# lfsr_seq_ctrl

Figure 1. Clock network drawn from the DEF (lfsr_seq_ctrl).
Scale bar: 50 µm.
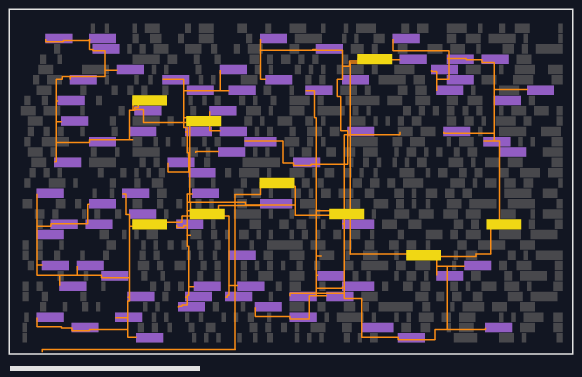

## config.mk

```make
export PLATFORM = sky130hd
export DESIGN_NAME = lfsr_seq_ctrl
export DESIGN_NICKNAME = d
export VERILOG_FILES = /design/src/rtl/lfsr_seq_ctrl.sv
export SDC_FILE = /design/constraint.sdc
export NUM_CORES = 1
export LEC_CHECK = 0
export ABC_AREA = 1
export CAP_MARGIN = 20
export CELL_PAD_IN_SITES_DETAIL_PLACEMENT = 2
export CELL_PAD_IN_SITES_GLOBAL_PLACEMENT = 2
export CORE_ASPECT_RATIO = 0.6
export CORE_MARGIN = 2
export CORE_UTILIZATION = 30
export CTS_CLUSTER_DIAMETER = 200
export DETAILED_ROUTE_END_ITERATION = 10
export DONT_BUFFER_PORTS = 1
export PLACE_DENSITY_LB_ADDON = 0.1
export SLEW_MARGIN = 20
export SYNTH_ARGS = -nofsm -noshare
export SYNTH_HDL_FRONTEND = slang
export SYNTH_SLANG_ARGS = --single-unit
```

## constraint.sdc

```tcl
create_clock -name clk -period 1.4 [get_ports clk]
set_input_delay 0.21 -clock clk [delete_from_list [all_inputs] [get_ports clk]]
set_output_delay 0.21 -clock clk [all_outputs]
set_load 0.05 [all_outputs]
```

## src/rtl/lfsr_seq_ctrl.sv

```systemverilog
// Sequencer that drives a shared register-file + ALU datapath through
// N steps of a multi-tap Fibonacci LFSR; the result is left in r1.
module lfsr_seq_ctrl #(
    parameter int DATA_W   = 32,
    parameter int ADDR_W   = 4,
    parameter int MAX_TAPS = 4,
    parameter int TAP_W    = $clog2(DATA_W),
    parameter int CNT_W    = 16
) (
    input  logic                      clk,
    input  logic                      rst,
    input  logic                      start,
    input  logic [DATA_W-1:0]         seed,
    input  logic [MAX_TAPS*TAP_W-1:0] tap_pos,
    input  logic [$clog2(MAX_TAPS):0] tap_count,
    input  logic [CNT_W-1:0]          num_iter,
    input  logic                      isZero,
    output logic                      busy,
    output logic                      done,
    output logic [ADDR_W-1:0]         raddr1,
    output logic [ADDR_W-1:0]         raddr2,
    output logic                      wen,
    output logic [ADDR_W-1:0]         waddr,
    output logic [1:0]                wdsrc,
    output logic [3:0]                func,
    output logic [DATA_W-1:0]         constant
);

    localparam int TC_W = $clog2(MAX_TAPS) + 1;

    localparam logic [3:0] ALU_SUB = 4'd1;
    localparam logic [3:0] ALU_AND = 4'd2;
    localparam logic [3:0] ALU_OR  = 4'd3;
    localparam logic [3:0] ALU_XOR = 4'd4;
    localparam logic [3:0] ALU_SHL = 4'd5;
    localparam logic [3:0] ALU_SHR = 4'd6;

    localparam logic [ADDR_W-1:0] R_LFSR = ADDR_W'(1);
    localparam logic [ADDR_W-1:0] R_FB   = ADDR_W'(2);
    localparam logic [ADDR_W-1:0] R_CNT  = ADDR_W'(3);
    localparam logic [ADDR_W-1:0] R_TMP  = ADDR_W'(4);

    localparam logic [1:0] SRC_CONST = 2'd0;
    localparam logic [1:0] SRC_IMM   = 2'd1;
    localparam logic [1:0] SRC_REG   = 2'd2;

    typedef enum logic [3:0] {
        IDLE, LOAD_SEED, LOAD_CNT, TAP_SHIFT, TAP_ACC,
        MASK, FB_SHL, ST_SHR, MERGE, DEC, DONE
    } state_t;

    state_t                    state_q, state_d;
    logic [TC_W-1:0]           idx_q, idx_d;
    logic [TC_W-1:0]           t_q, eff_t;
    logic [DATA_W-1:0]         seed_q;
    logic [MAX_TAPS*TAP_W-1:0] tap_q;
    logic [CNT_W-1:0]          num_q;
    logic [TAP_W-1:0]          tap_sel;

    // Zero taps still means one tap; oversized counts clamp to MAX_TAPS.
    always_comb begin
        eff_t = tap_count;
        if (tap_count == '0)
            eff_t = TC_W'(1);
        else if (tap_count > TC_W'(MAX_TAPS))
            eff_t = TC_W'(MAX_TAPS);
    end

    assign tap_sel = tap_q[int'(idx_q)*TAP_W +: TAP_W];

    always_ff @(posedge clk) begin
        if (rst) begin
            state_q <= IDLE;
            idx_q   <= '0;
            t_q     <= '0;
            seed_q  <= '0;
            tap_q   <= '0;
            num_q   <= '0;
        end else begin
            state_q <= state_d;
            idx_q   <= idx_d;
            if (state_q == IDLE && start) begin
                seed_q <= seed;
                tap_q  <= tap_pos;
                t_q    <= eff_t;
                num_q  <= num_iter;
            end
        end
    end

    always_comb begin
        state_d = state_q;
        idx_d   = idx_q;
        unique case (state_q)
            IDLE:      if (start) state_d = LOAD_SEED;
            LOAD_SEED: state_d = LOAD_CNT;
            LOAD_CNT: begin
                idx_d   = '0;
                state_d = (num_q == '0) ? DONE : TAP_SHIFT;
            end
            TAP_SHIFT: begin
                if (idx_q != '0) begin
                    state_d = TAP_ACC;
                end else if (t_q == TC_W'(1)) begin
                    state_d = MASK;
                end else begin
                    idx_d = idx_q + TC_W'(1);
                end
            end
            TAP_ACC: begin
                if (idx_q == t_q - TC_W'(1)) begin
                    state_d = MASK;
                end else begin
                    idx_d   = idx_q + TC_W'(1);
                    state_d = TAP_SHIFT;
                end
            end
            MASK:   state_d = FB_SHL;
            FB_SHL: state_d = ST_SHR;
            ST_SHR: state_d = MERGE;
            MERGE:  state_d = DEC;
            DEC: begin
                idx_d   = '0;
                state_d = isZero ? DONE : TAP_SHIFT;
            end
            DONE:    state_d = IDLE;
            default: state_d = IDLE;
        endcase
    end

    always_comb begin
        busy     = (state_q != IDLE);
        done     = 1'b0;
        raddr1   = '0;
        raddr2   = '0;
        wen      = 1'b0;
        waddr    = '0;
        wdsrc    = SRC_CONST;
        func     = '0;
        constant = '0;
        unique case (state_q)
            LOAD_SEED: begin
                wen      = 1'b1;
                waddr    = R_LFSR;
                constant = seed_q;
            end
            LOAD_CNT: begin
                wen      = 1'b1;
                waddr    = R_CNT;
                constant = DATA_W'(num_q);
            end
            TAP_SHIFT: begin
                wen      = 1'b1;
                raddr1   = R_LFSR;
                func     = ALU_SHR;
                wdsrc    = SRC_IMM;
                constant = DATA_W'(tap_sel);
                waddr    = (idx_q == '0) ? R_FB : R_TMP;
            end
            TAP_ACC: begin
                wen    = 1'b1;
                raddr1 = R_FB;
                raddr2 = R_TMP;
                func   = ALU_XOR;
                wdsrc  = SRC_REG;
                waddr  = R_FB;
            end
            MASK: begin
                wen      = 1'b1;
                raddr1   = R_FB;
                func     = ALU_AND;
                wdsrc    = SRC_IMM;
                constant = DATA_W'(1);
                waddr    = R_FB;
            end
            FB_SHL: begin
                wen      = 1'b1;
                raddr1   = R_FB;
                func     = ALU_SHL;
                wdsrc    = SRC_IMM;
                constant = DATA_W'(DATA_W - 1);
                waddr    = R_FB;
            end
            ST_SHR: begin
                wen      = 1'b1;
                raddr1   = R_LFSR;
                func     = ALU_SHR;
                wdsrc    = SRC_IMM;
                constant = DATA_W'(1);
                waddr    = R_LFSR;
            end
            MERGE: begin
                wen    = 1'b1;
                raddr1 = R_LFSR;
                raddr2 = R_FB;
                func   = ALU_OR;
                wdsrc  = SRC_REG;
                waddr  = R_LFSR;
            end
            DEC: begin
                wen      = 1'b1;
                raddr1   = R_CNT;
                func     = ALU_SUB;
                wdsrc    = SRC_IMM;
                constant = DATA_W'(1);
                waddr    = R_CNT;
            end
            DONE:    done = 1'b1;
            default: ;
        endcase
    end

endmodule

```

# avr_uart_rx

[src/rtl/avr_uart_pkg.sv]
`default_nettype none
// ============================================================================
// Module   : avr_uart_pkg
// Brief    : Shared widths, line levels and receiver FSM encoding.
// Revision : 1.0 - initial release
// ============================================================================
package avr_uart_pkg;

    localparam int   UART_DATA_W     = 8;
    localparam logic UART_STOP_LEVEL = 1'b1;

    typedef enum logic [2:0] {
        ST_IDLE      = 3'd0,
        ST_START     = 3'd1,
        ST_DATA      = 3'd2,
        ST_PARITY    = 3'd3,
        ST_STOP      = 3'd4,
        ST_WAIT_IDLE = 3'd5
    } rx_state_t;

endpackage
`default_nettype wire

[src/rtl/uart_rx_sync.sv]
`default_nettype none
// ============================================================================
// Module   : uart_rx_sync
// Brief    : Two-flop synchronizer for the serial line; resets to idle (1).
// Revision : 1.0 - initial release
// ============================================================================
module uart_rx_sync (
    input  logic clk,
    input  logic rst_n,
    input  logic d,
    output logic q
);

    logic r_meta;
    logic r_sync;

    always_ff @(posedge clk) begin
        if (!rst_n) begin
            r_meta <= 1'b1;
            r_sync <= 1'b1;
        end else begin
            r_meta <= d;
            r_sync <= r_meta;
        end
    end

    assign q = r_sync;

endmodule
`default_nettype wire

[src/rtl/avr_uart_rx.sv]
`default_nettype none
// ============================================================================
// Module   : avr_uart_rx
// Brief    : 8N1 LSB-first UART receiver with valid/ready output and sticky
//            overrun; even parity bit enabled by AVR_UART_RX_PARITY_EN.
// Revision : 1.0 - initial release
// ============================================================================
module avr_uart_rx
    import avr_uart_pkg::*;
#(
    parameter int CLKS_PER_BIT = 16
) (
    input  logic                   clk,
    input  logic                   rst_n,
    input  logic                   rxd,
    output logic [UART_DATA_W-1:0] data,
    output logic                   valid,
    input  logic                   ready,
    output logic                   frame_err,
    output logic                   overrun,
    input  logic                   ovr_clr
);

    localparam int c_CW = $clog2(CLKS_PER_BIT);
    localparam int c_IW = $clog2(UART_DATA_W);
    localparam logic [c_CW-1:0] c_CNT_HALF = c_CW'(CLKS_PER_BIT / 2 - 1);
    localparam logic [c_CW-1:0] c_CNT_FULL = c_CW'(CLKS_PER_BIT - 1);
    localparam logic [c_IW-1:0] c_LAST_IDX = c_IW'(UART_DATA_W - 1);

    rx_state_t              r_state;
    rx_state_t              w_state_next;
    logic [c_CW-1:0]        r_cnt;
    logic [c_CW-1:0]        w_cnt_next;
    logic [c_IW-1:0]        r_idx;
    logic [UART_DATA_W-1:0] r_shift;
    logic [UART_DATA_W-1:0] r_data;
    logic                   r_valid;
    logic                   r_frame_err;
    logic                   r_overrun;

    logic w_rxs;
    logic w_tick;
    logic w_idx_clr;
    logic w_shift_en;
    logic w_stop_smp;
    logic w_par_bad;
    logic w_deliver;
    logic w_ferr;
    logic w_load_ok;

    uart_rx_sync u_sync (
        .clk   (clk),
        .rst_n (rst_n),
        .d     (rxd),
        .q     (w_rxs)
    );

    assign w_tick = (r_cnt == '0);

    always_ff @(posedge clk) begin
        if (!rst_n) begin
            r_state <= ST_IDLE;
        end else begin
            r_state <= w_state_next;
        end
    end

    always_comb begin
        w_state_next = r_state;
        case (r_state)
            ST_IDLE: begin
                if (!w_rxs) w_state_next = ST_START;
            end
            ST_START: begin
                if (w_tick) w_state_next = w_rxs ? ST_IDLE : ST_DATA;
            end
            ST_DATA: begin
                if (w_tick && (r_idx == c_LAST_IDX)) begin
`ifdef AVR_UART_RX_PARITY_EN
                    w_state_next = ST_PARITY;
`else
                    w_state_next = ST_STOP;
`endif
                end
            end
`ifdef AVR_UART_RX_PARITY_EN
            ST_PARITY: begin
                if (w_tick) w_state_next = ST_STOP;
            end
`endif
            ST_STOP: begin
                if (w_tick) begin
                    w_state_next = (w_rxs == UART_STOP_LEVEL) ? ST_IDLE : ST_WAIT_IDLE;
                end
            end
            ST_WAIT_IDLE: begin
                if (w_rxs) w_state_next = ST_IDLE;
            end
            default: w_state_next = ST_IDLE;
        endcase
    end

`ifdef AVR_UART_RX_PARITY_EN
    logic w_par_smp;
`endif

    // Counter counts down to 0; each zero is a mid-bit sample point.
    always_comb begin
        w_cnt_next = w_tick ? '0 : r_cnt - 1'b1;
        w_idx_clr  = 1'b0;
        w_shift_en = 1'b0;
        w_stop_smp = 1'b0;
`ifdef AVR_UART_RX_PARITY_EN
        w_par_smp  = 1'b0;
`endif
        case (r_state)
            ST_IDLE: begin
                if (!w_rxs) w_cnt_next = c_CNT_HALF;
            end
            ST_START: begin
                if (w_tick && !w_rxs) begin
                    w_cnt_next = c_CNT_FULL;
                    w_idx_clr  = 1'b1;
                end
            end
            ST_DATA: begin
                if (w_tick) begin
                    w_cnt_next = c_CNT_FULL;
                    w_shift_en = 1'b1;
                end
            end
`ifdef AVR_UART_RX_PARITY_EN
            ST_PARITY: begin
                if (w_tick) begin
                    w_cnt_next = c_CNT_FULL;
                    w_par_smp  = 1'b1;
                end
            end
`endif
            ST_STOP: begin
                w_stop_smp = w_tick;
            end
            default: begin
            end
        endcase
    end

`ifdef AVR_UART_RX_PARITY_EN
    logic r_par_bad;

    // Even parity: data bits plus parity bit must hold an even number of ones.
    always_ff @(posedge clk) begin
        if (!rst_n) begin
            r_par_bad <= 1'b0;
        end else if (w_par_smp) begin
            r_par_bad <= (^r_shift) ^ w_rxs;
        end
    end

    assign w_par_bad = r_par_bad;
`else
    assign w_par_bad = 1'b0;
`endif

    assign w_deliver = w_stop_smp && (w_rxs == UART_STOP_LEVEL) && !w_par_bad;
    assign w_ferr    = w_stop_smp && ((w_rxs != UART_STOP_LEVEL) || w_par_bad);
    assign w_load_ok = !r_valid || ready;

    always_ff @(posedge clk) begin
        if (!rst_n) begin
            r_cnt       <= '0;
            r_idx       <= '0;
            r_shift     <= '0;
            r_data      <= '0;
            r_valid     <= 1'b0;
            r_frame_err <= 1'b0;
            r_overrun   <= 1'b0;
        end else begin
            r_cnt       <= w_cnt_next;
            r_frame_err <= w_ferr;

            if (w_idx_clr) begin
                r_idx <= '0;
            end else if (w_shift_en) begin
                r_idx <= r_idx + 1'b1;
            end

            if (w_shift_en) begin
                r_shift[r_idx] <= w_rxs;
            end

            if (w_deliver && w_load_ok) begin
                r_data  <= r_shift;
                r_valid <= 1'b1;
            end else if (r_valid && ready) begin
                r_valid <= 1'b0;
            end

            // A new overrun takes priority over a clear in the same cycle.
            if (w_deliver && !w_load_ok) begin
                r_overrun <= 1'b1;
            end else if (ovr_clr) begin
                r_overrun <= 1'b0;
            end
        end
    end

    assign data      = r_data;
    assign valid     = r_valid;
    assign frame_err = r_frame_err;
    assign overrun   = r_overrun;

endmodule
`default_nettype wire
[config.mk]
export PLATFORM = sky130hd
export DESIGN_NAME = avr_uart_rx
export DESIGN_NICKNAME = d
export VERILOG_FILES = /design/src/rtl/avr_uart_pkg.sv /design/src/rtl/uart_rx_sync.sv /design/src/rtl/avr_uart_rx.sv
export SDC_FILE = /design/constraint.sdc
export NUM_CORES = 1
export LEC_CHECK = 0
export ABC_AREA = 1
export CORE_MARGIN = 1.5
export CORE_UTILIZATION = 55
export CTS_CLUSTER_DIAMETER = 60
export CTS_CLUSTER_SIZE = 40
export DETAILED_ROUTE_END_ITERATION = 8
export PLACE_DENSITY_LB_ADDON = 0.15
export SLEW_MARGIN = 15
export SYNTH_ARGS = -nofsm -noshare
export SYNTH_HDL_FRONTEND = slang
export SYNTH_SLANG_ARGS = --single-unit
[constraint.sdc]
create_clock -name clk -period 1.55 [get_ports clk]
set_clock_uncertainty 0.1 [all_clocks]
set_input_delay 0.2325 -clock clk [delete_from_list [all_inputs] [get_ports clk]]
set_output_delay 0.2325 -clock clk [all_outputs]
set_load 0.01 [all_outputs]
# mem_port_arbiter

==> src/rtl/mem_port_arbiter.sv <==
// Two-requester arbiter for a single synchronous-read memory port.
// Instruction fetch (IF) and load/store (LS) share the port; a grant is
// issued combinationally in the request cycle, conflicts are resolved
// round-robin, and a small return FSM steers the read data that arrives
// one cycle after each read grant back to the requester that issued it.
module mem_port_arbiter #(
  parameter int AW = 32,
  parameter int DW = 32
) (
  input  logic          clk,
  input  logic          reset,
  input  logic          if_req,
  input  logic [AW-1:0] if_addr,
  output logic          if_gnt,
  output logic          if_rvalid,
  output logic [DW-1:0] if_rdata,
  input  logic          ls_req,
  input  logic          ls_we,
  input  logic [AW-1:0] ls_addr,
  input  logic [DW-1:0] ls_wdata,
  output logic          ls_gnt,
  output logic          ls_rvalid,
  output logic [DW-1:0] ls_rdata,
  output logic          mem_en,
  output logic          mem_we,
  output logic [AW-1:0] mem_addr,
  output logic [DW-1:0] mem_wdata,
  input  logic [DW-1:0] mem_rdata,
  output logic [15:0]   conflict_cnt
);

  typedef enum logic [1:0] {IDLE, RD_IF, RD_LS} state_t;

  localparam logic LAST_IF = 1'b0;
  localparam logic LAST_LS = 1'b1;

  state_t      r_state;
  state_t      w_state_nxt;
  logic        r_last_gnt;
  logic [15:0] r_conflict_cnt;
  logic        w_if_gnt;
  logic        w_ls_gnt;
  logic        w_conflict;

  assign w_conflict = if_req & ls_req;

  // Grant: lone requester wins immediately; on conflict the side that did
  // not win last time goes. Reset input gates grants so nothing reaches
  // the memory while reset is held.
  always_comb begin
    w_if_gnt = 1'b0;
    w_ls_gnt = 1'b0;
    if (reset) begin
      if (w_conflict) begin
        if (r_last_gnt == LAST_IF) w_ls_gnt = 1'b1;
        else                       w_if_gnt = 1'b1;
      end else begin
        w_if_gnt = if_req;
        w_ls_gnt = ls_req;
      end
    end
  end

  assign if_gnt = w_if_gnt;
  assign ls_gnt = w_ls_gnt;
  assign mem_en = w_if_gnt | w_ls_gnt;

  // Port mux: fetches are always reads with zero write data; idle port is all-zero.
  always_comb begin
    mem_we    = 1'b0;
    mem_addr  = '0;
    mem_wdata = '0;
    if (w_if_gnt) begin
      mem_addr = if_addr;
    end else if (w_ls_gnt) begin
      mem_we    = ls_we;
      mem_addr  = ls_addr;
      mem_wdata = ls_wdata;
    end
  end

  // Return FSM next state: remember which requester owns next cycle's read data.
  always_comb begin
    w_state_nxt = IDLE;
    if (w_if_gnt)                w_state_nxt = RD_IF;
    else if (w_ls_gnt && !ls_we) w_state_nxt = RD_LS;
  end

  // Return FSM state register; reset drops any read in flight.
  always_ff @(posedge clk or negedge reset) begin
    if (!reset) r_state <= IDLE;
    else        r_state <= w_state_nxt;
  end

  // Round-robin history; reset to IF so LS wins the first conflict.
  always_ff @(posedge clk or negedge reset) begin
    if (!reset)        r_last_gnt <= LAST_IF;
    else if (w_if_gnt) r_last_gnt <= LAST_IF;
    else if (w_ls_gnt) r_last_gnt <= LAST_LS;
  end

  // Saturating count of cycles in which both sides were requesting.
  always_ff @(posedge clk or negedge reset) begin
    if (!reset)
      r_conflict_cnt <= '0;
    else if (w_conflict && (r_conflict_cnt != 16'hFFFF))
      r_conflict_cnt <= r_conflict_cnt + 16'd1;
  end

  assign conflict_cnt = r_conflict_cnt;
  assign if_rvalid    = (r_state == RD_IF);
  assign ls_rvalid    = (r_state == RD_LS);
  assign if_rdata     = if_rvalid ? mem_rdata : '0;
  assign ls_rdata     = ls_rvalid ? mem_rdata : '0;

endmodule

==> config.mk <==
export PLATFORM = sky130hd
export DESIGN_NAME = mem_port_arbiter
export DESIGN_NICKNAME = d
export VERILOG_FILES = /design/src/rtl/mem_port_arbiter.sv
export SDC_FILE = /design/constraint.sdc
export NUM_CORES = 1
export LEC_CHECK = 0
export ABC_AREA = 1
export CAP_MARGIN = 20
export CORE_AREA = 8 8 103 105
export CTS_CLUSTER_DIAMETER = 80
export DETAILED_ROUTE_END_ITERATION = 8
export DIE_AREA = 0 0 111 113
export HOLD_SLACK_MARGIN = 0.08
export PLACE_DENSITY = 0.84
export REMOVE_ABC_BUFFERS = 1
export SKIP_LAST_GASP = 1
export SYNTH_ARGS = -nofsm -noshare
export SYNTH_HDL_FRONTEND = slang
export SYNTH_SLANG_ARGS = --single-unit
==> constraint.sdc <==
create_clock -name clk -period 1.56 [get_ports clk]
set_clock_uncertainty 0.05 [all_clocks]
set_input_delay 0.312 -clock clk [delete_from_list [all_inputs] [get_ports clk]]
set_output_delay 0.312 -clock clk [all_outputs]
set_load 0.02 [all_outputs]
Figure 2. Clock network drawn from the DEF (mem_port_arbiter).
Scale bar: 20 µm.
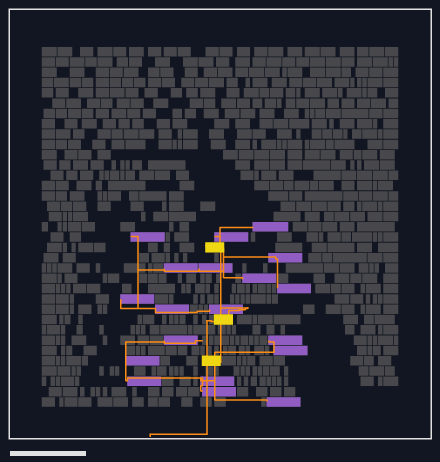
- clock-net drivers: yellow (count 3)
- clock wires: orange (length 336 µm)
- flip-flops: purple (count 19)
- routed clock nets: 4
clock latency on the worst-skew pair: 270 ps
Clock power frac: 12.5%
P_clk: 0.374 mW

Figure 3. Power grid (mem_port_arbiter).
Scale bar: 20 µm. Pins as bars on the die edge.
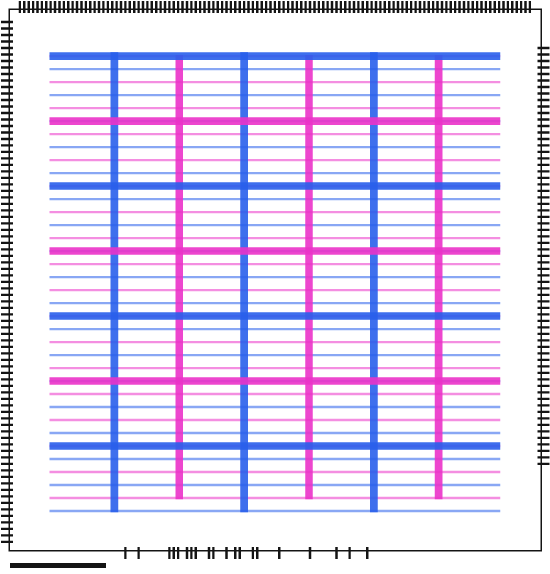
- VDD: magenta
- VSS: blue
- met1 rails: 36
- rows: 35
- signal pins: 283
- met4 straps: 6
- met5 straps: 7

==> flow_summary.json, mem_port_arbiter <==
{
  "root_buffer": "clkbuf_8",
  "finalSetupViolations": 134,
  "final_cell_mix": "129 x clkdlybuf4s50_1, 110 x buf_6, 80 x inv_1",
  "syn-cell-area_um2": 2140,
  "finalWorstSetupSlack_ps": -278,
  "yosys.area_share.simple_pct": 41.1,
  "top_cell_area_share_pct": 22.2,
  "warning_count": 27,
  "synthArstFlopShare_pct": 100,
  "antenna_cells": 0,
  "finalSetupTns_ps": -26610,
  "grt_max_degree": 27,
  "failed_checks": "setup timing",
  "vdd_ir_drop_max_mv": 0.341,
  "synthTopLogicFamily": "simple AND/OR/NAND/NOR gates",
  "cts_buffers": 3,
  "cts_sinks": 19,
  "outcome": "finished with violations",
  "use_met1_pct": 23.6,
  "final_cell_area_um2": 6400
}
## mem_port_arbiter: critical path: stages (launching register included)
cell and delay, ps:
dfrtp_2 460, nor2_4 170, inv_4 90, buf_8 140, buf_4 130, nor2_4 80, buf_6 120
## mem_port_arbiter: path summary, 6_finish.rpt
check	slack, ps	end	depth (start not counted)	startpoint
setup / recovery	-280	ls_rdata[7]	6	r_state[0]$_DFF_PN0_
hold / removal	200	conflict_cnt[2]$_DFFE_PN0P_	2	reset
setup reg to reg	110	conflict_cnt[6]$_DFFE_PN0P_	10	conflict_cnt[0]$_DFFE_PN0P_
hold reg to reg	480	conflict_cnt[14]$_DFFE_PN0P_	2	conflict_cnt[14]$_DFFE_PN0P_
max in group asynchronous	1030	r_state[0]$_DFF_PN0_	2	reset
min in group clk	480	conflict_cnt[14]$_DFFE_PN0P_	2	conflict_cnt[14]$_DFFE_PN0P_
## mem_port_arbiter: per-layer routing
metal	vias up	routed length, µm
li1	1751	-
met3	37	1790
met4	0	534
met2	232	8710
met5	-	0
met1	1754	5640
## mem_port_arbiter: state kept, by name (all words and copies together) (netlist names)
signal and flops:
conflict_cnt 16, r_state 2, r_last_gnt 1
Figure 4. Placement view (avr_uart_rx).
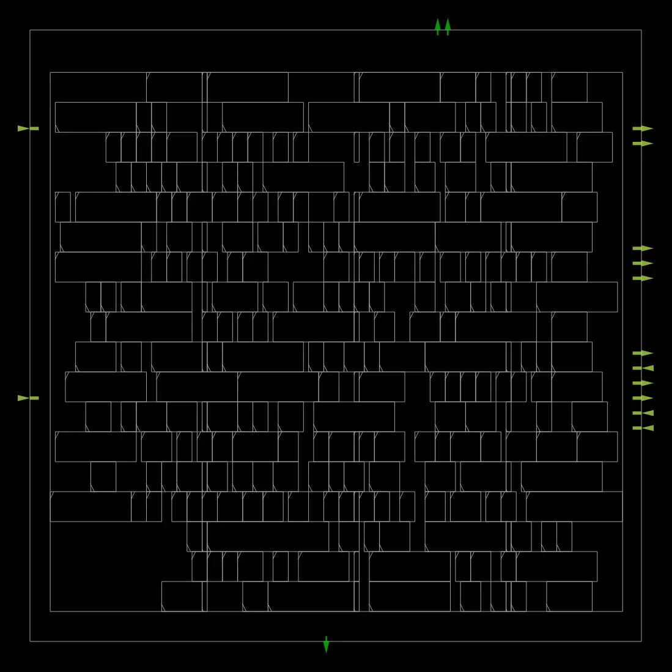
total core area: 2540 µm²
row cnt: 18
Cell Count, Final, Fillers Out: 278

==> flow_summary.json, avr_uart_rx <==
{
  "worst_ep_arrival_time_ps": 1660,
  "power_leakage_nw": 1.03,
  "synthTopLogicFamily": "simple AND/OR/NAND/NOR gates",
  "p_seq_share_pct": 33.7,
  "crit_type": "flop to flop",
  "power_mw": 3.06,
  "syn_avg_cell_area_um2": 6.99,
  "nFillCells": 216,
  "outcome": "complete, no violations",
  "first_pass_iters": 4,
  "yosysTopAreaCell": "dfxtp_1",
  "power_frac_comb_pct": 44.8,
  "root_buffer": "clkbuf_4",
  "switching_power_mw": 1.18,
  "yosys_area_um2": 1520,
  "vdd_ir_drop_max_mv": 1.52
}
avr_uart_rx: area by class of cell:
type                            instances  area (µm²)  share of cell area, %
Multi-Input combinational cell        152         795                   42.0
Sequential cell                        31         628                   33.2
Timing Repair Buffer                   25         226                   12.0
Inverter                               32         120                   6.34
Clock buffer                            6        51.3                   2.71
Tap cell                               30        37.5                   1.98
Clock inverter                          2        35.0                   1.85
avr_uart_rx: per-layer routing:
metal / GRT usage, % / vias to the layer above / routed length [µm]
li1: - / 725 / -
met4: 6.97 / 0 / 13
met1: 26.2 / 626 / 1450
met5: 0 / - / 0
met2: 33.7 / 34 / 1490
met3: 7.49 / 2 / 175
avr_uart_rx: per-stage QoR:
stage | util, % | area, µm² | setup WS, ps
global route | 74.4 | 1890 | -36.8
floorplan | - | 1520 | 221
finish | 74.4 | 1890 | 28.9
global placement | 67.6 | 1720 | 4.17
detailed placement | 67.6 | 1720 | -77.9
CTS | 70.6 | 1800 | 3.23
avr_uart_rx: worst max-delay path, cell delays in order, from the launching register on:
cell and delay, ps:
dfxtp_4 370, nor2_4 140, nand2_4 90, nor2_8 190
nand2_4 110, nor2_2 220, nand3_1 110, nand2_1 70
nor2_1 40
Figure 5. Placement view (lfsr_seq_ctrl).
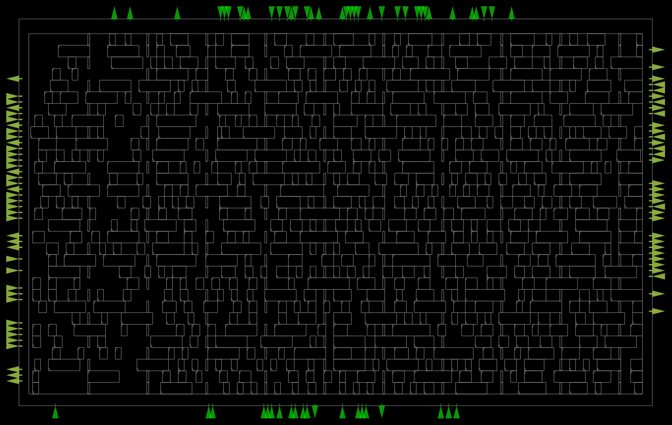
tap cells: 165
fin util: 50.5%

## Picture notes: Figure 1
- clock-net drivers: yellow (count 9)
- flip-flops: purple (count 78)
- clock wires: orange (length 1,250 µm)
- routed clock nets: 10
- flops lie: spread over the die
Clock power frac: 16.4%
clock latency on the worst-skew pair: 360 ps
clk_skew: 17.3 ps
P_clk: 2.37 mW

==> flow_summary.json, lfsr_seq_ctrl <==
{
  "holdPathStages": 2,
  "largest_class": "combinational gates",
  "logic_gates": 342,
  "outcome": "finished with violations",
  "r2r_cells": 12,
  "flops": 78,
  "switching_share_pct": 48.9,
  "critical_path.endpoint": "constant[1]",
  "sh_comb_area_pct": 37.0,
  "ys.warnings.count": 0,
  "cp-end-kind": "output port",
  "hold_path_end": "tap_q[17]$_SDFFE_PP0P_",
  "grt_pass1_wl_um": 27300,
  "finalSetupViolations": 125,
  "failed_checks": "setup timing",
  "finalWorstSetupSlack_ps": -635
}
[lfsr_seq_ctrl: per-layer routing]
layer,up-vias,GRT usage [%],wire [µm]
met2,154,43.9,9850
li1,1923,-,-
met3,36,8.18,1200
met1,2101,34.1,8580
met5,-,0,0
met4,0,8.02,527
[lfsr_seq_ctrl: synth_stat cells, drive strengths merged]
library cell | count | area (µm²)
nand2 | 88 | 335
conb | 1 | 3.75
xnor2 | 1 | 8.76
nand4 | 2 | 12.5
o21ai | 68 | 340
clkbuf | 18 | 67.6
o21a | 1 | 7.51
buf | 17 | 139
a21oi | 89 | 472
o211ai | 4 | 30.0
nor2 | 50 | 210
nand3 | 12 | 65.1
inv | 86 | 323
o22ai | 11 | 68.8
a211oi | 1 | 7.51
nand3b | 3 | 22.5
dfxtp | 78 | 1560
ha | 4 | 50.1
a31oi | 1 | 6.26
o2111ai | 1 | 8.76
[lfsr_seq_ctrl: flip-flops by register name, indices dropped and copies added, names as in the netlist]
signal   cells
idx_q        3
state_q      4
t_q          3
num_q       16
seed_q      32
tap_q       20

# count_serializer

## src/rtl/count_serializer.sv

```systemverilog
// Captures a snapshot of a wide counter and streams it out LSB byte first over a
// valid/ready byte link; snapshot requests arriving mid-frame are only counted.
module count_serializer #(
    parameter int unsigned WIDTH  = 128,
    parameter int unsigned DROP_W = 8
) (
    input  logic              clk_i,
    input  logic              rst_ni,
    input  logic [WIDTH-1:0]  count_i,
    input  logic              snap_i,
    output logic              busy_o,
    output logic [7:0]        tx_data_o,
    output logic              tx_valid_o,
    input  logic              tx_ready_i,
    output logic              tx_last_o,
    output logic [DROP_W-1:0] drop_cnt_o
);

    localparam int unsigned NBytes = WIDTH / 8;
    localparam int unsigned IdxW   = (NBytes > 1) ? $clog2(NBytes) : 1;
    localparam logic [IdxW-1:0] LastIdx = IdxW'(NBytes - 1);

    if ((WIDTH % 8) != 0 || WIDTH < 8) begin : g_width_check
        $error("count_serializer: WIDTH must be a multiple of 8 and at least 8");
    end

    typedef enum logic [0:0] {StIdle, StSend} state_e;

    state_e              r_state, w_state_d;
    logic [WIDTH-1:0]    r_shadow, w_shadow_d;
    logic [IdxW-1:0]     r_idx, w_idx_d, w_idx_inc;
    logic [7:0]          r_data, w_data_d;
    logic                r_last, w_last_d;
    logic [DROP_W-1:0]   r_drop, w_drop_d;
    logic [7:0]          w_bytes [NBytes];
    logic                w_xfer, w_final, w_capture, w_drop;

    always_comb begin
        for (int b = 0; b < int'(NBytes); b++) begin
            w_bytes[b] = r_shadow[8*b +: 8];
        end
    end

    assign w_xfer    = (r_state == StSend) && tx_ready_i;
    assign w_final   = w_xfer && r_last;
    // The final-transfer edge counts as free, so a snap there starts the next frame.
    assign w_capture = snap_i && ((r_state == StIdle) || w_final);
    assign w_drop    = snap_i && (r_state == StSend) && !w_final;
    assign w_idx_inc = r_idx + 1'b1;

    always_comb begin
        w_state_d  = r_state;
        w_shadow_d = r_shadow;
        w_idx_d    = r_idx;
        w_data_d   = r_data;
        w_last_d   = r_last;
        w_drop_d   = r_drop;

        if (w_capture) begin
            w_state_d  = StSend;
            w_shadow_d = count_i;
            w_idx_d    = '0;
            w_data_d   = count_i[7:0];
            w_last_d   = (NBytes == 1);
        end else if (w_final) begin
            w_state_d = StIdle;
            w_idx_d   = '0;
            w_data_d  = 8'h00;
            w_last_d  = 1'b0;
        end else if (w_xfer) begin
            w_idx_d  = w_idx_inc;
            w_data_d = w_bytes[w_idx_inc];
            w_last_d = (w_idx_inc == LastIdx);
        end

        if (w_drop && (r_drop != {DROP_W{1'b1}})) begin
            w_drop_d = r_drop + 1'b1;
        end
    end

    always_ff @(posedge clk_i or negedge rst_ni) begin
        if (!rst_ni) begin
            r_state  <= StIdle;
            r_shadow <= '0;
            r_idx    <= '0;
            r_data   <= 8'h00;
            r_last   <= 1'b0;
            r_drop   <= '0;
        end else begin
            r_state  <= w_state_d;
            r_shadow <= w_shadow_d;
            r_idx    <= w_idx_d;
            r_data   <= w_data_d;
            r_last   <= w_last_d;
            r_drop   <= w_drop_d;
        end
    end

    assign busy_o     = (r_state == StSend);
    assign tx_valid_o = (r_state == StSend);
    assign tx_data_o  = r_data;
    assign tx_last_o  = r_last;
    assign drop_cnt_o = r_drop;

endmodule

```

## config.mk

```make
export PLATFORM = sky130hd
export DESIGN_NAME = count_serializer
export DESIGN_NICKNAME = d
export VERILOG_FILES = /design/src/rtl/count_serializer.sv
export SDC_FILE = /design/constraint.sdc
export NUM_CORES = 1
export LEC_CHECK = 0
export ABC_CLOCK_PERIOD_IN_PS = 3760
export CAP_MARGIN = 5
export CELL_PAD_IN_SITES_DETAIL_PLACEMENT = 1
export CELL_PAD_IN_SITES_GLOBAL_PLACEMENT = 2
export CORE_AREA = 2 2 119 167
export DETAILED_ROUTE_END_ITERATION = 10
export DIE_AREA = 0 0 121 169
export PLACE_DENSITY_LB_ADDON = 0.05
export SLEW_MARGIN = 0
export SYNTH_ARGS = -nofsm -noshare
export SYNTH_HDL_FRONTEND = slang
export SYNTH_SLANG_ARGS = --single-unit
```

## constraint.sdc

```tcl
create_clock -name clk_i -period 3.76 [get_ports clk_i]
set_input_delay 0.94 -clock clk_i [delete_from_list [all_inputs] [get_ports clk_i]]
set_output_delay 0.94 -clock clk_i [all_outputs]
set_load 0.05 [all_outputs]
```

# shift_queue_array

[config.mk]
export PLATFORM = sky130hd
export DESIGN_NAME = shift_queue_array
export DESIGN_NICKNAME = d
export VERILOG_FILES = /design/src/rtl/shift_queue_array.sv
export SDC_FILE = /design/constraint.sdc
export NUM_CORES = 1
export LEC_CHECK = 0
export ABC_AREA = 0
export CORE_ASPECT_RATIO = 1.2
export CORE_MARGIN = 2
export CORE_UTILIZATION = 57
export CTS_BUF_LIST = sky130_fd_sc_hd__clkbuf_4
export CTS_CLUSTER_SIZE = 28
export DETAILED_ROUTE_END_ITERATION = 8
export PLACE_DENSITY_LB_ADDON = 0.05
export SYNTH_ARGS = -nofsm -noshare
export SYNTH_HDL_FRONTEND = slang
export SYNTH_SLANG_ARGS = --single-unit
[constraint.sdc]
create_clock -name clk -period 3.2 [get_ports clk]
set_input_delay 0.64 -clock clk [delete_from_list [all_inputs] [get_ports clk]]
set_output_delay 0.64 -clock clk [all_outputs]
set_load 0.05 [all_outputs]
[src/rtl/shift_queue_array.sv]
// shift_queue_array: depth-N shifting queue of {ptr, chan} entries.
// It sits between the op decoder and the channel arbiter.
// Entry 0 is always the head. Occupied entries are contiguous from index 0.
// Ops are APPEND, INSERT-at-index and REMOVE-at-index, plus head dequeue.
// Each op completes in a single cycle.
// Optional macro SHIFT_QUEUE_SEARCH_EN adds a combinational ptr-field
// search port (search_ptr / search_hit / search_idx).
//
// Handshake semantics:
//   - An op fires on a cycle where op_val && op_rdy are both high.
//   - A dequeue fires on a cycle where deq_val && deq_rdy are both high.
//   - op_rdy is a function of op_type, full, empty and deq_val only; it
//     never looks at op_val.
//   - deq_rdy is a function of occupancy only.
//   - All effects appear on the cycle after the fire.
module shift_queue_array #(
  parameter int p_ptrwidth  = 5,
  parameter int p_chanwidth = 32,
  parameter int p_depth     = 8,
  parameter int p_idxwidth  = $clog2(p_depth),
  parameter int p_bitwidth  = p_ptrwidth + p_chanwidth
) (
  input  logic                  clk,
  input  logic                  rst,
  input  logic                  op_val,
  output logic                  op_rdy,
  input  logic [1:0]            op_type,
  input  logic [p_idxwidth-1:0] op_idx,
  input  logic [p_bitwidth-1:0] op_data,
  output logic                  op_err,
  input  logic                  deq_val,
  output logic                  deq_rdy,
  output logic [p_bitwidth-1:0] deq_data,
  output logic [p_idxwidth:0]   count,
  output logic                  full,
  output logic                  empty,
  output logic [p_depth-1:0]    occ
`ifdef SHIFT_QUEUE_SEARCH_EN
  ,
  input  logic [p_ptrwidth-1:0] search_ptr,
  output logic                  search_hit,
  output logic [p_idxwidth-1:0] search_idx
`endif
);

  typedef logic [p_idxwidth:0]   cnt_t;
  typedef logic [p_idxwidth-1:0] idx_t;
  typedef logic [p_bitwidth-1:0] entry_t;

  localparam logic [1:0] OP_APPEND = 2'b00;
  localparam logic [1:0] OP_INSERT = 2'b01;
  localparam logic [1:0] OP_REMOVE = 2'b10;
  localparam cnt_t       c_depth   = cnt_t'(p_depth);
  localparam cnt_t       c_one     = cnt_t'(1);

  // Storage and occupancy
  entry_t r_entry [p_depth];
  cnt_t   r_count;
  logic   r_op_err;

  // Neighbour views used by the shift muxes.
  // w_fwd[i] is entry i+1 (a forward shift toward the head).
  // w_rev[i] is entry i-1 (a reverse shift, used to open a gap for insert).
  entry_t w_fwd [p_depth];
  entry_t w_rev [p_depth];

  entry_t w_entry_nxt [p_depth];
  cnt_t   w_count_nxt;
  logic   w_err_nxt;

  logic   w_full;
  logic   w_empty;
  logic   w_deq_fire;
  logic   w_op_fire;
  logic   w_append_fire;
  logic   w_insert_fire;
  logic   w_remove_fire;
  logic   w_remove_ok;
  logic   w_reserved_fire;
  cnt_t   w_op_idx;
  cnt_t   w_ins_idx;
  cnt_t   w_last;

  for (genvar g = 0; g < p_depth; g++) begin : g_nbr
    if (g == p_depth - 1) begin : g_fwd_end
      assign w_fwd[g] = r_entry[g];
    end else begin : g_fwd_mid
      assign w_fwd[g] = r_entry[g+1];
    end
    if (g == 0) begin : g_rev_end
      assign w_rev[g] = r_entry[g];
    end else begin : g_rev_mid
      assign w_rev[g] = r_entry[g-1];
    end
  end

  assign w_full     = (r_count == c_depth);
  assign w_empty    = (r_count == '0);
  assign w_deq_fire = deq_val && !w_empty;

  // Handshake readiness: depends on the op kind, occupancy and deq_val.
  always_comb begin
    op_rdy = 1'b1;
    case (op_type)
      OP_APPEND: op_rdy = !w_full || w_deq_fire;
      OP_INSERT: op_rdy = !w_full && !deq_val;
      OP_REMOVE: op_rdy = !deq_val;
      default:   op_rdy = 1'b1;
    endcase
  end

  assign w_op_fire       = op_val && op_rdy;
  assign w_append_fire   = w_op_fire && (op_type == OP_APPEND);
  assign w_insert_fire   = w_op_fire && (op_type == OP_INSERT);
  assign w_remove_fire   = w_op_fire && (op_type == OP_REMOVE);
  assign w_reserved_fire = w_op_fire && (op_type == 2'b11);
  assign w_op_idx        = {1'b0, op_idx};
  assign w_remove_ok     = w_remove_fire && (w_op_idx < r_count);

  // An insert index beyond the tail is clamped to the tail (plain append).
  assign w_ins_idx = (w_op_idx > r_count) ? r_count : w_op_idx;

  // Index of the last occupied slot.
  // It is only consumed when the queue is non-empty.
  assign w_last = r_count - c_one;

  // Next-entry muxes: shift forward, shift reverse, write new data, or hold.
  always_comb begin
    for (int i = 0; i < p_depth; i++) begin
      w_entry_nxt[i] = r_entry[i];
      if (w_deq_fire) begin
        if (cnt_t'(i) < w_last) begin
          w_entry_nxt[i] = w_fwd[i];
        end
        if (w_append_fire && (cnt_t'(i) == w_last)) begin
          w_entry_nxt[i] = op_data;
        end
      end else if (w_append_fire) begin
        if (cnt_t'(i) == r_count) begin
          w_entry_nxt[i] = op_data;
        end
      end else if (w_insert_fire) begin
        if (cnt_t'(i) == w_ins_idx) begin
          w_entry_nxt[i] = op_data;
        end else if ((cnt_t'(i) > w_ins_idx) && (cnt_t'(i) <= r_count)) begin
          w_entry_nxt[i] = w_rev[i];
        end
      end else if (w_remove_ok) begin
        if ((cnt_t'(i) >= w_op_idx) && (cnt_t'(i) < w_last)) begin
          w_entry_nxt[i] = w_fwd[i];
        end
      end
    end
  end

  // Occupancy count update and the ignored-op error flag.
  always_comb begin
    w_count_nxt = r_count;
    w_err_nxt   = w_reserved_fire || (w_remove_fire && !w_remove_ok);
    if (w_deq_fire) begin
      if (!w_append_fire) begin
        w_count_nxt = r_count - c_one;
      end
    end else if (w_append_fire || w_insert_fire) begin
      w_count_nxt = r_count + c_one;
    end else if (w_remove_ok) begin
      w_count_nxt = r_count - c_one;
    end
  end

  // Entry storage register; reset clears every slot so deq_data reads 0.
  always_ff @(posedge clk) begin
    if (rst) begin
      for (int i = 0; i < p_depth; i++) begin
        r_entry[i] <= '0;
      end
    end else begin
      for (int i = 0; i < p_depth; i++) begin
        r_entry[i] <= w_entry_nxt[i];
      end
    end
  end

  // Count and error register.
  // Reset wins over any op or dequeue in the same cycle.
  always_ff @(posedge clk) begin
    if (rst) begin
      r_count  <= '0;
      r_op_err <= 1'b0;
    end else begin
      r_count  <= w_count_nxt;
      r_op_err <= w_err_nxt;
    end
  end

  // Occupancy vector: slot i is valid when it lies below the count.
  always_comb begin
    occ = '0;
    for (int i = 0; i < p_depth; i++) begin
      occ[i] = (cnt_t'(i) < r_count);
    end
  end

  assign count    = r_count;
  assign full     = w_full;
  assign empty    = w_empty;
  assign deq_rdy  = !w_empty;
  assign deq_data = r_entry[0];
  assign op_err   = r_op_err;

`ifdef SHIFT_QUEUE_SEARCH_EN
  // Ptr search over occupied slots.
  // The loop scans from the top slot down to slot 0, so the lowest
  // matching index is the one that remains.
  always_comb begin
    search_hit = 1'b0;
    search_idx = '0;
    for (int i = p_depth - 1; i >= 0; i--) begin
      if (occ[i] && (r_entry[i][p_bitwidth-1 -: p_ptrwidth] == search_ptr)) begin
        search_hit = 1'b1;
        search_idx = idx_t'(i);
      end
    end
  end
`endif

endmodule

# sprite_plotter

**config.mk**
```make
export PLATFORM = sky130hd
export DESIGN_NAME = sprite_plotter
export DESIGN_NICKNAME = d
export VERILOG_FILES = /design/src/rtl/mario_pkg.sv /design/src/rtl/sprite_addr_gen.sv /design/src/rtl/sprite_plotter.sv
export SDC_FILE = /design/constraint.sdc
export NUM_CORES = 1
export LEC_CHECK = 0
export CAP_MARGIN = 20
export CORE_ASPECT_RATIO = 1.75
export CORE_UTILIZATION = 45
export CTS_CLUSTER_SIZE = 28
export DETAILED_ROUTE_END_ITERATION = 8
export GPL_TIMING_DRIVEN = 0
export HOLD_SLACK_MARGIN = 0.06
export PLACE_DENSITY = 0.78
export REMOVE_ABC_BUFFERS = 1
export SLEW_MARGIN = 20
export SYNTH_ARGS = -nofsm -noshare
export SYNTH_HDL_FRONTEND = slang
export SYNTH_HIERARCHICAL = 1
export SYNTH_SLANG_ARGS = --single-unit
```
**constraint.sdc**
```tcl
create_clock -name clk -period 7.35 [get_ports clk]
set_input_delay 2.205 -clock clk [delete_from_list [all_inputs] [get_ports clk]]
set_output_delay 2.205 -clock clk [all_outputs]
set_load 0.05 [all_outputs]
```
**src/rtl/mario_pkg.sv**
```systemverilog
// Shared constants and types for the sprite plotting path: screen geometry,
// the 3-bit VGA palette and the plotter state encoding.
package mario_pkg;

   localparam int unsigned SCREEN_W = 160;
   localparam int unsigned SCREEN_H = 120;
   localparam int unsigned SPRITE_W = 4;
   localparam int unsigned SPRITE_H = 4;

   // 3-bit RGB palette as understood by the VGA adapter
   localparam logic [2:0] COL_BLACK   = 3'd0;
   localparam logic [2:0] COL_BLUE    = 3'd1;
   localparam logic [2:0] COL_GREEN   = 3'd2;
   localparam logic [2:0] COL_CYAN    = 3'd3;
   localparam logic [2:0] COL_RED     = 3'd4;
   localparam logic [2:0] COL_MAGENTA = 3'd5;
   localparam logic [2:0] COL_YELLOW  = 3'd6;
   localparam logic [2:0] COL_WHITE   = 3'd7;

   typedef enum logic [1:0] {
      IDLE  = 2'd0,
      ERASE = 2'd1,
      DRAW  = 2'd2,
      DONE  = 2'd3
   } plot_state_e;

endpackage

```
**src/rtl/sprite_addr_gen.sv**
```systemverilog
// Pixel walker for one 4x4 sprite square. cnt_q is the index of the pixel
// currently held on the plotter's output registers; the coordinate outputs
// describe the pixel that will be registered at the next edge, so the
// plotter can keep every VGA output purely registered.
module sprite_addr_gen
   import mario_pkg::*;
(
   input  logic       clk,
   input  logic       resetn,
   input  logic       load_i,     // next pixel is index 0 of a new phase
   input  logic       step_i,     // next pixel is cnt_q + 1
   input  logic [7:0] base_x_i,   // top-left of the square for the next pixel
   input  logic [6:0] base_y_i,
   output logic       last_o,     // pixel 15 is on the outputs now
   output logic [7:0] pix_x_o,
   output logic [6:0] pix_y_o,
   output logic       pix_on_o    // next pixel lies on screen
);

   localparam logic [8:0] X_LIM = 9'(SCREEN_W);
   localparam logic [7:0] Y_LIM = 8'(SCREEN_H);

   logic [3:0] cnt_q, cnt_d;
   logic [3:0] idx;
   logic [8:0] sum_x;
   logic [7:0] sum_y;

   // Next pixel index, offset addition with a carry bit, and clip test
   always_comb begin
      // NOTE: every signal assigned here gets a value on every path first, otherwise a latch is inferred.
      idx   = load_i ? 4'd0 : cnt_q + 4'd1;
      cnt_d = (load_i || step_i) ? idx : cnt_q;
      // row-major walk: dx = idx[1:0] runs fastest, dy = idx[3:2]
      sum_x = {1'b0, base_x_i} + {7'd0, idx[1:0]};
      sum_y = {1'b0, base_y_i} + {6'd0, idx[3:2]};
      pix_on_o = (sum_x < X_LIM) && (sum_y < Y_LIM);
      pix_x_o  = sum_x[7:0];
      pix_y_o  = sum_y[6:0];
   end

   // Pixel counter register
   always_ff @(posedge clk or negedge resetn) begin
      // NOTE: sequential state uses non-blocking assignments so all flops update together at the edge.
      if (!resetn) cnt_q <= 4'd0;
      else         cnt_q <= cnt_d;
   end

   assign last_o = (cnt_q == 4'd15);

endmodule

```
**src/rtl/sprite_plotter.sv**
```systemverilog
// Redraws a 4x4 sprite on a 160x120 VGA frame buffer: optionally erases the
// square at the previous position with the background colour, then draws the
// square at the new position, one pixel per clock. All outputs are registered.
module sprite_plotter
   import mario_pkg::*;
#(
   parameter logic [2:0] BG_COLOUR = 3'd0,
   parameter bit         ERASE_EN  = 1'b1
)(
   input  logic       clk,
   input  logic       resetn,
   input  logic       req_valid,
   output logic       req_ready,
   input  logic [7:0] new_x,
   input  logic [6:0] new_y,
   input  logic [2:0] new_colour,
   output logic [7:0] vga_x,
   output logic [6:0] vga_y,
   output logic [2:0] vga_colour,
   output logic       vga_plot,
   output logic       frame_done
);

   plot_state_e state_q;
   logic        ready_q;
   logic        have_old_q;
   logic [7:0]  old_x_q, pos_x_q;
   logic [6:0]  old_y_q, pos_y_q;
   logic [2:0]  colour_q;
   logic [7:0]  vga_x_q;
   logic [6:0]  vga_y_q;
   logic [2:0]  vga_colour_q;
   logic        vga_plot_q;
   logic        frame_done_q;

   logic        accept;
   logic        erase_go;
   logic        gen_load, gen_step, gen_last, gen_on;
   logic [7:0]  gen_base_x, gen_x;
   logic [6:0]  gen_base_y, gen_y;

   // ready_q is only ever 1 in IDLE, so it doubles as the accept qualifier
   assign accept   = req_valid && ready_q;
   assign erase_go = ERASE_EN && have_old_q;

   // Select the square and counter action for the pixel registered next
   always_comb begin
      gen_load   = 1'b0;
      gen_step   = 1'b0;
      gen_base_x = pos_x_q;
      gen_base_y = pos_y_q;
      case (state_q)
         IDLE: begin
            if (accept) begin
               gen_load = 1'b1;
               // the request is latched on this same edge, so draw straight from the inputs
               gen_base_x = erase_go ? old_x_q : new_x;
               gen_base_y = erase_go ? old_y_q : new_y;
            end
         end
         ERASE: begin
            if (gen_last) begin
               gen_load = 1'b1;
            end else begin
               gen_step   = 1'b1;
               gen_base_x = old_x_q;
               gen_base_y = old_y_q;
            end
         end
         DRAW: begin
            gen_step = !gen_last;
         end
         default: ;
      endcase
   end

   sprite_addr_gen u_addr_gen (
      .clk      (clk),
      .resetn   (resetn),
      .load_i   (gen_load),
      .step_i   (gen_step),
      .base_x_i (gen_base_x),
      .base_y_i (gen_base_y),
      .last_o   (gen_last),
      .pix_x_o  (gen_x),
      .pix_y_o  (gen_y),
      .pix_on_o (gen_on)
   );

   // Redraw FSM with registered VGA outputs, handshake and position history
   always_ff @(posedge clk or negedge resetn) begin
      if (!resetn) begin
         state_q      <= IDLE;
         ready_q      <= 1'b1;
         have_old_q   <= 1'b0;
         old_x_q      <= 8'd0;
         old_y_q      <= 7'd0;
         pos_x_q      <= 8'd0;
         pos_y_q      <= 7'd0;
         colour_q     <= 3'd0;
         vga_x_q      <= 8'd0;
         vga_y_q      <= 7'd0;
         vga_colour_q <= 3'd0;
         vga_plot_q   <= 1'b0;
         frame_done_q <= 1'b0;
      end else begin
         frame_done_q <= 1'b0;
         case (state_q)
            IDLE: begin
               if (accept) begin
                  pos_x_q      <= new_x;
                  pos_y_q      <= new_y;
                  colour_q     <= new_colour;
                  ready_q      <= 1'b0;
                  state_q      <= erase_go ? ERASE : DRAW;
                  vga_x_q      <= gen_x;
                  vga_y_q      <= gen_y;
                  vga_colour_q <= erase_go ? BG_COLOUR : new_colour;
                  vga_plot_q   <= gen_on;
               end
            end
            ERASE: begin
               vga_x_q    <= gen_x;
               vga_y_q    <= gen_y;
               vga_plot_q <= gen_on;
               if (gen_last) begin
                  state_q      <= DRAW;
                  vga_colour_q <= colour_q;
               end else begin
                  vga_colour_q <= BG_COLOUR;
               end
            end
            DRAW: begin
               if (gen_last) begin
                  state_q      <= DONE;
                  vga_x_q      <= 8'd0;
                  vga_y_q      <= 7'd0;
                  vga_colour_q <= 3'd0;
                  vga_plot_q   <= 1'b0;
                  frame_done_q <= 1'b1;
                  old_x_q      <= pos_x_q;
                  old_y_q      <= pos_y_q;
                  have_old_q   <= 1'b1;
               end else begin
                  vga_x_q      <= gen_x;
                  vga_y_q      <= gen_y;
                  vga_colour_q <= colour_q;
                  vga_plot_q   <= gen_on;
               end
            end
            DONE: begin
               state_q <= IDLE;
               ready_q <= 1'b1;
            end
            default: state_q <= IDLE;
         endcase
      end
   end

   assign req_ready  = ready_q;
   assign vga_x      = vga_x_q;
   assign vga_y      = vga_y_q;
   assign vga_colour = vga_colour_q;
   assign vga_plot   = vga_plot_q;
   assign frame_done = frame_done_q;

endmodule

```
# display_scanner

`config.mk`:
```
export PLATFORM = sky130hd
export DESIGN_NAME = display_scanner
export DESIGN_NICKNAME = d
export VERILOG_FILES = /design/src/rtl/display_scanner.sv
export SDC_FILE = /design/constraint.sdc
export NUM_CORES = 1
export LEC_CHECK = 0
export CORE_MARGIN = 2
export CORE_UTILIZATION = 53
export CTS_CLUSTER_SIZE = 30
export DETAILED_ROUTE_END_ITERATION = 10
export PLACE_DENSITY = 0.8
export SYNTH_ARGS = -nofsm -noshare
export SYNTH_HDL_FRONTEND = slang
export SYNTH_SLANG_ARGS = --single-unit
```
`constraint.sdc`:
```
create_clock -name clk -period 3.51 [get_ports clk]
set_input_delay 0.702 -clock clk [delete_from_list [all_inputs] [get_ports clk]]
set_output_delay 0.702 -clock clk [all_outputs]
set_load 0.02 [all_outputs]
```
`src/rtl/display_scanner.sv`:
```
// display_scanner: time-multiplexed scan controller for a multi-digit
// 7-segment display. Walks a one-hot digit select across the slots, PWM-dims
// each slot via on_signal, blanks a leading-zero top digit, and snapshots the
// digit/brightness inputs once per frame so a displayed frame never tears.
module display_scanner #(
  parameter int NUM_DIGITS = 6,
  parameter int CLK_DIV    = 16,
  parameter int PWM_BITS   = 4
) (
  input  logic                    clk,
  input  logic                    reset,
  input  logic [4*NUM_DIGITS-1:0] digits_in,
  input  logic [PWM_BITS-1:0]     brightness,
  input  logic                    enable,
  input  logic                    blank_lz,
  output logic [3:0]              number,
  output logic                    on_signal,
  output logic [NUM_DIGITS-1:0]   digit_sel,
  output logic                    frame_start
);

  localparam int PW = (CLK_DIV > 1) ? $clog2(CLK_DIV) : 1;
  localparam int SW = (NUM_DIGITS > 1) ? $clog2(NUM_DIGITS) : 1;
  localparam logic [PW-1:0] PRESC_LAST = PW'(CLK_DIV - 1);
  localparam logic [SW-1:0] SLOT_LAST  = SW'(NUM_DIGITS - 1);

  logic [PW-1:0]           presc_q, presc_d;
  logic [PWM_BITS-1:0]     step_q, step_d;
  logic [SW-1:0]           slot_q, slot_d;
  logic [4*NUM_DIGITS-1:0] shadow_q, shadow_d;
  logic [PWM_BITS-1:0]     bright_q, bright_d;
  logic [3:0]              number_q, number_d;
  logic                    on_signal_q, on_signal_d;
  logic [NUM_DIGITS-1:0]   digit_sel_q, digit_sel_d;
  logic                    frame_start_q, frame_start_d;

  logic tick;
  logic step_wrap;
  logic frame_wrap;
  logic lz_blank;

  // Next-state of the prescaler / step / slot counter chain and the frame snapshot.
  always_comb begin
    // NOTE: every always_comb output gets a default first so no path leaves it unassigned (no latch).
    presc_d  = presc_q;
    step_d   = step_q;
    slot_d   = slot_q;
    shadow_d = shadow_q;
    bright_d = bright_q;

    tick       = (presc_q == PRESC_LAST);
    step_wrap  = tick && (step_q == '1);
    frame_wrap = step_wrap && (slot_q == SLOT_LAST);

    presc_d = tick ? '0 : presc_q + PW'(1);
    if (tick) begin
      step_d = step_q + PWM_BITS'(1);
    end
    if (step_wrap) begin
      slot_d = (slot_q == SLOT_LAST) ? '0 : slot_q + SW'(1);
    end

    // Entering slot 0 / step 0 / presc 0: latch the frame's contents.
    if (frame_wrap) begin
      shadow_d = digits_in;
      bright_d = brightness;
    end
  end

  // Output values computed from next-state so outputs line up with the counters.
  always_comb begin
    number_d    = '0;
    digit_sel_d = '0;
    for (int k = 0; k < NUM_DIGITS; k++) begin
      if (slot_d == SW'(k)) begin
        number_d       = shadow_d[4*k +: 4];
        digit_sel_d[k] = 1'b1;
      end
    end

    lz_blank = blank_lz && (slot_d == SLOT_LAST) &&
               (shadow_d[4*NUM_DIGITS-1 -: 4] == 4'd0);

    // Step 0 is always dark so segments are off while digit_sel changes.
    on_signal_d = enable && (step_d != '0) && (step_d <= bright_d) && !lz_blank;

    frame_start_d = frame_wrap;
  end

  // State and registered outputs.
  always_ff @(posedge clk or posedge reset) begin
    if (reset) begin
      // NOTE: the shadow copy is reset too, so the first frame after reset is defined (all zero, dark).
      presc_q       <= '0;
      step_q        <= '0;
      slot_q        <= '0;
      shadow_q      <= '0;
      bright_q      <= '0;
      number_q      <= '0;
      on_signal_q   <= 1'b0;
      digit_sel_q   <= NUM_DIGITS'(1);
      frame_start_q <= 1'b0;
    end else begin
      // NOTE: non-blocking assignments so all flops update from the same pre-edge values.
      presc_q       <= presc_d;
      step_q        <= step_d;
      slot_q        <= slot_d;
      shadow_q      <= shadow_d;
      bright_q      <= bright_d;
      number_q      <= number_d;
      on_signal_q   <= on_signal_d;
      digit_sel_q   <= digit_sel_d;
      frame_start_q <= frame_start_d;
    end
  end

  assign number      = number_q;
  assign on_signal   = on_signal_q;
  assign digit_sel   = digit_sel_q;
  assign frame_start = frame_start_q;

endmodule

```

==> notes/layouts.md <==
Pictures saved along the way, in no particular order.

Clock network drawn from the DEF.
(a)
Scale bar: 20 µm.
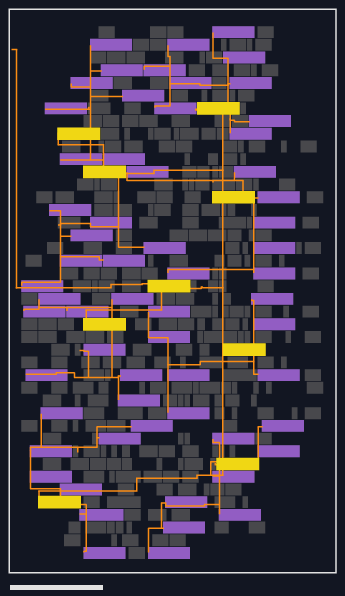
(b)
Scale bar: 20 µm.
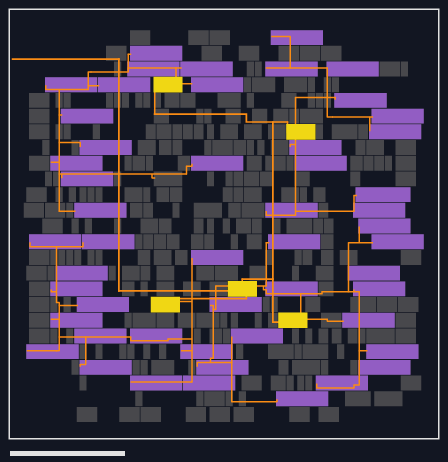
(c)
Scale bar: 20 µm.
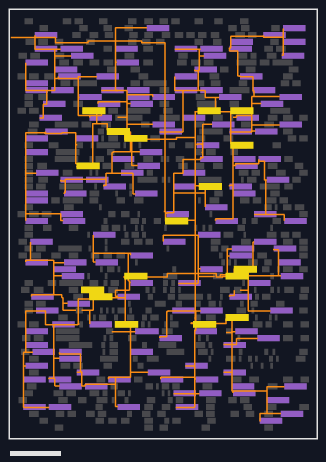
(d)
Scale bar: 50 µm.
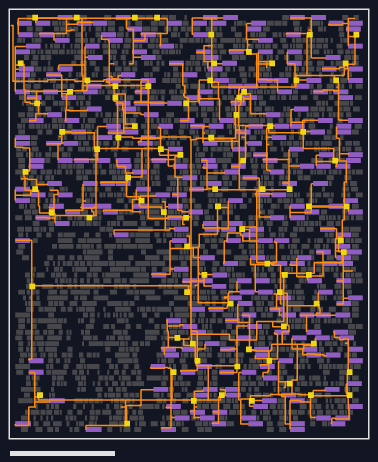
Of these, largest die: (d)
(d) -> shift_queue_array
(b) -> display_scanner
(c) -> count_serializer
(a) -> sprite_plotter

Figure 6. Placement by cell class (sprite_plotter).
Scale bar: 20 µm.
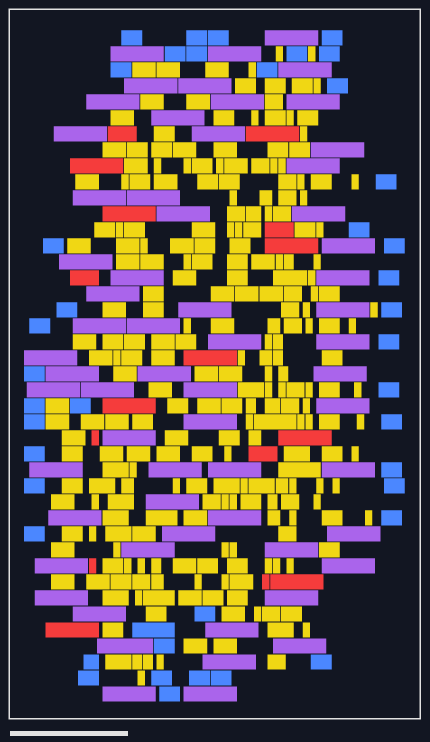
- remaining buffers and delay cells: blue (cells 42; share of their area 10%)
- registers: purple (cells 61; share of their area 36%)
- remaining logic cells: yellow (cells 243; share of their area 47%)
- clock drivers and dummy loads: red (cells 16; share of their area 6.9%)
total core area: 7670 µm²
post-route cell area: 4350 µm²
fin util: 56.7%
row cnt: 42

Figure 7. Power grid (sprite_plotter).
Scale bar: 20 µm. Pins as bars on the die edge.
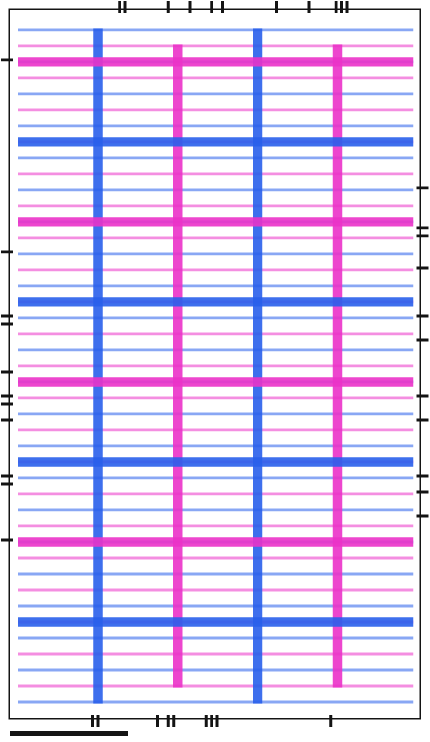
- VSS: blue
- VDD: magenta
- met4 straps: 4
- met5 straps: 8
Die Width: 69.6 µm
chip height: 120 µm
Peak VDD IR: 0.278 mV

==> flow_summary.json, sprite_plotter <==
{
  "outcome": "complete, no violations",
  "syn_to_final_growth_pct": 20.7,
  "top_cell_area_share_pct": 41.7,
  "crit_required_ps": 7600,
  "syn-cell-area_um2": 3600,
  "worst_ep_arrival_time_ps": 5410,
  "ys_ff": 61,
  "cts_resized": 0,
  "p_seq_share_pct": 28.1,
  "holdPathStages": 1,
  "grt_pass1_vias": 2603,
  "r2r_start": "u_addr_gen/cnt_q[0]$_DFFE_PN0P_",
  "seq-power_mw": 0.554,
  "fin_cells": 450,
  "power_frac_comb_pct": 51.4,
  "vias_per_cell": 5.58
}
==> sprite_plotter: worst reg2reg max path: stages, from the launching register on <==
cell	delay [ps]
dfrtp_1	420
ha_1	250
and3_1	810
mux2_2	420
a221o_1	320
ha_1	250
fa_1	450
nand3_1	150
nor3_1	70
o311ai_2	250
o311a_1	210
nand2_1	50
mux2i_1	140
==> sprite_plotter: final cells by class <==
type                       instances  area (µm²)  share of cell area (%)
multi-input combinational        218        1900                    43.6
tap                               88         110                    2.53
sequential                        61        1530                    35.1
clock buffer                      16         292                    6.71
timing repair buffer              42         428                    9.84
inverter                          25        93.8                    2.16
==> sprite_plotter: state kept, by name (all words and copies together) (netlist names) <==
name	cells
u_addr_gen/cnt_q	4
vga_plot	1
vga_colour	3
erase_go	1
frame_done	1
old_x_q	8
vga_y	7
pos_y_q	7
colour_q	3
req_ready	1
vga_x	8
pos_x_q	8
old_y_q	7
state_q	2
==> sprite_plotter: per-layer routing <==
layer	vias up	GRT usage, %	share of wire, %
met1	1253	18.7	38
met4	0	9.50	2.3
li1	1197	-	-
met3	12	5.25	3.6
met5	-	0	0
met2	48	34.5	56
Figure 8. Placement view (shift_queue_array).
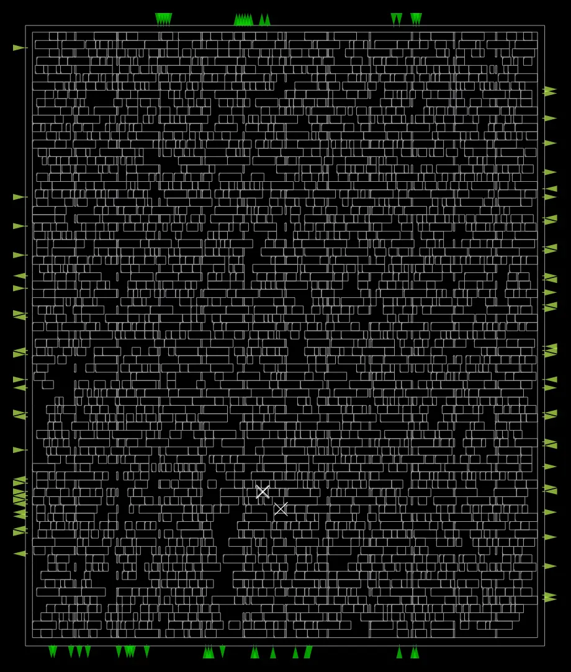
Fill cells: 2,778
fin util: 67.2%
tap cells: 412

Figure 9. Placement by cell class (shift_queue_array).
Scale bar: 50 µm.
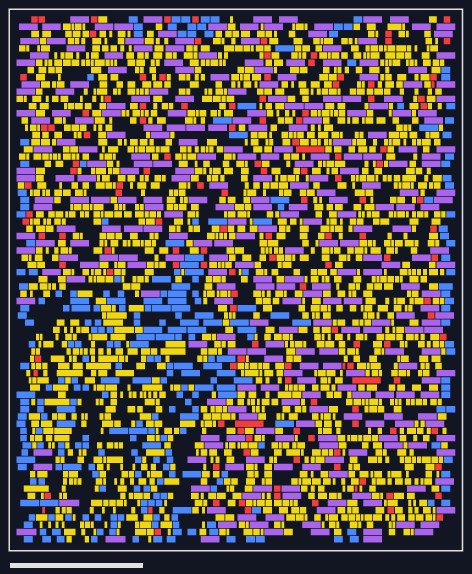
- remaining logic cells: yellow (cells 1,629; share of their area 53%)
- remaining buffers and delay cells: blue (cells 276; share of their area 14%)
- registers: purple (cells 301; share of their area 28%)
- clock drivers and dummy loads: red (cells 137; share of their area 5.0%)

==> flow_summary.json, shift_queue_array <==
{
  "use_met2_pct": 65.8,
  "warning_count": 33,
  "final.period_utilization_pct": 95.9,
  "outcome": "finished with violations",
  "worst_ep_arrival_time_ps": 3710,
  "rows": 73,
  "p_seq_share_pct": 27.2,
  "root_buffer": "clkbuf_4",
  "failed_checks": "DRC",
  "syn-cell-area_um2": 18900,
  "final_cell_area_um2": 22100,
  "fmax_mhz": 326,
  "grt_usage_pct": 40.2,
  "ys_types": 87,
  "xor_area_share_pct": 0.139,
  "antenna_found_initial": 2,
  "max_stage_delay_ps": 680,
  "first_pass_iters": 9,
  "dpl.cell_count": 2616,
  "power_leakage_nw": 7.51,
  "ys_sh_adder_pct": 0.596,
  "worst_path_max_delay_cell": "nor2_1",
  "cts_sinks": 301,
  "drc": 7
}
==> shift_queue_array: state kept, by name, summed over array words and instances (netlist names) <==
name / flops
count: 4
op_err: 1
r_entry: 296
==> shift_queue_array: power by group through the flow <==
stage | clock network, mW | registers, mW | logic [mW]
finish | 3.73 | 6.74 | 14.3
global route | 3.98 | 6.87 | 15.3
global placement | 0 | 6.66 | 13.7
floorplan | 0 | 6.33 | 9.63
CTS | 3.77 | 6.64 | 14.0
detailed placement | 0 | 6.70 | 14.0
==> shift_queue_array: repair_timing <==
action | 4_1_cts | 5_1_grt
pin swaps | 0 | 1
resized | 1 | 2
setup buffers | 0 | 2
endpoints found under the setup margin | 1 | 13
==> shift_queue_array: worst reg2reg max path: stages, from the launching register on <==
cell and delay (ps):
dfxtp_2 330, clkinv_1 90, ha_1 320, or2_2 320, o211a_2 180, buf_4 150
nand2_1 260, o31ai_4 100, nor2_1 680, a222oi_1 260, a211oi_1 290
==> shift_queue_array: final cells by class <==
class / count / area [µm²]
flip-flops and latches: 301 / 6030
fillers: 2778 / 10800
repair buffers: 276 / 3060
inverters: 49 / 186
well taps: 412 / 515
multi-input cells: 1580 / 11200
clock buffers: 127 / 953
clock inverters: 10 / 124
diodes: 2 / 5.00
Figure 10. Placement view (display_scanner).
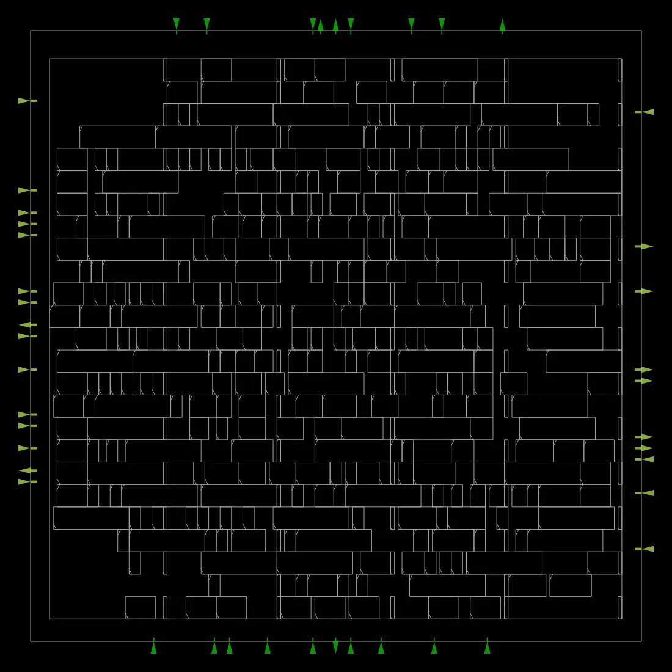
sequential share of cell area: 40.8%
Cell Count, Final, Fillers Out: 385
total core area: 4720 µm²
tap cells: 67
fin util: 66.3%

==> flow_summary.json, display_scanner <==
{
  "logic_gates": 205,
  "yosys.stat.seqShare_pct": 49.0,
  "powerDensity_nw_per_um2": 316,
  "hold_path_end": "shadow_q[5]$_DFF_PP0_",
  "antenna_found_initial": 0,
  "die-height_um": 74.1,
  "skew_ps": 9.17,
  "drt_iter0_markers": 83,
  "worst-path-max-fanout": 29,
  "r2r-end": "on_signal$_DFF_PP0_",
  "p_seq_share_pct": 59.8,
  "outcome": "complete, no violations",
  "grt_pass1_wl_um": 8870,
  "sh_comb_area_pct": 38.3,
  "worst_path_max_delay_cell": "dfrtp_1",
  "grt_max_degree": 52,
  "rsz0062_at_grt": "no",
  "comb_area_um2": 1200,
  "root_buffer": "clkbuf_8",
  "drv_cap": 0,
  "crit_type": "flop to flop",
  "cts.clk_slew.worst_paths_ps": 90
}
-- display_scanner: Yosys cell counts, types with 2 or more instances --
| master | count |
|---|---|
| buf_2 | 3 |
| inv_2 | 4 |
| inv_1 | 6 |
| nand3b_1 | 2 |
| and3_1 | 3 |
| o311ai_0 | 4 |
| nor3_1 | 2 |
| o32ai_1 | 4 |
| o21ai_0 | 14 |
| dfrtp_1 | 50 |
| o2bb2ai_1 | 8 |
| mux2_2 | 8 |
| mux2i_2 | 3 |
| a31oi_1 | 8 |
| nor2b_1 | 5 |
| nand3_1 | 6 |
| clkbuf_1 | 6 |
| buf_6 | 3 |
| nand2_1 | 89 |
| a21oi_1 | 6 |
| nor2_1 | 9 |
| a22oi_1 | 4 |
| ha_1 | 6 |
| xnor2_1 | 4 |
| a21boi_0 | 4 |
| buf_4 | 3 |
-- display_scanner: metal layers --
metal	GRT usage, %	part of all wire, %
met3	4.74	5.0
met1	28.6	46
met2	33.3	46
met4	9.09	2.3
met5	0	0
-- display_scanner: kinds of logic (layout without fill, tap and decap cells) --
group           Yosys count  count (layout)
simple gates            126             126
compound gates           56              56
flops                    51              51
buf+inv                  25              62
mux                      12              12
fa+ha+maj                 6               6
xor+xnor                  5               5
Figure 11. Power grid (count_serializer).
Scale bar: 20 µm. Pins as bars on the die edge.
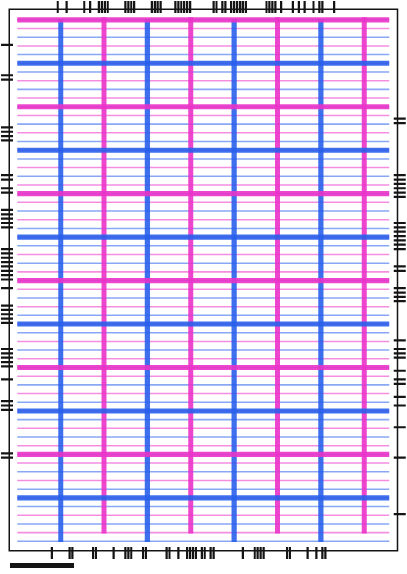
- VSS: blue
- VDD: magenta
- met1 rails: 61
- met4 straps: 8
- met5 straps: 12
chip height: 169 µm
Peak VDD IR: 0.353 mV
Die Width: 121 µm

==> flow_summary.json, count_serializer <==
{
  "grt_use_met3_pct": 4.78,
  "grt_pass1_wl_um": 28600,
  "cts_buffer_depth": 2,
  "sh_comb_area_pct": 32.5,
  "clock_latency_ps": 420,
  "synth.area.mux_share_pct": 31.1,
  "outcome": "complete, no violations",
  "nFillCells": 1918,
  "worst_ep_arrival_time_ps": 1960,
  "ff_type": "dfrtp_1",
  "startpoint": "busy_o$_DFFE_PN0P_",
  "fmax_mhz": 345,
  "wl_um": 18100,
  "drc": 0,
  "ctsHoldBuffers": 0,
  "synthTopCellsByArea": "dfrtp_1 54%, mux2_2 21%, mux4_1 5.7%",
  "ys_types": 34,
  "cp-end-kind": "output port",
  "first_pass_iters": 4,
  "regArea_um2": 3750,
  "synth_cells": 499,
  "antenna_cells": 0,
  "inverters_excl_clock": 2,
  "place_congestion": 0.770,
  "num-nets-final": 782,
  "final_cell_area_um2": 9260,
  "met1_length_um": 6890,
  "dieArea_um2": 20400
}
==> count_serializer: path summary, 6_finish.rpt <==
kind / to / slack [ps] / cells past startpoint
setup / recovery: tx_valid_o / 860 / 1
hold / removal: r_shadow[58]$_DFFE_PN0P_ / 500 / 1
setup reg to reg: tx_data_o[1]$_DFFE_PN0P_ / 970 / 6
hold reg to reg: r_shadow[58]$_DFFE_PN0P_ / 500 / 1
max in group asynchronous: r_shadow[105]$_DFFE_PN0P_ / 2360 / 2
min in group asynchronous: r_shadow[124]$_DFFE_PN0P_ / 530 / 1
==> count_serializer: synth_stat cells, types with 3 or more instances <==
library cell and count:
o2111ai_1 7, mux4_1 15, o21ai_0 12, dfrtp_1 150, xor2_1 4, nand2_1 75, nor2_1 5, clkbuf_1 5
xnor2_1 5, nand4_1 3, buf_4 3, nand3_1 16, buf_2 19, ha_1 3, mux4_2 9, mux2_2 129
a221oi_1 8, mux2i_1 10
==> count_serializer: power by group <==
group / switching (mW) / internal, mW
combinational: 1.26 / 1.39
sequential: 0.479 / 2.41
clock: 0.721 / 0.929
total: 2.46 / 4.73


==> layout pictures side by side <==
Placement view.
picture 1
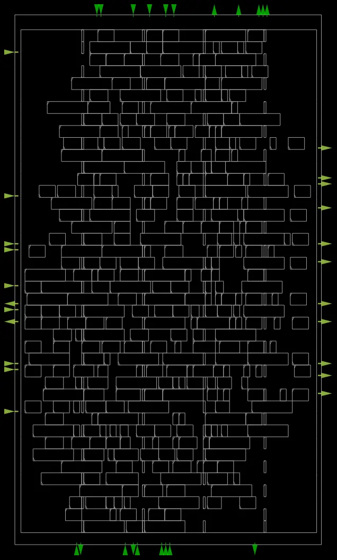
picture 2
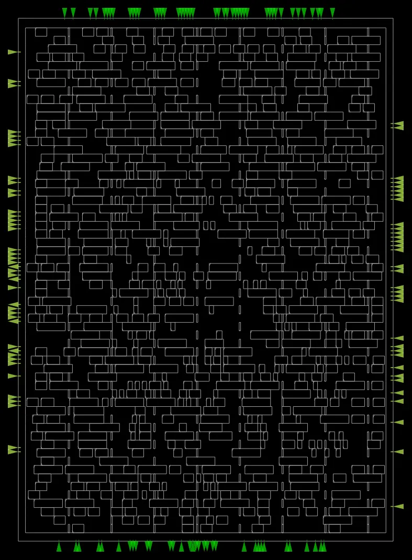
picture 3
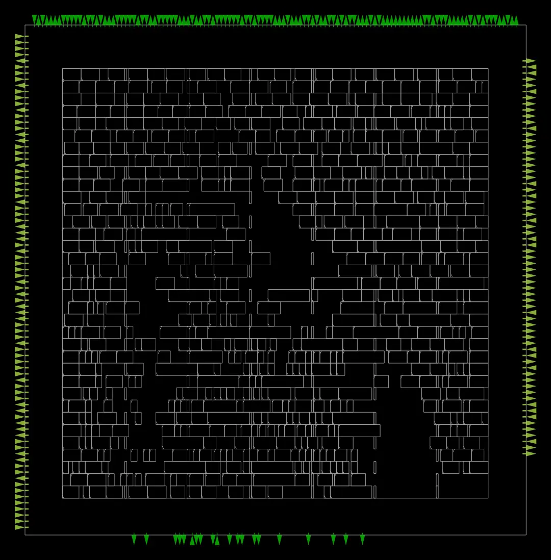
The one with the fewest cells is picture 1.
The one with the fewest sequential cells is picture 3.
sprite_plotter -> picture 1
mem_port_arbiter -> picture 3
count_serializer -> picture 2


## Gallery

Power grid.
panel A
Scale bar: 20 µm. Pins as bars on the die edge.
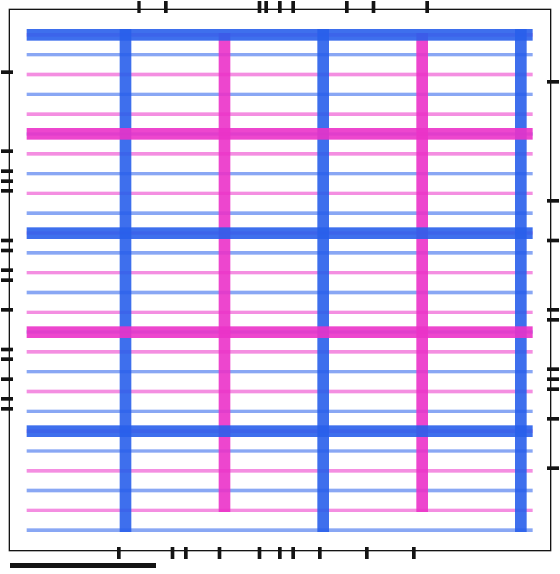
panel B
Scale bar: 20 µm. Pins as bars on the die edge.
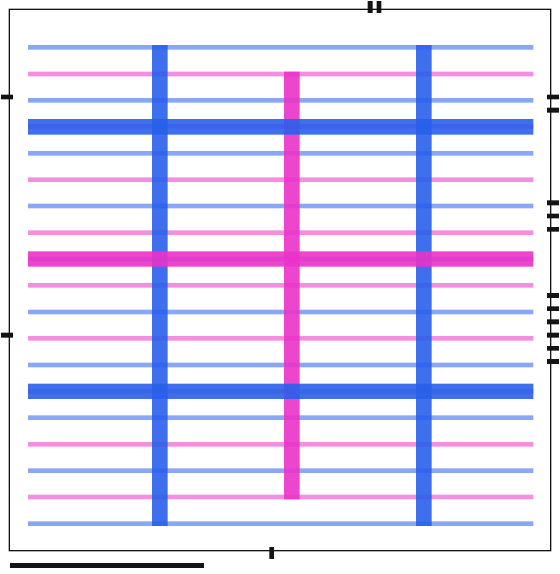
panel C
Scale bar: 50 µm. Pins as bars on the die edge.
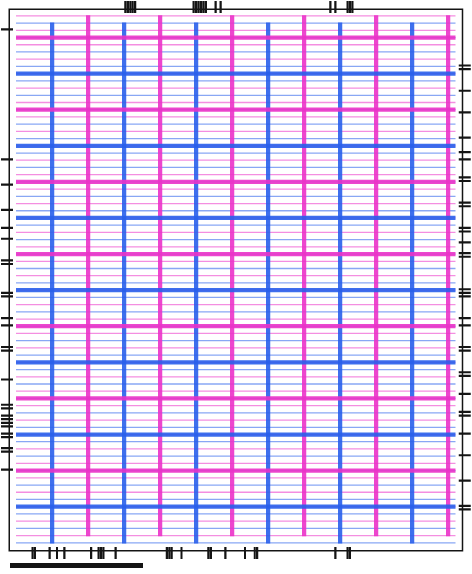
panel D
Scale bar: 50 µm. Pins as bars on the die edge.
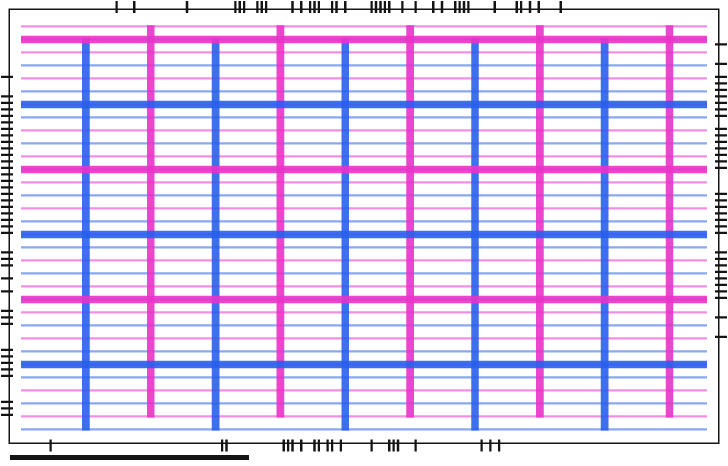
- smallest die: panel B
avr_uart_rx -> panel B
lfsr_seq_ctrl -> panel D
display_scanner -> panel A
shift_queue_array -> panel C

Key to panel C:
- VDD: magenta
- VSS: blue
- rows: 73
- met4 straps: 12

Power and IR drop assume default switching activity.
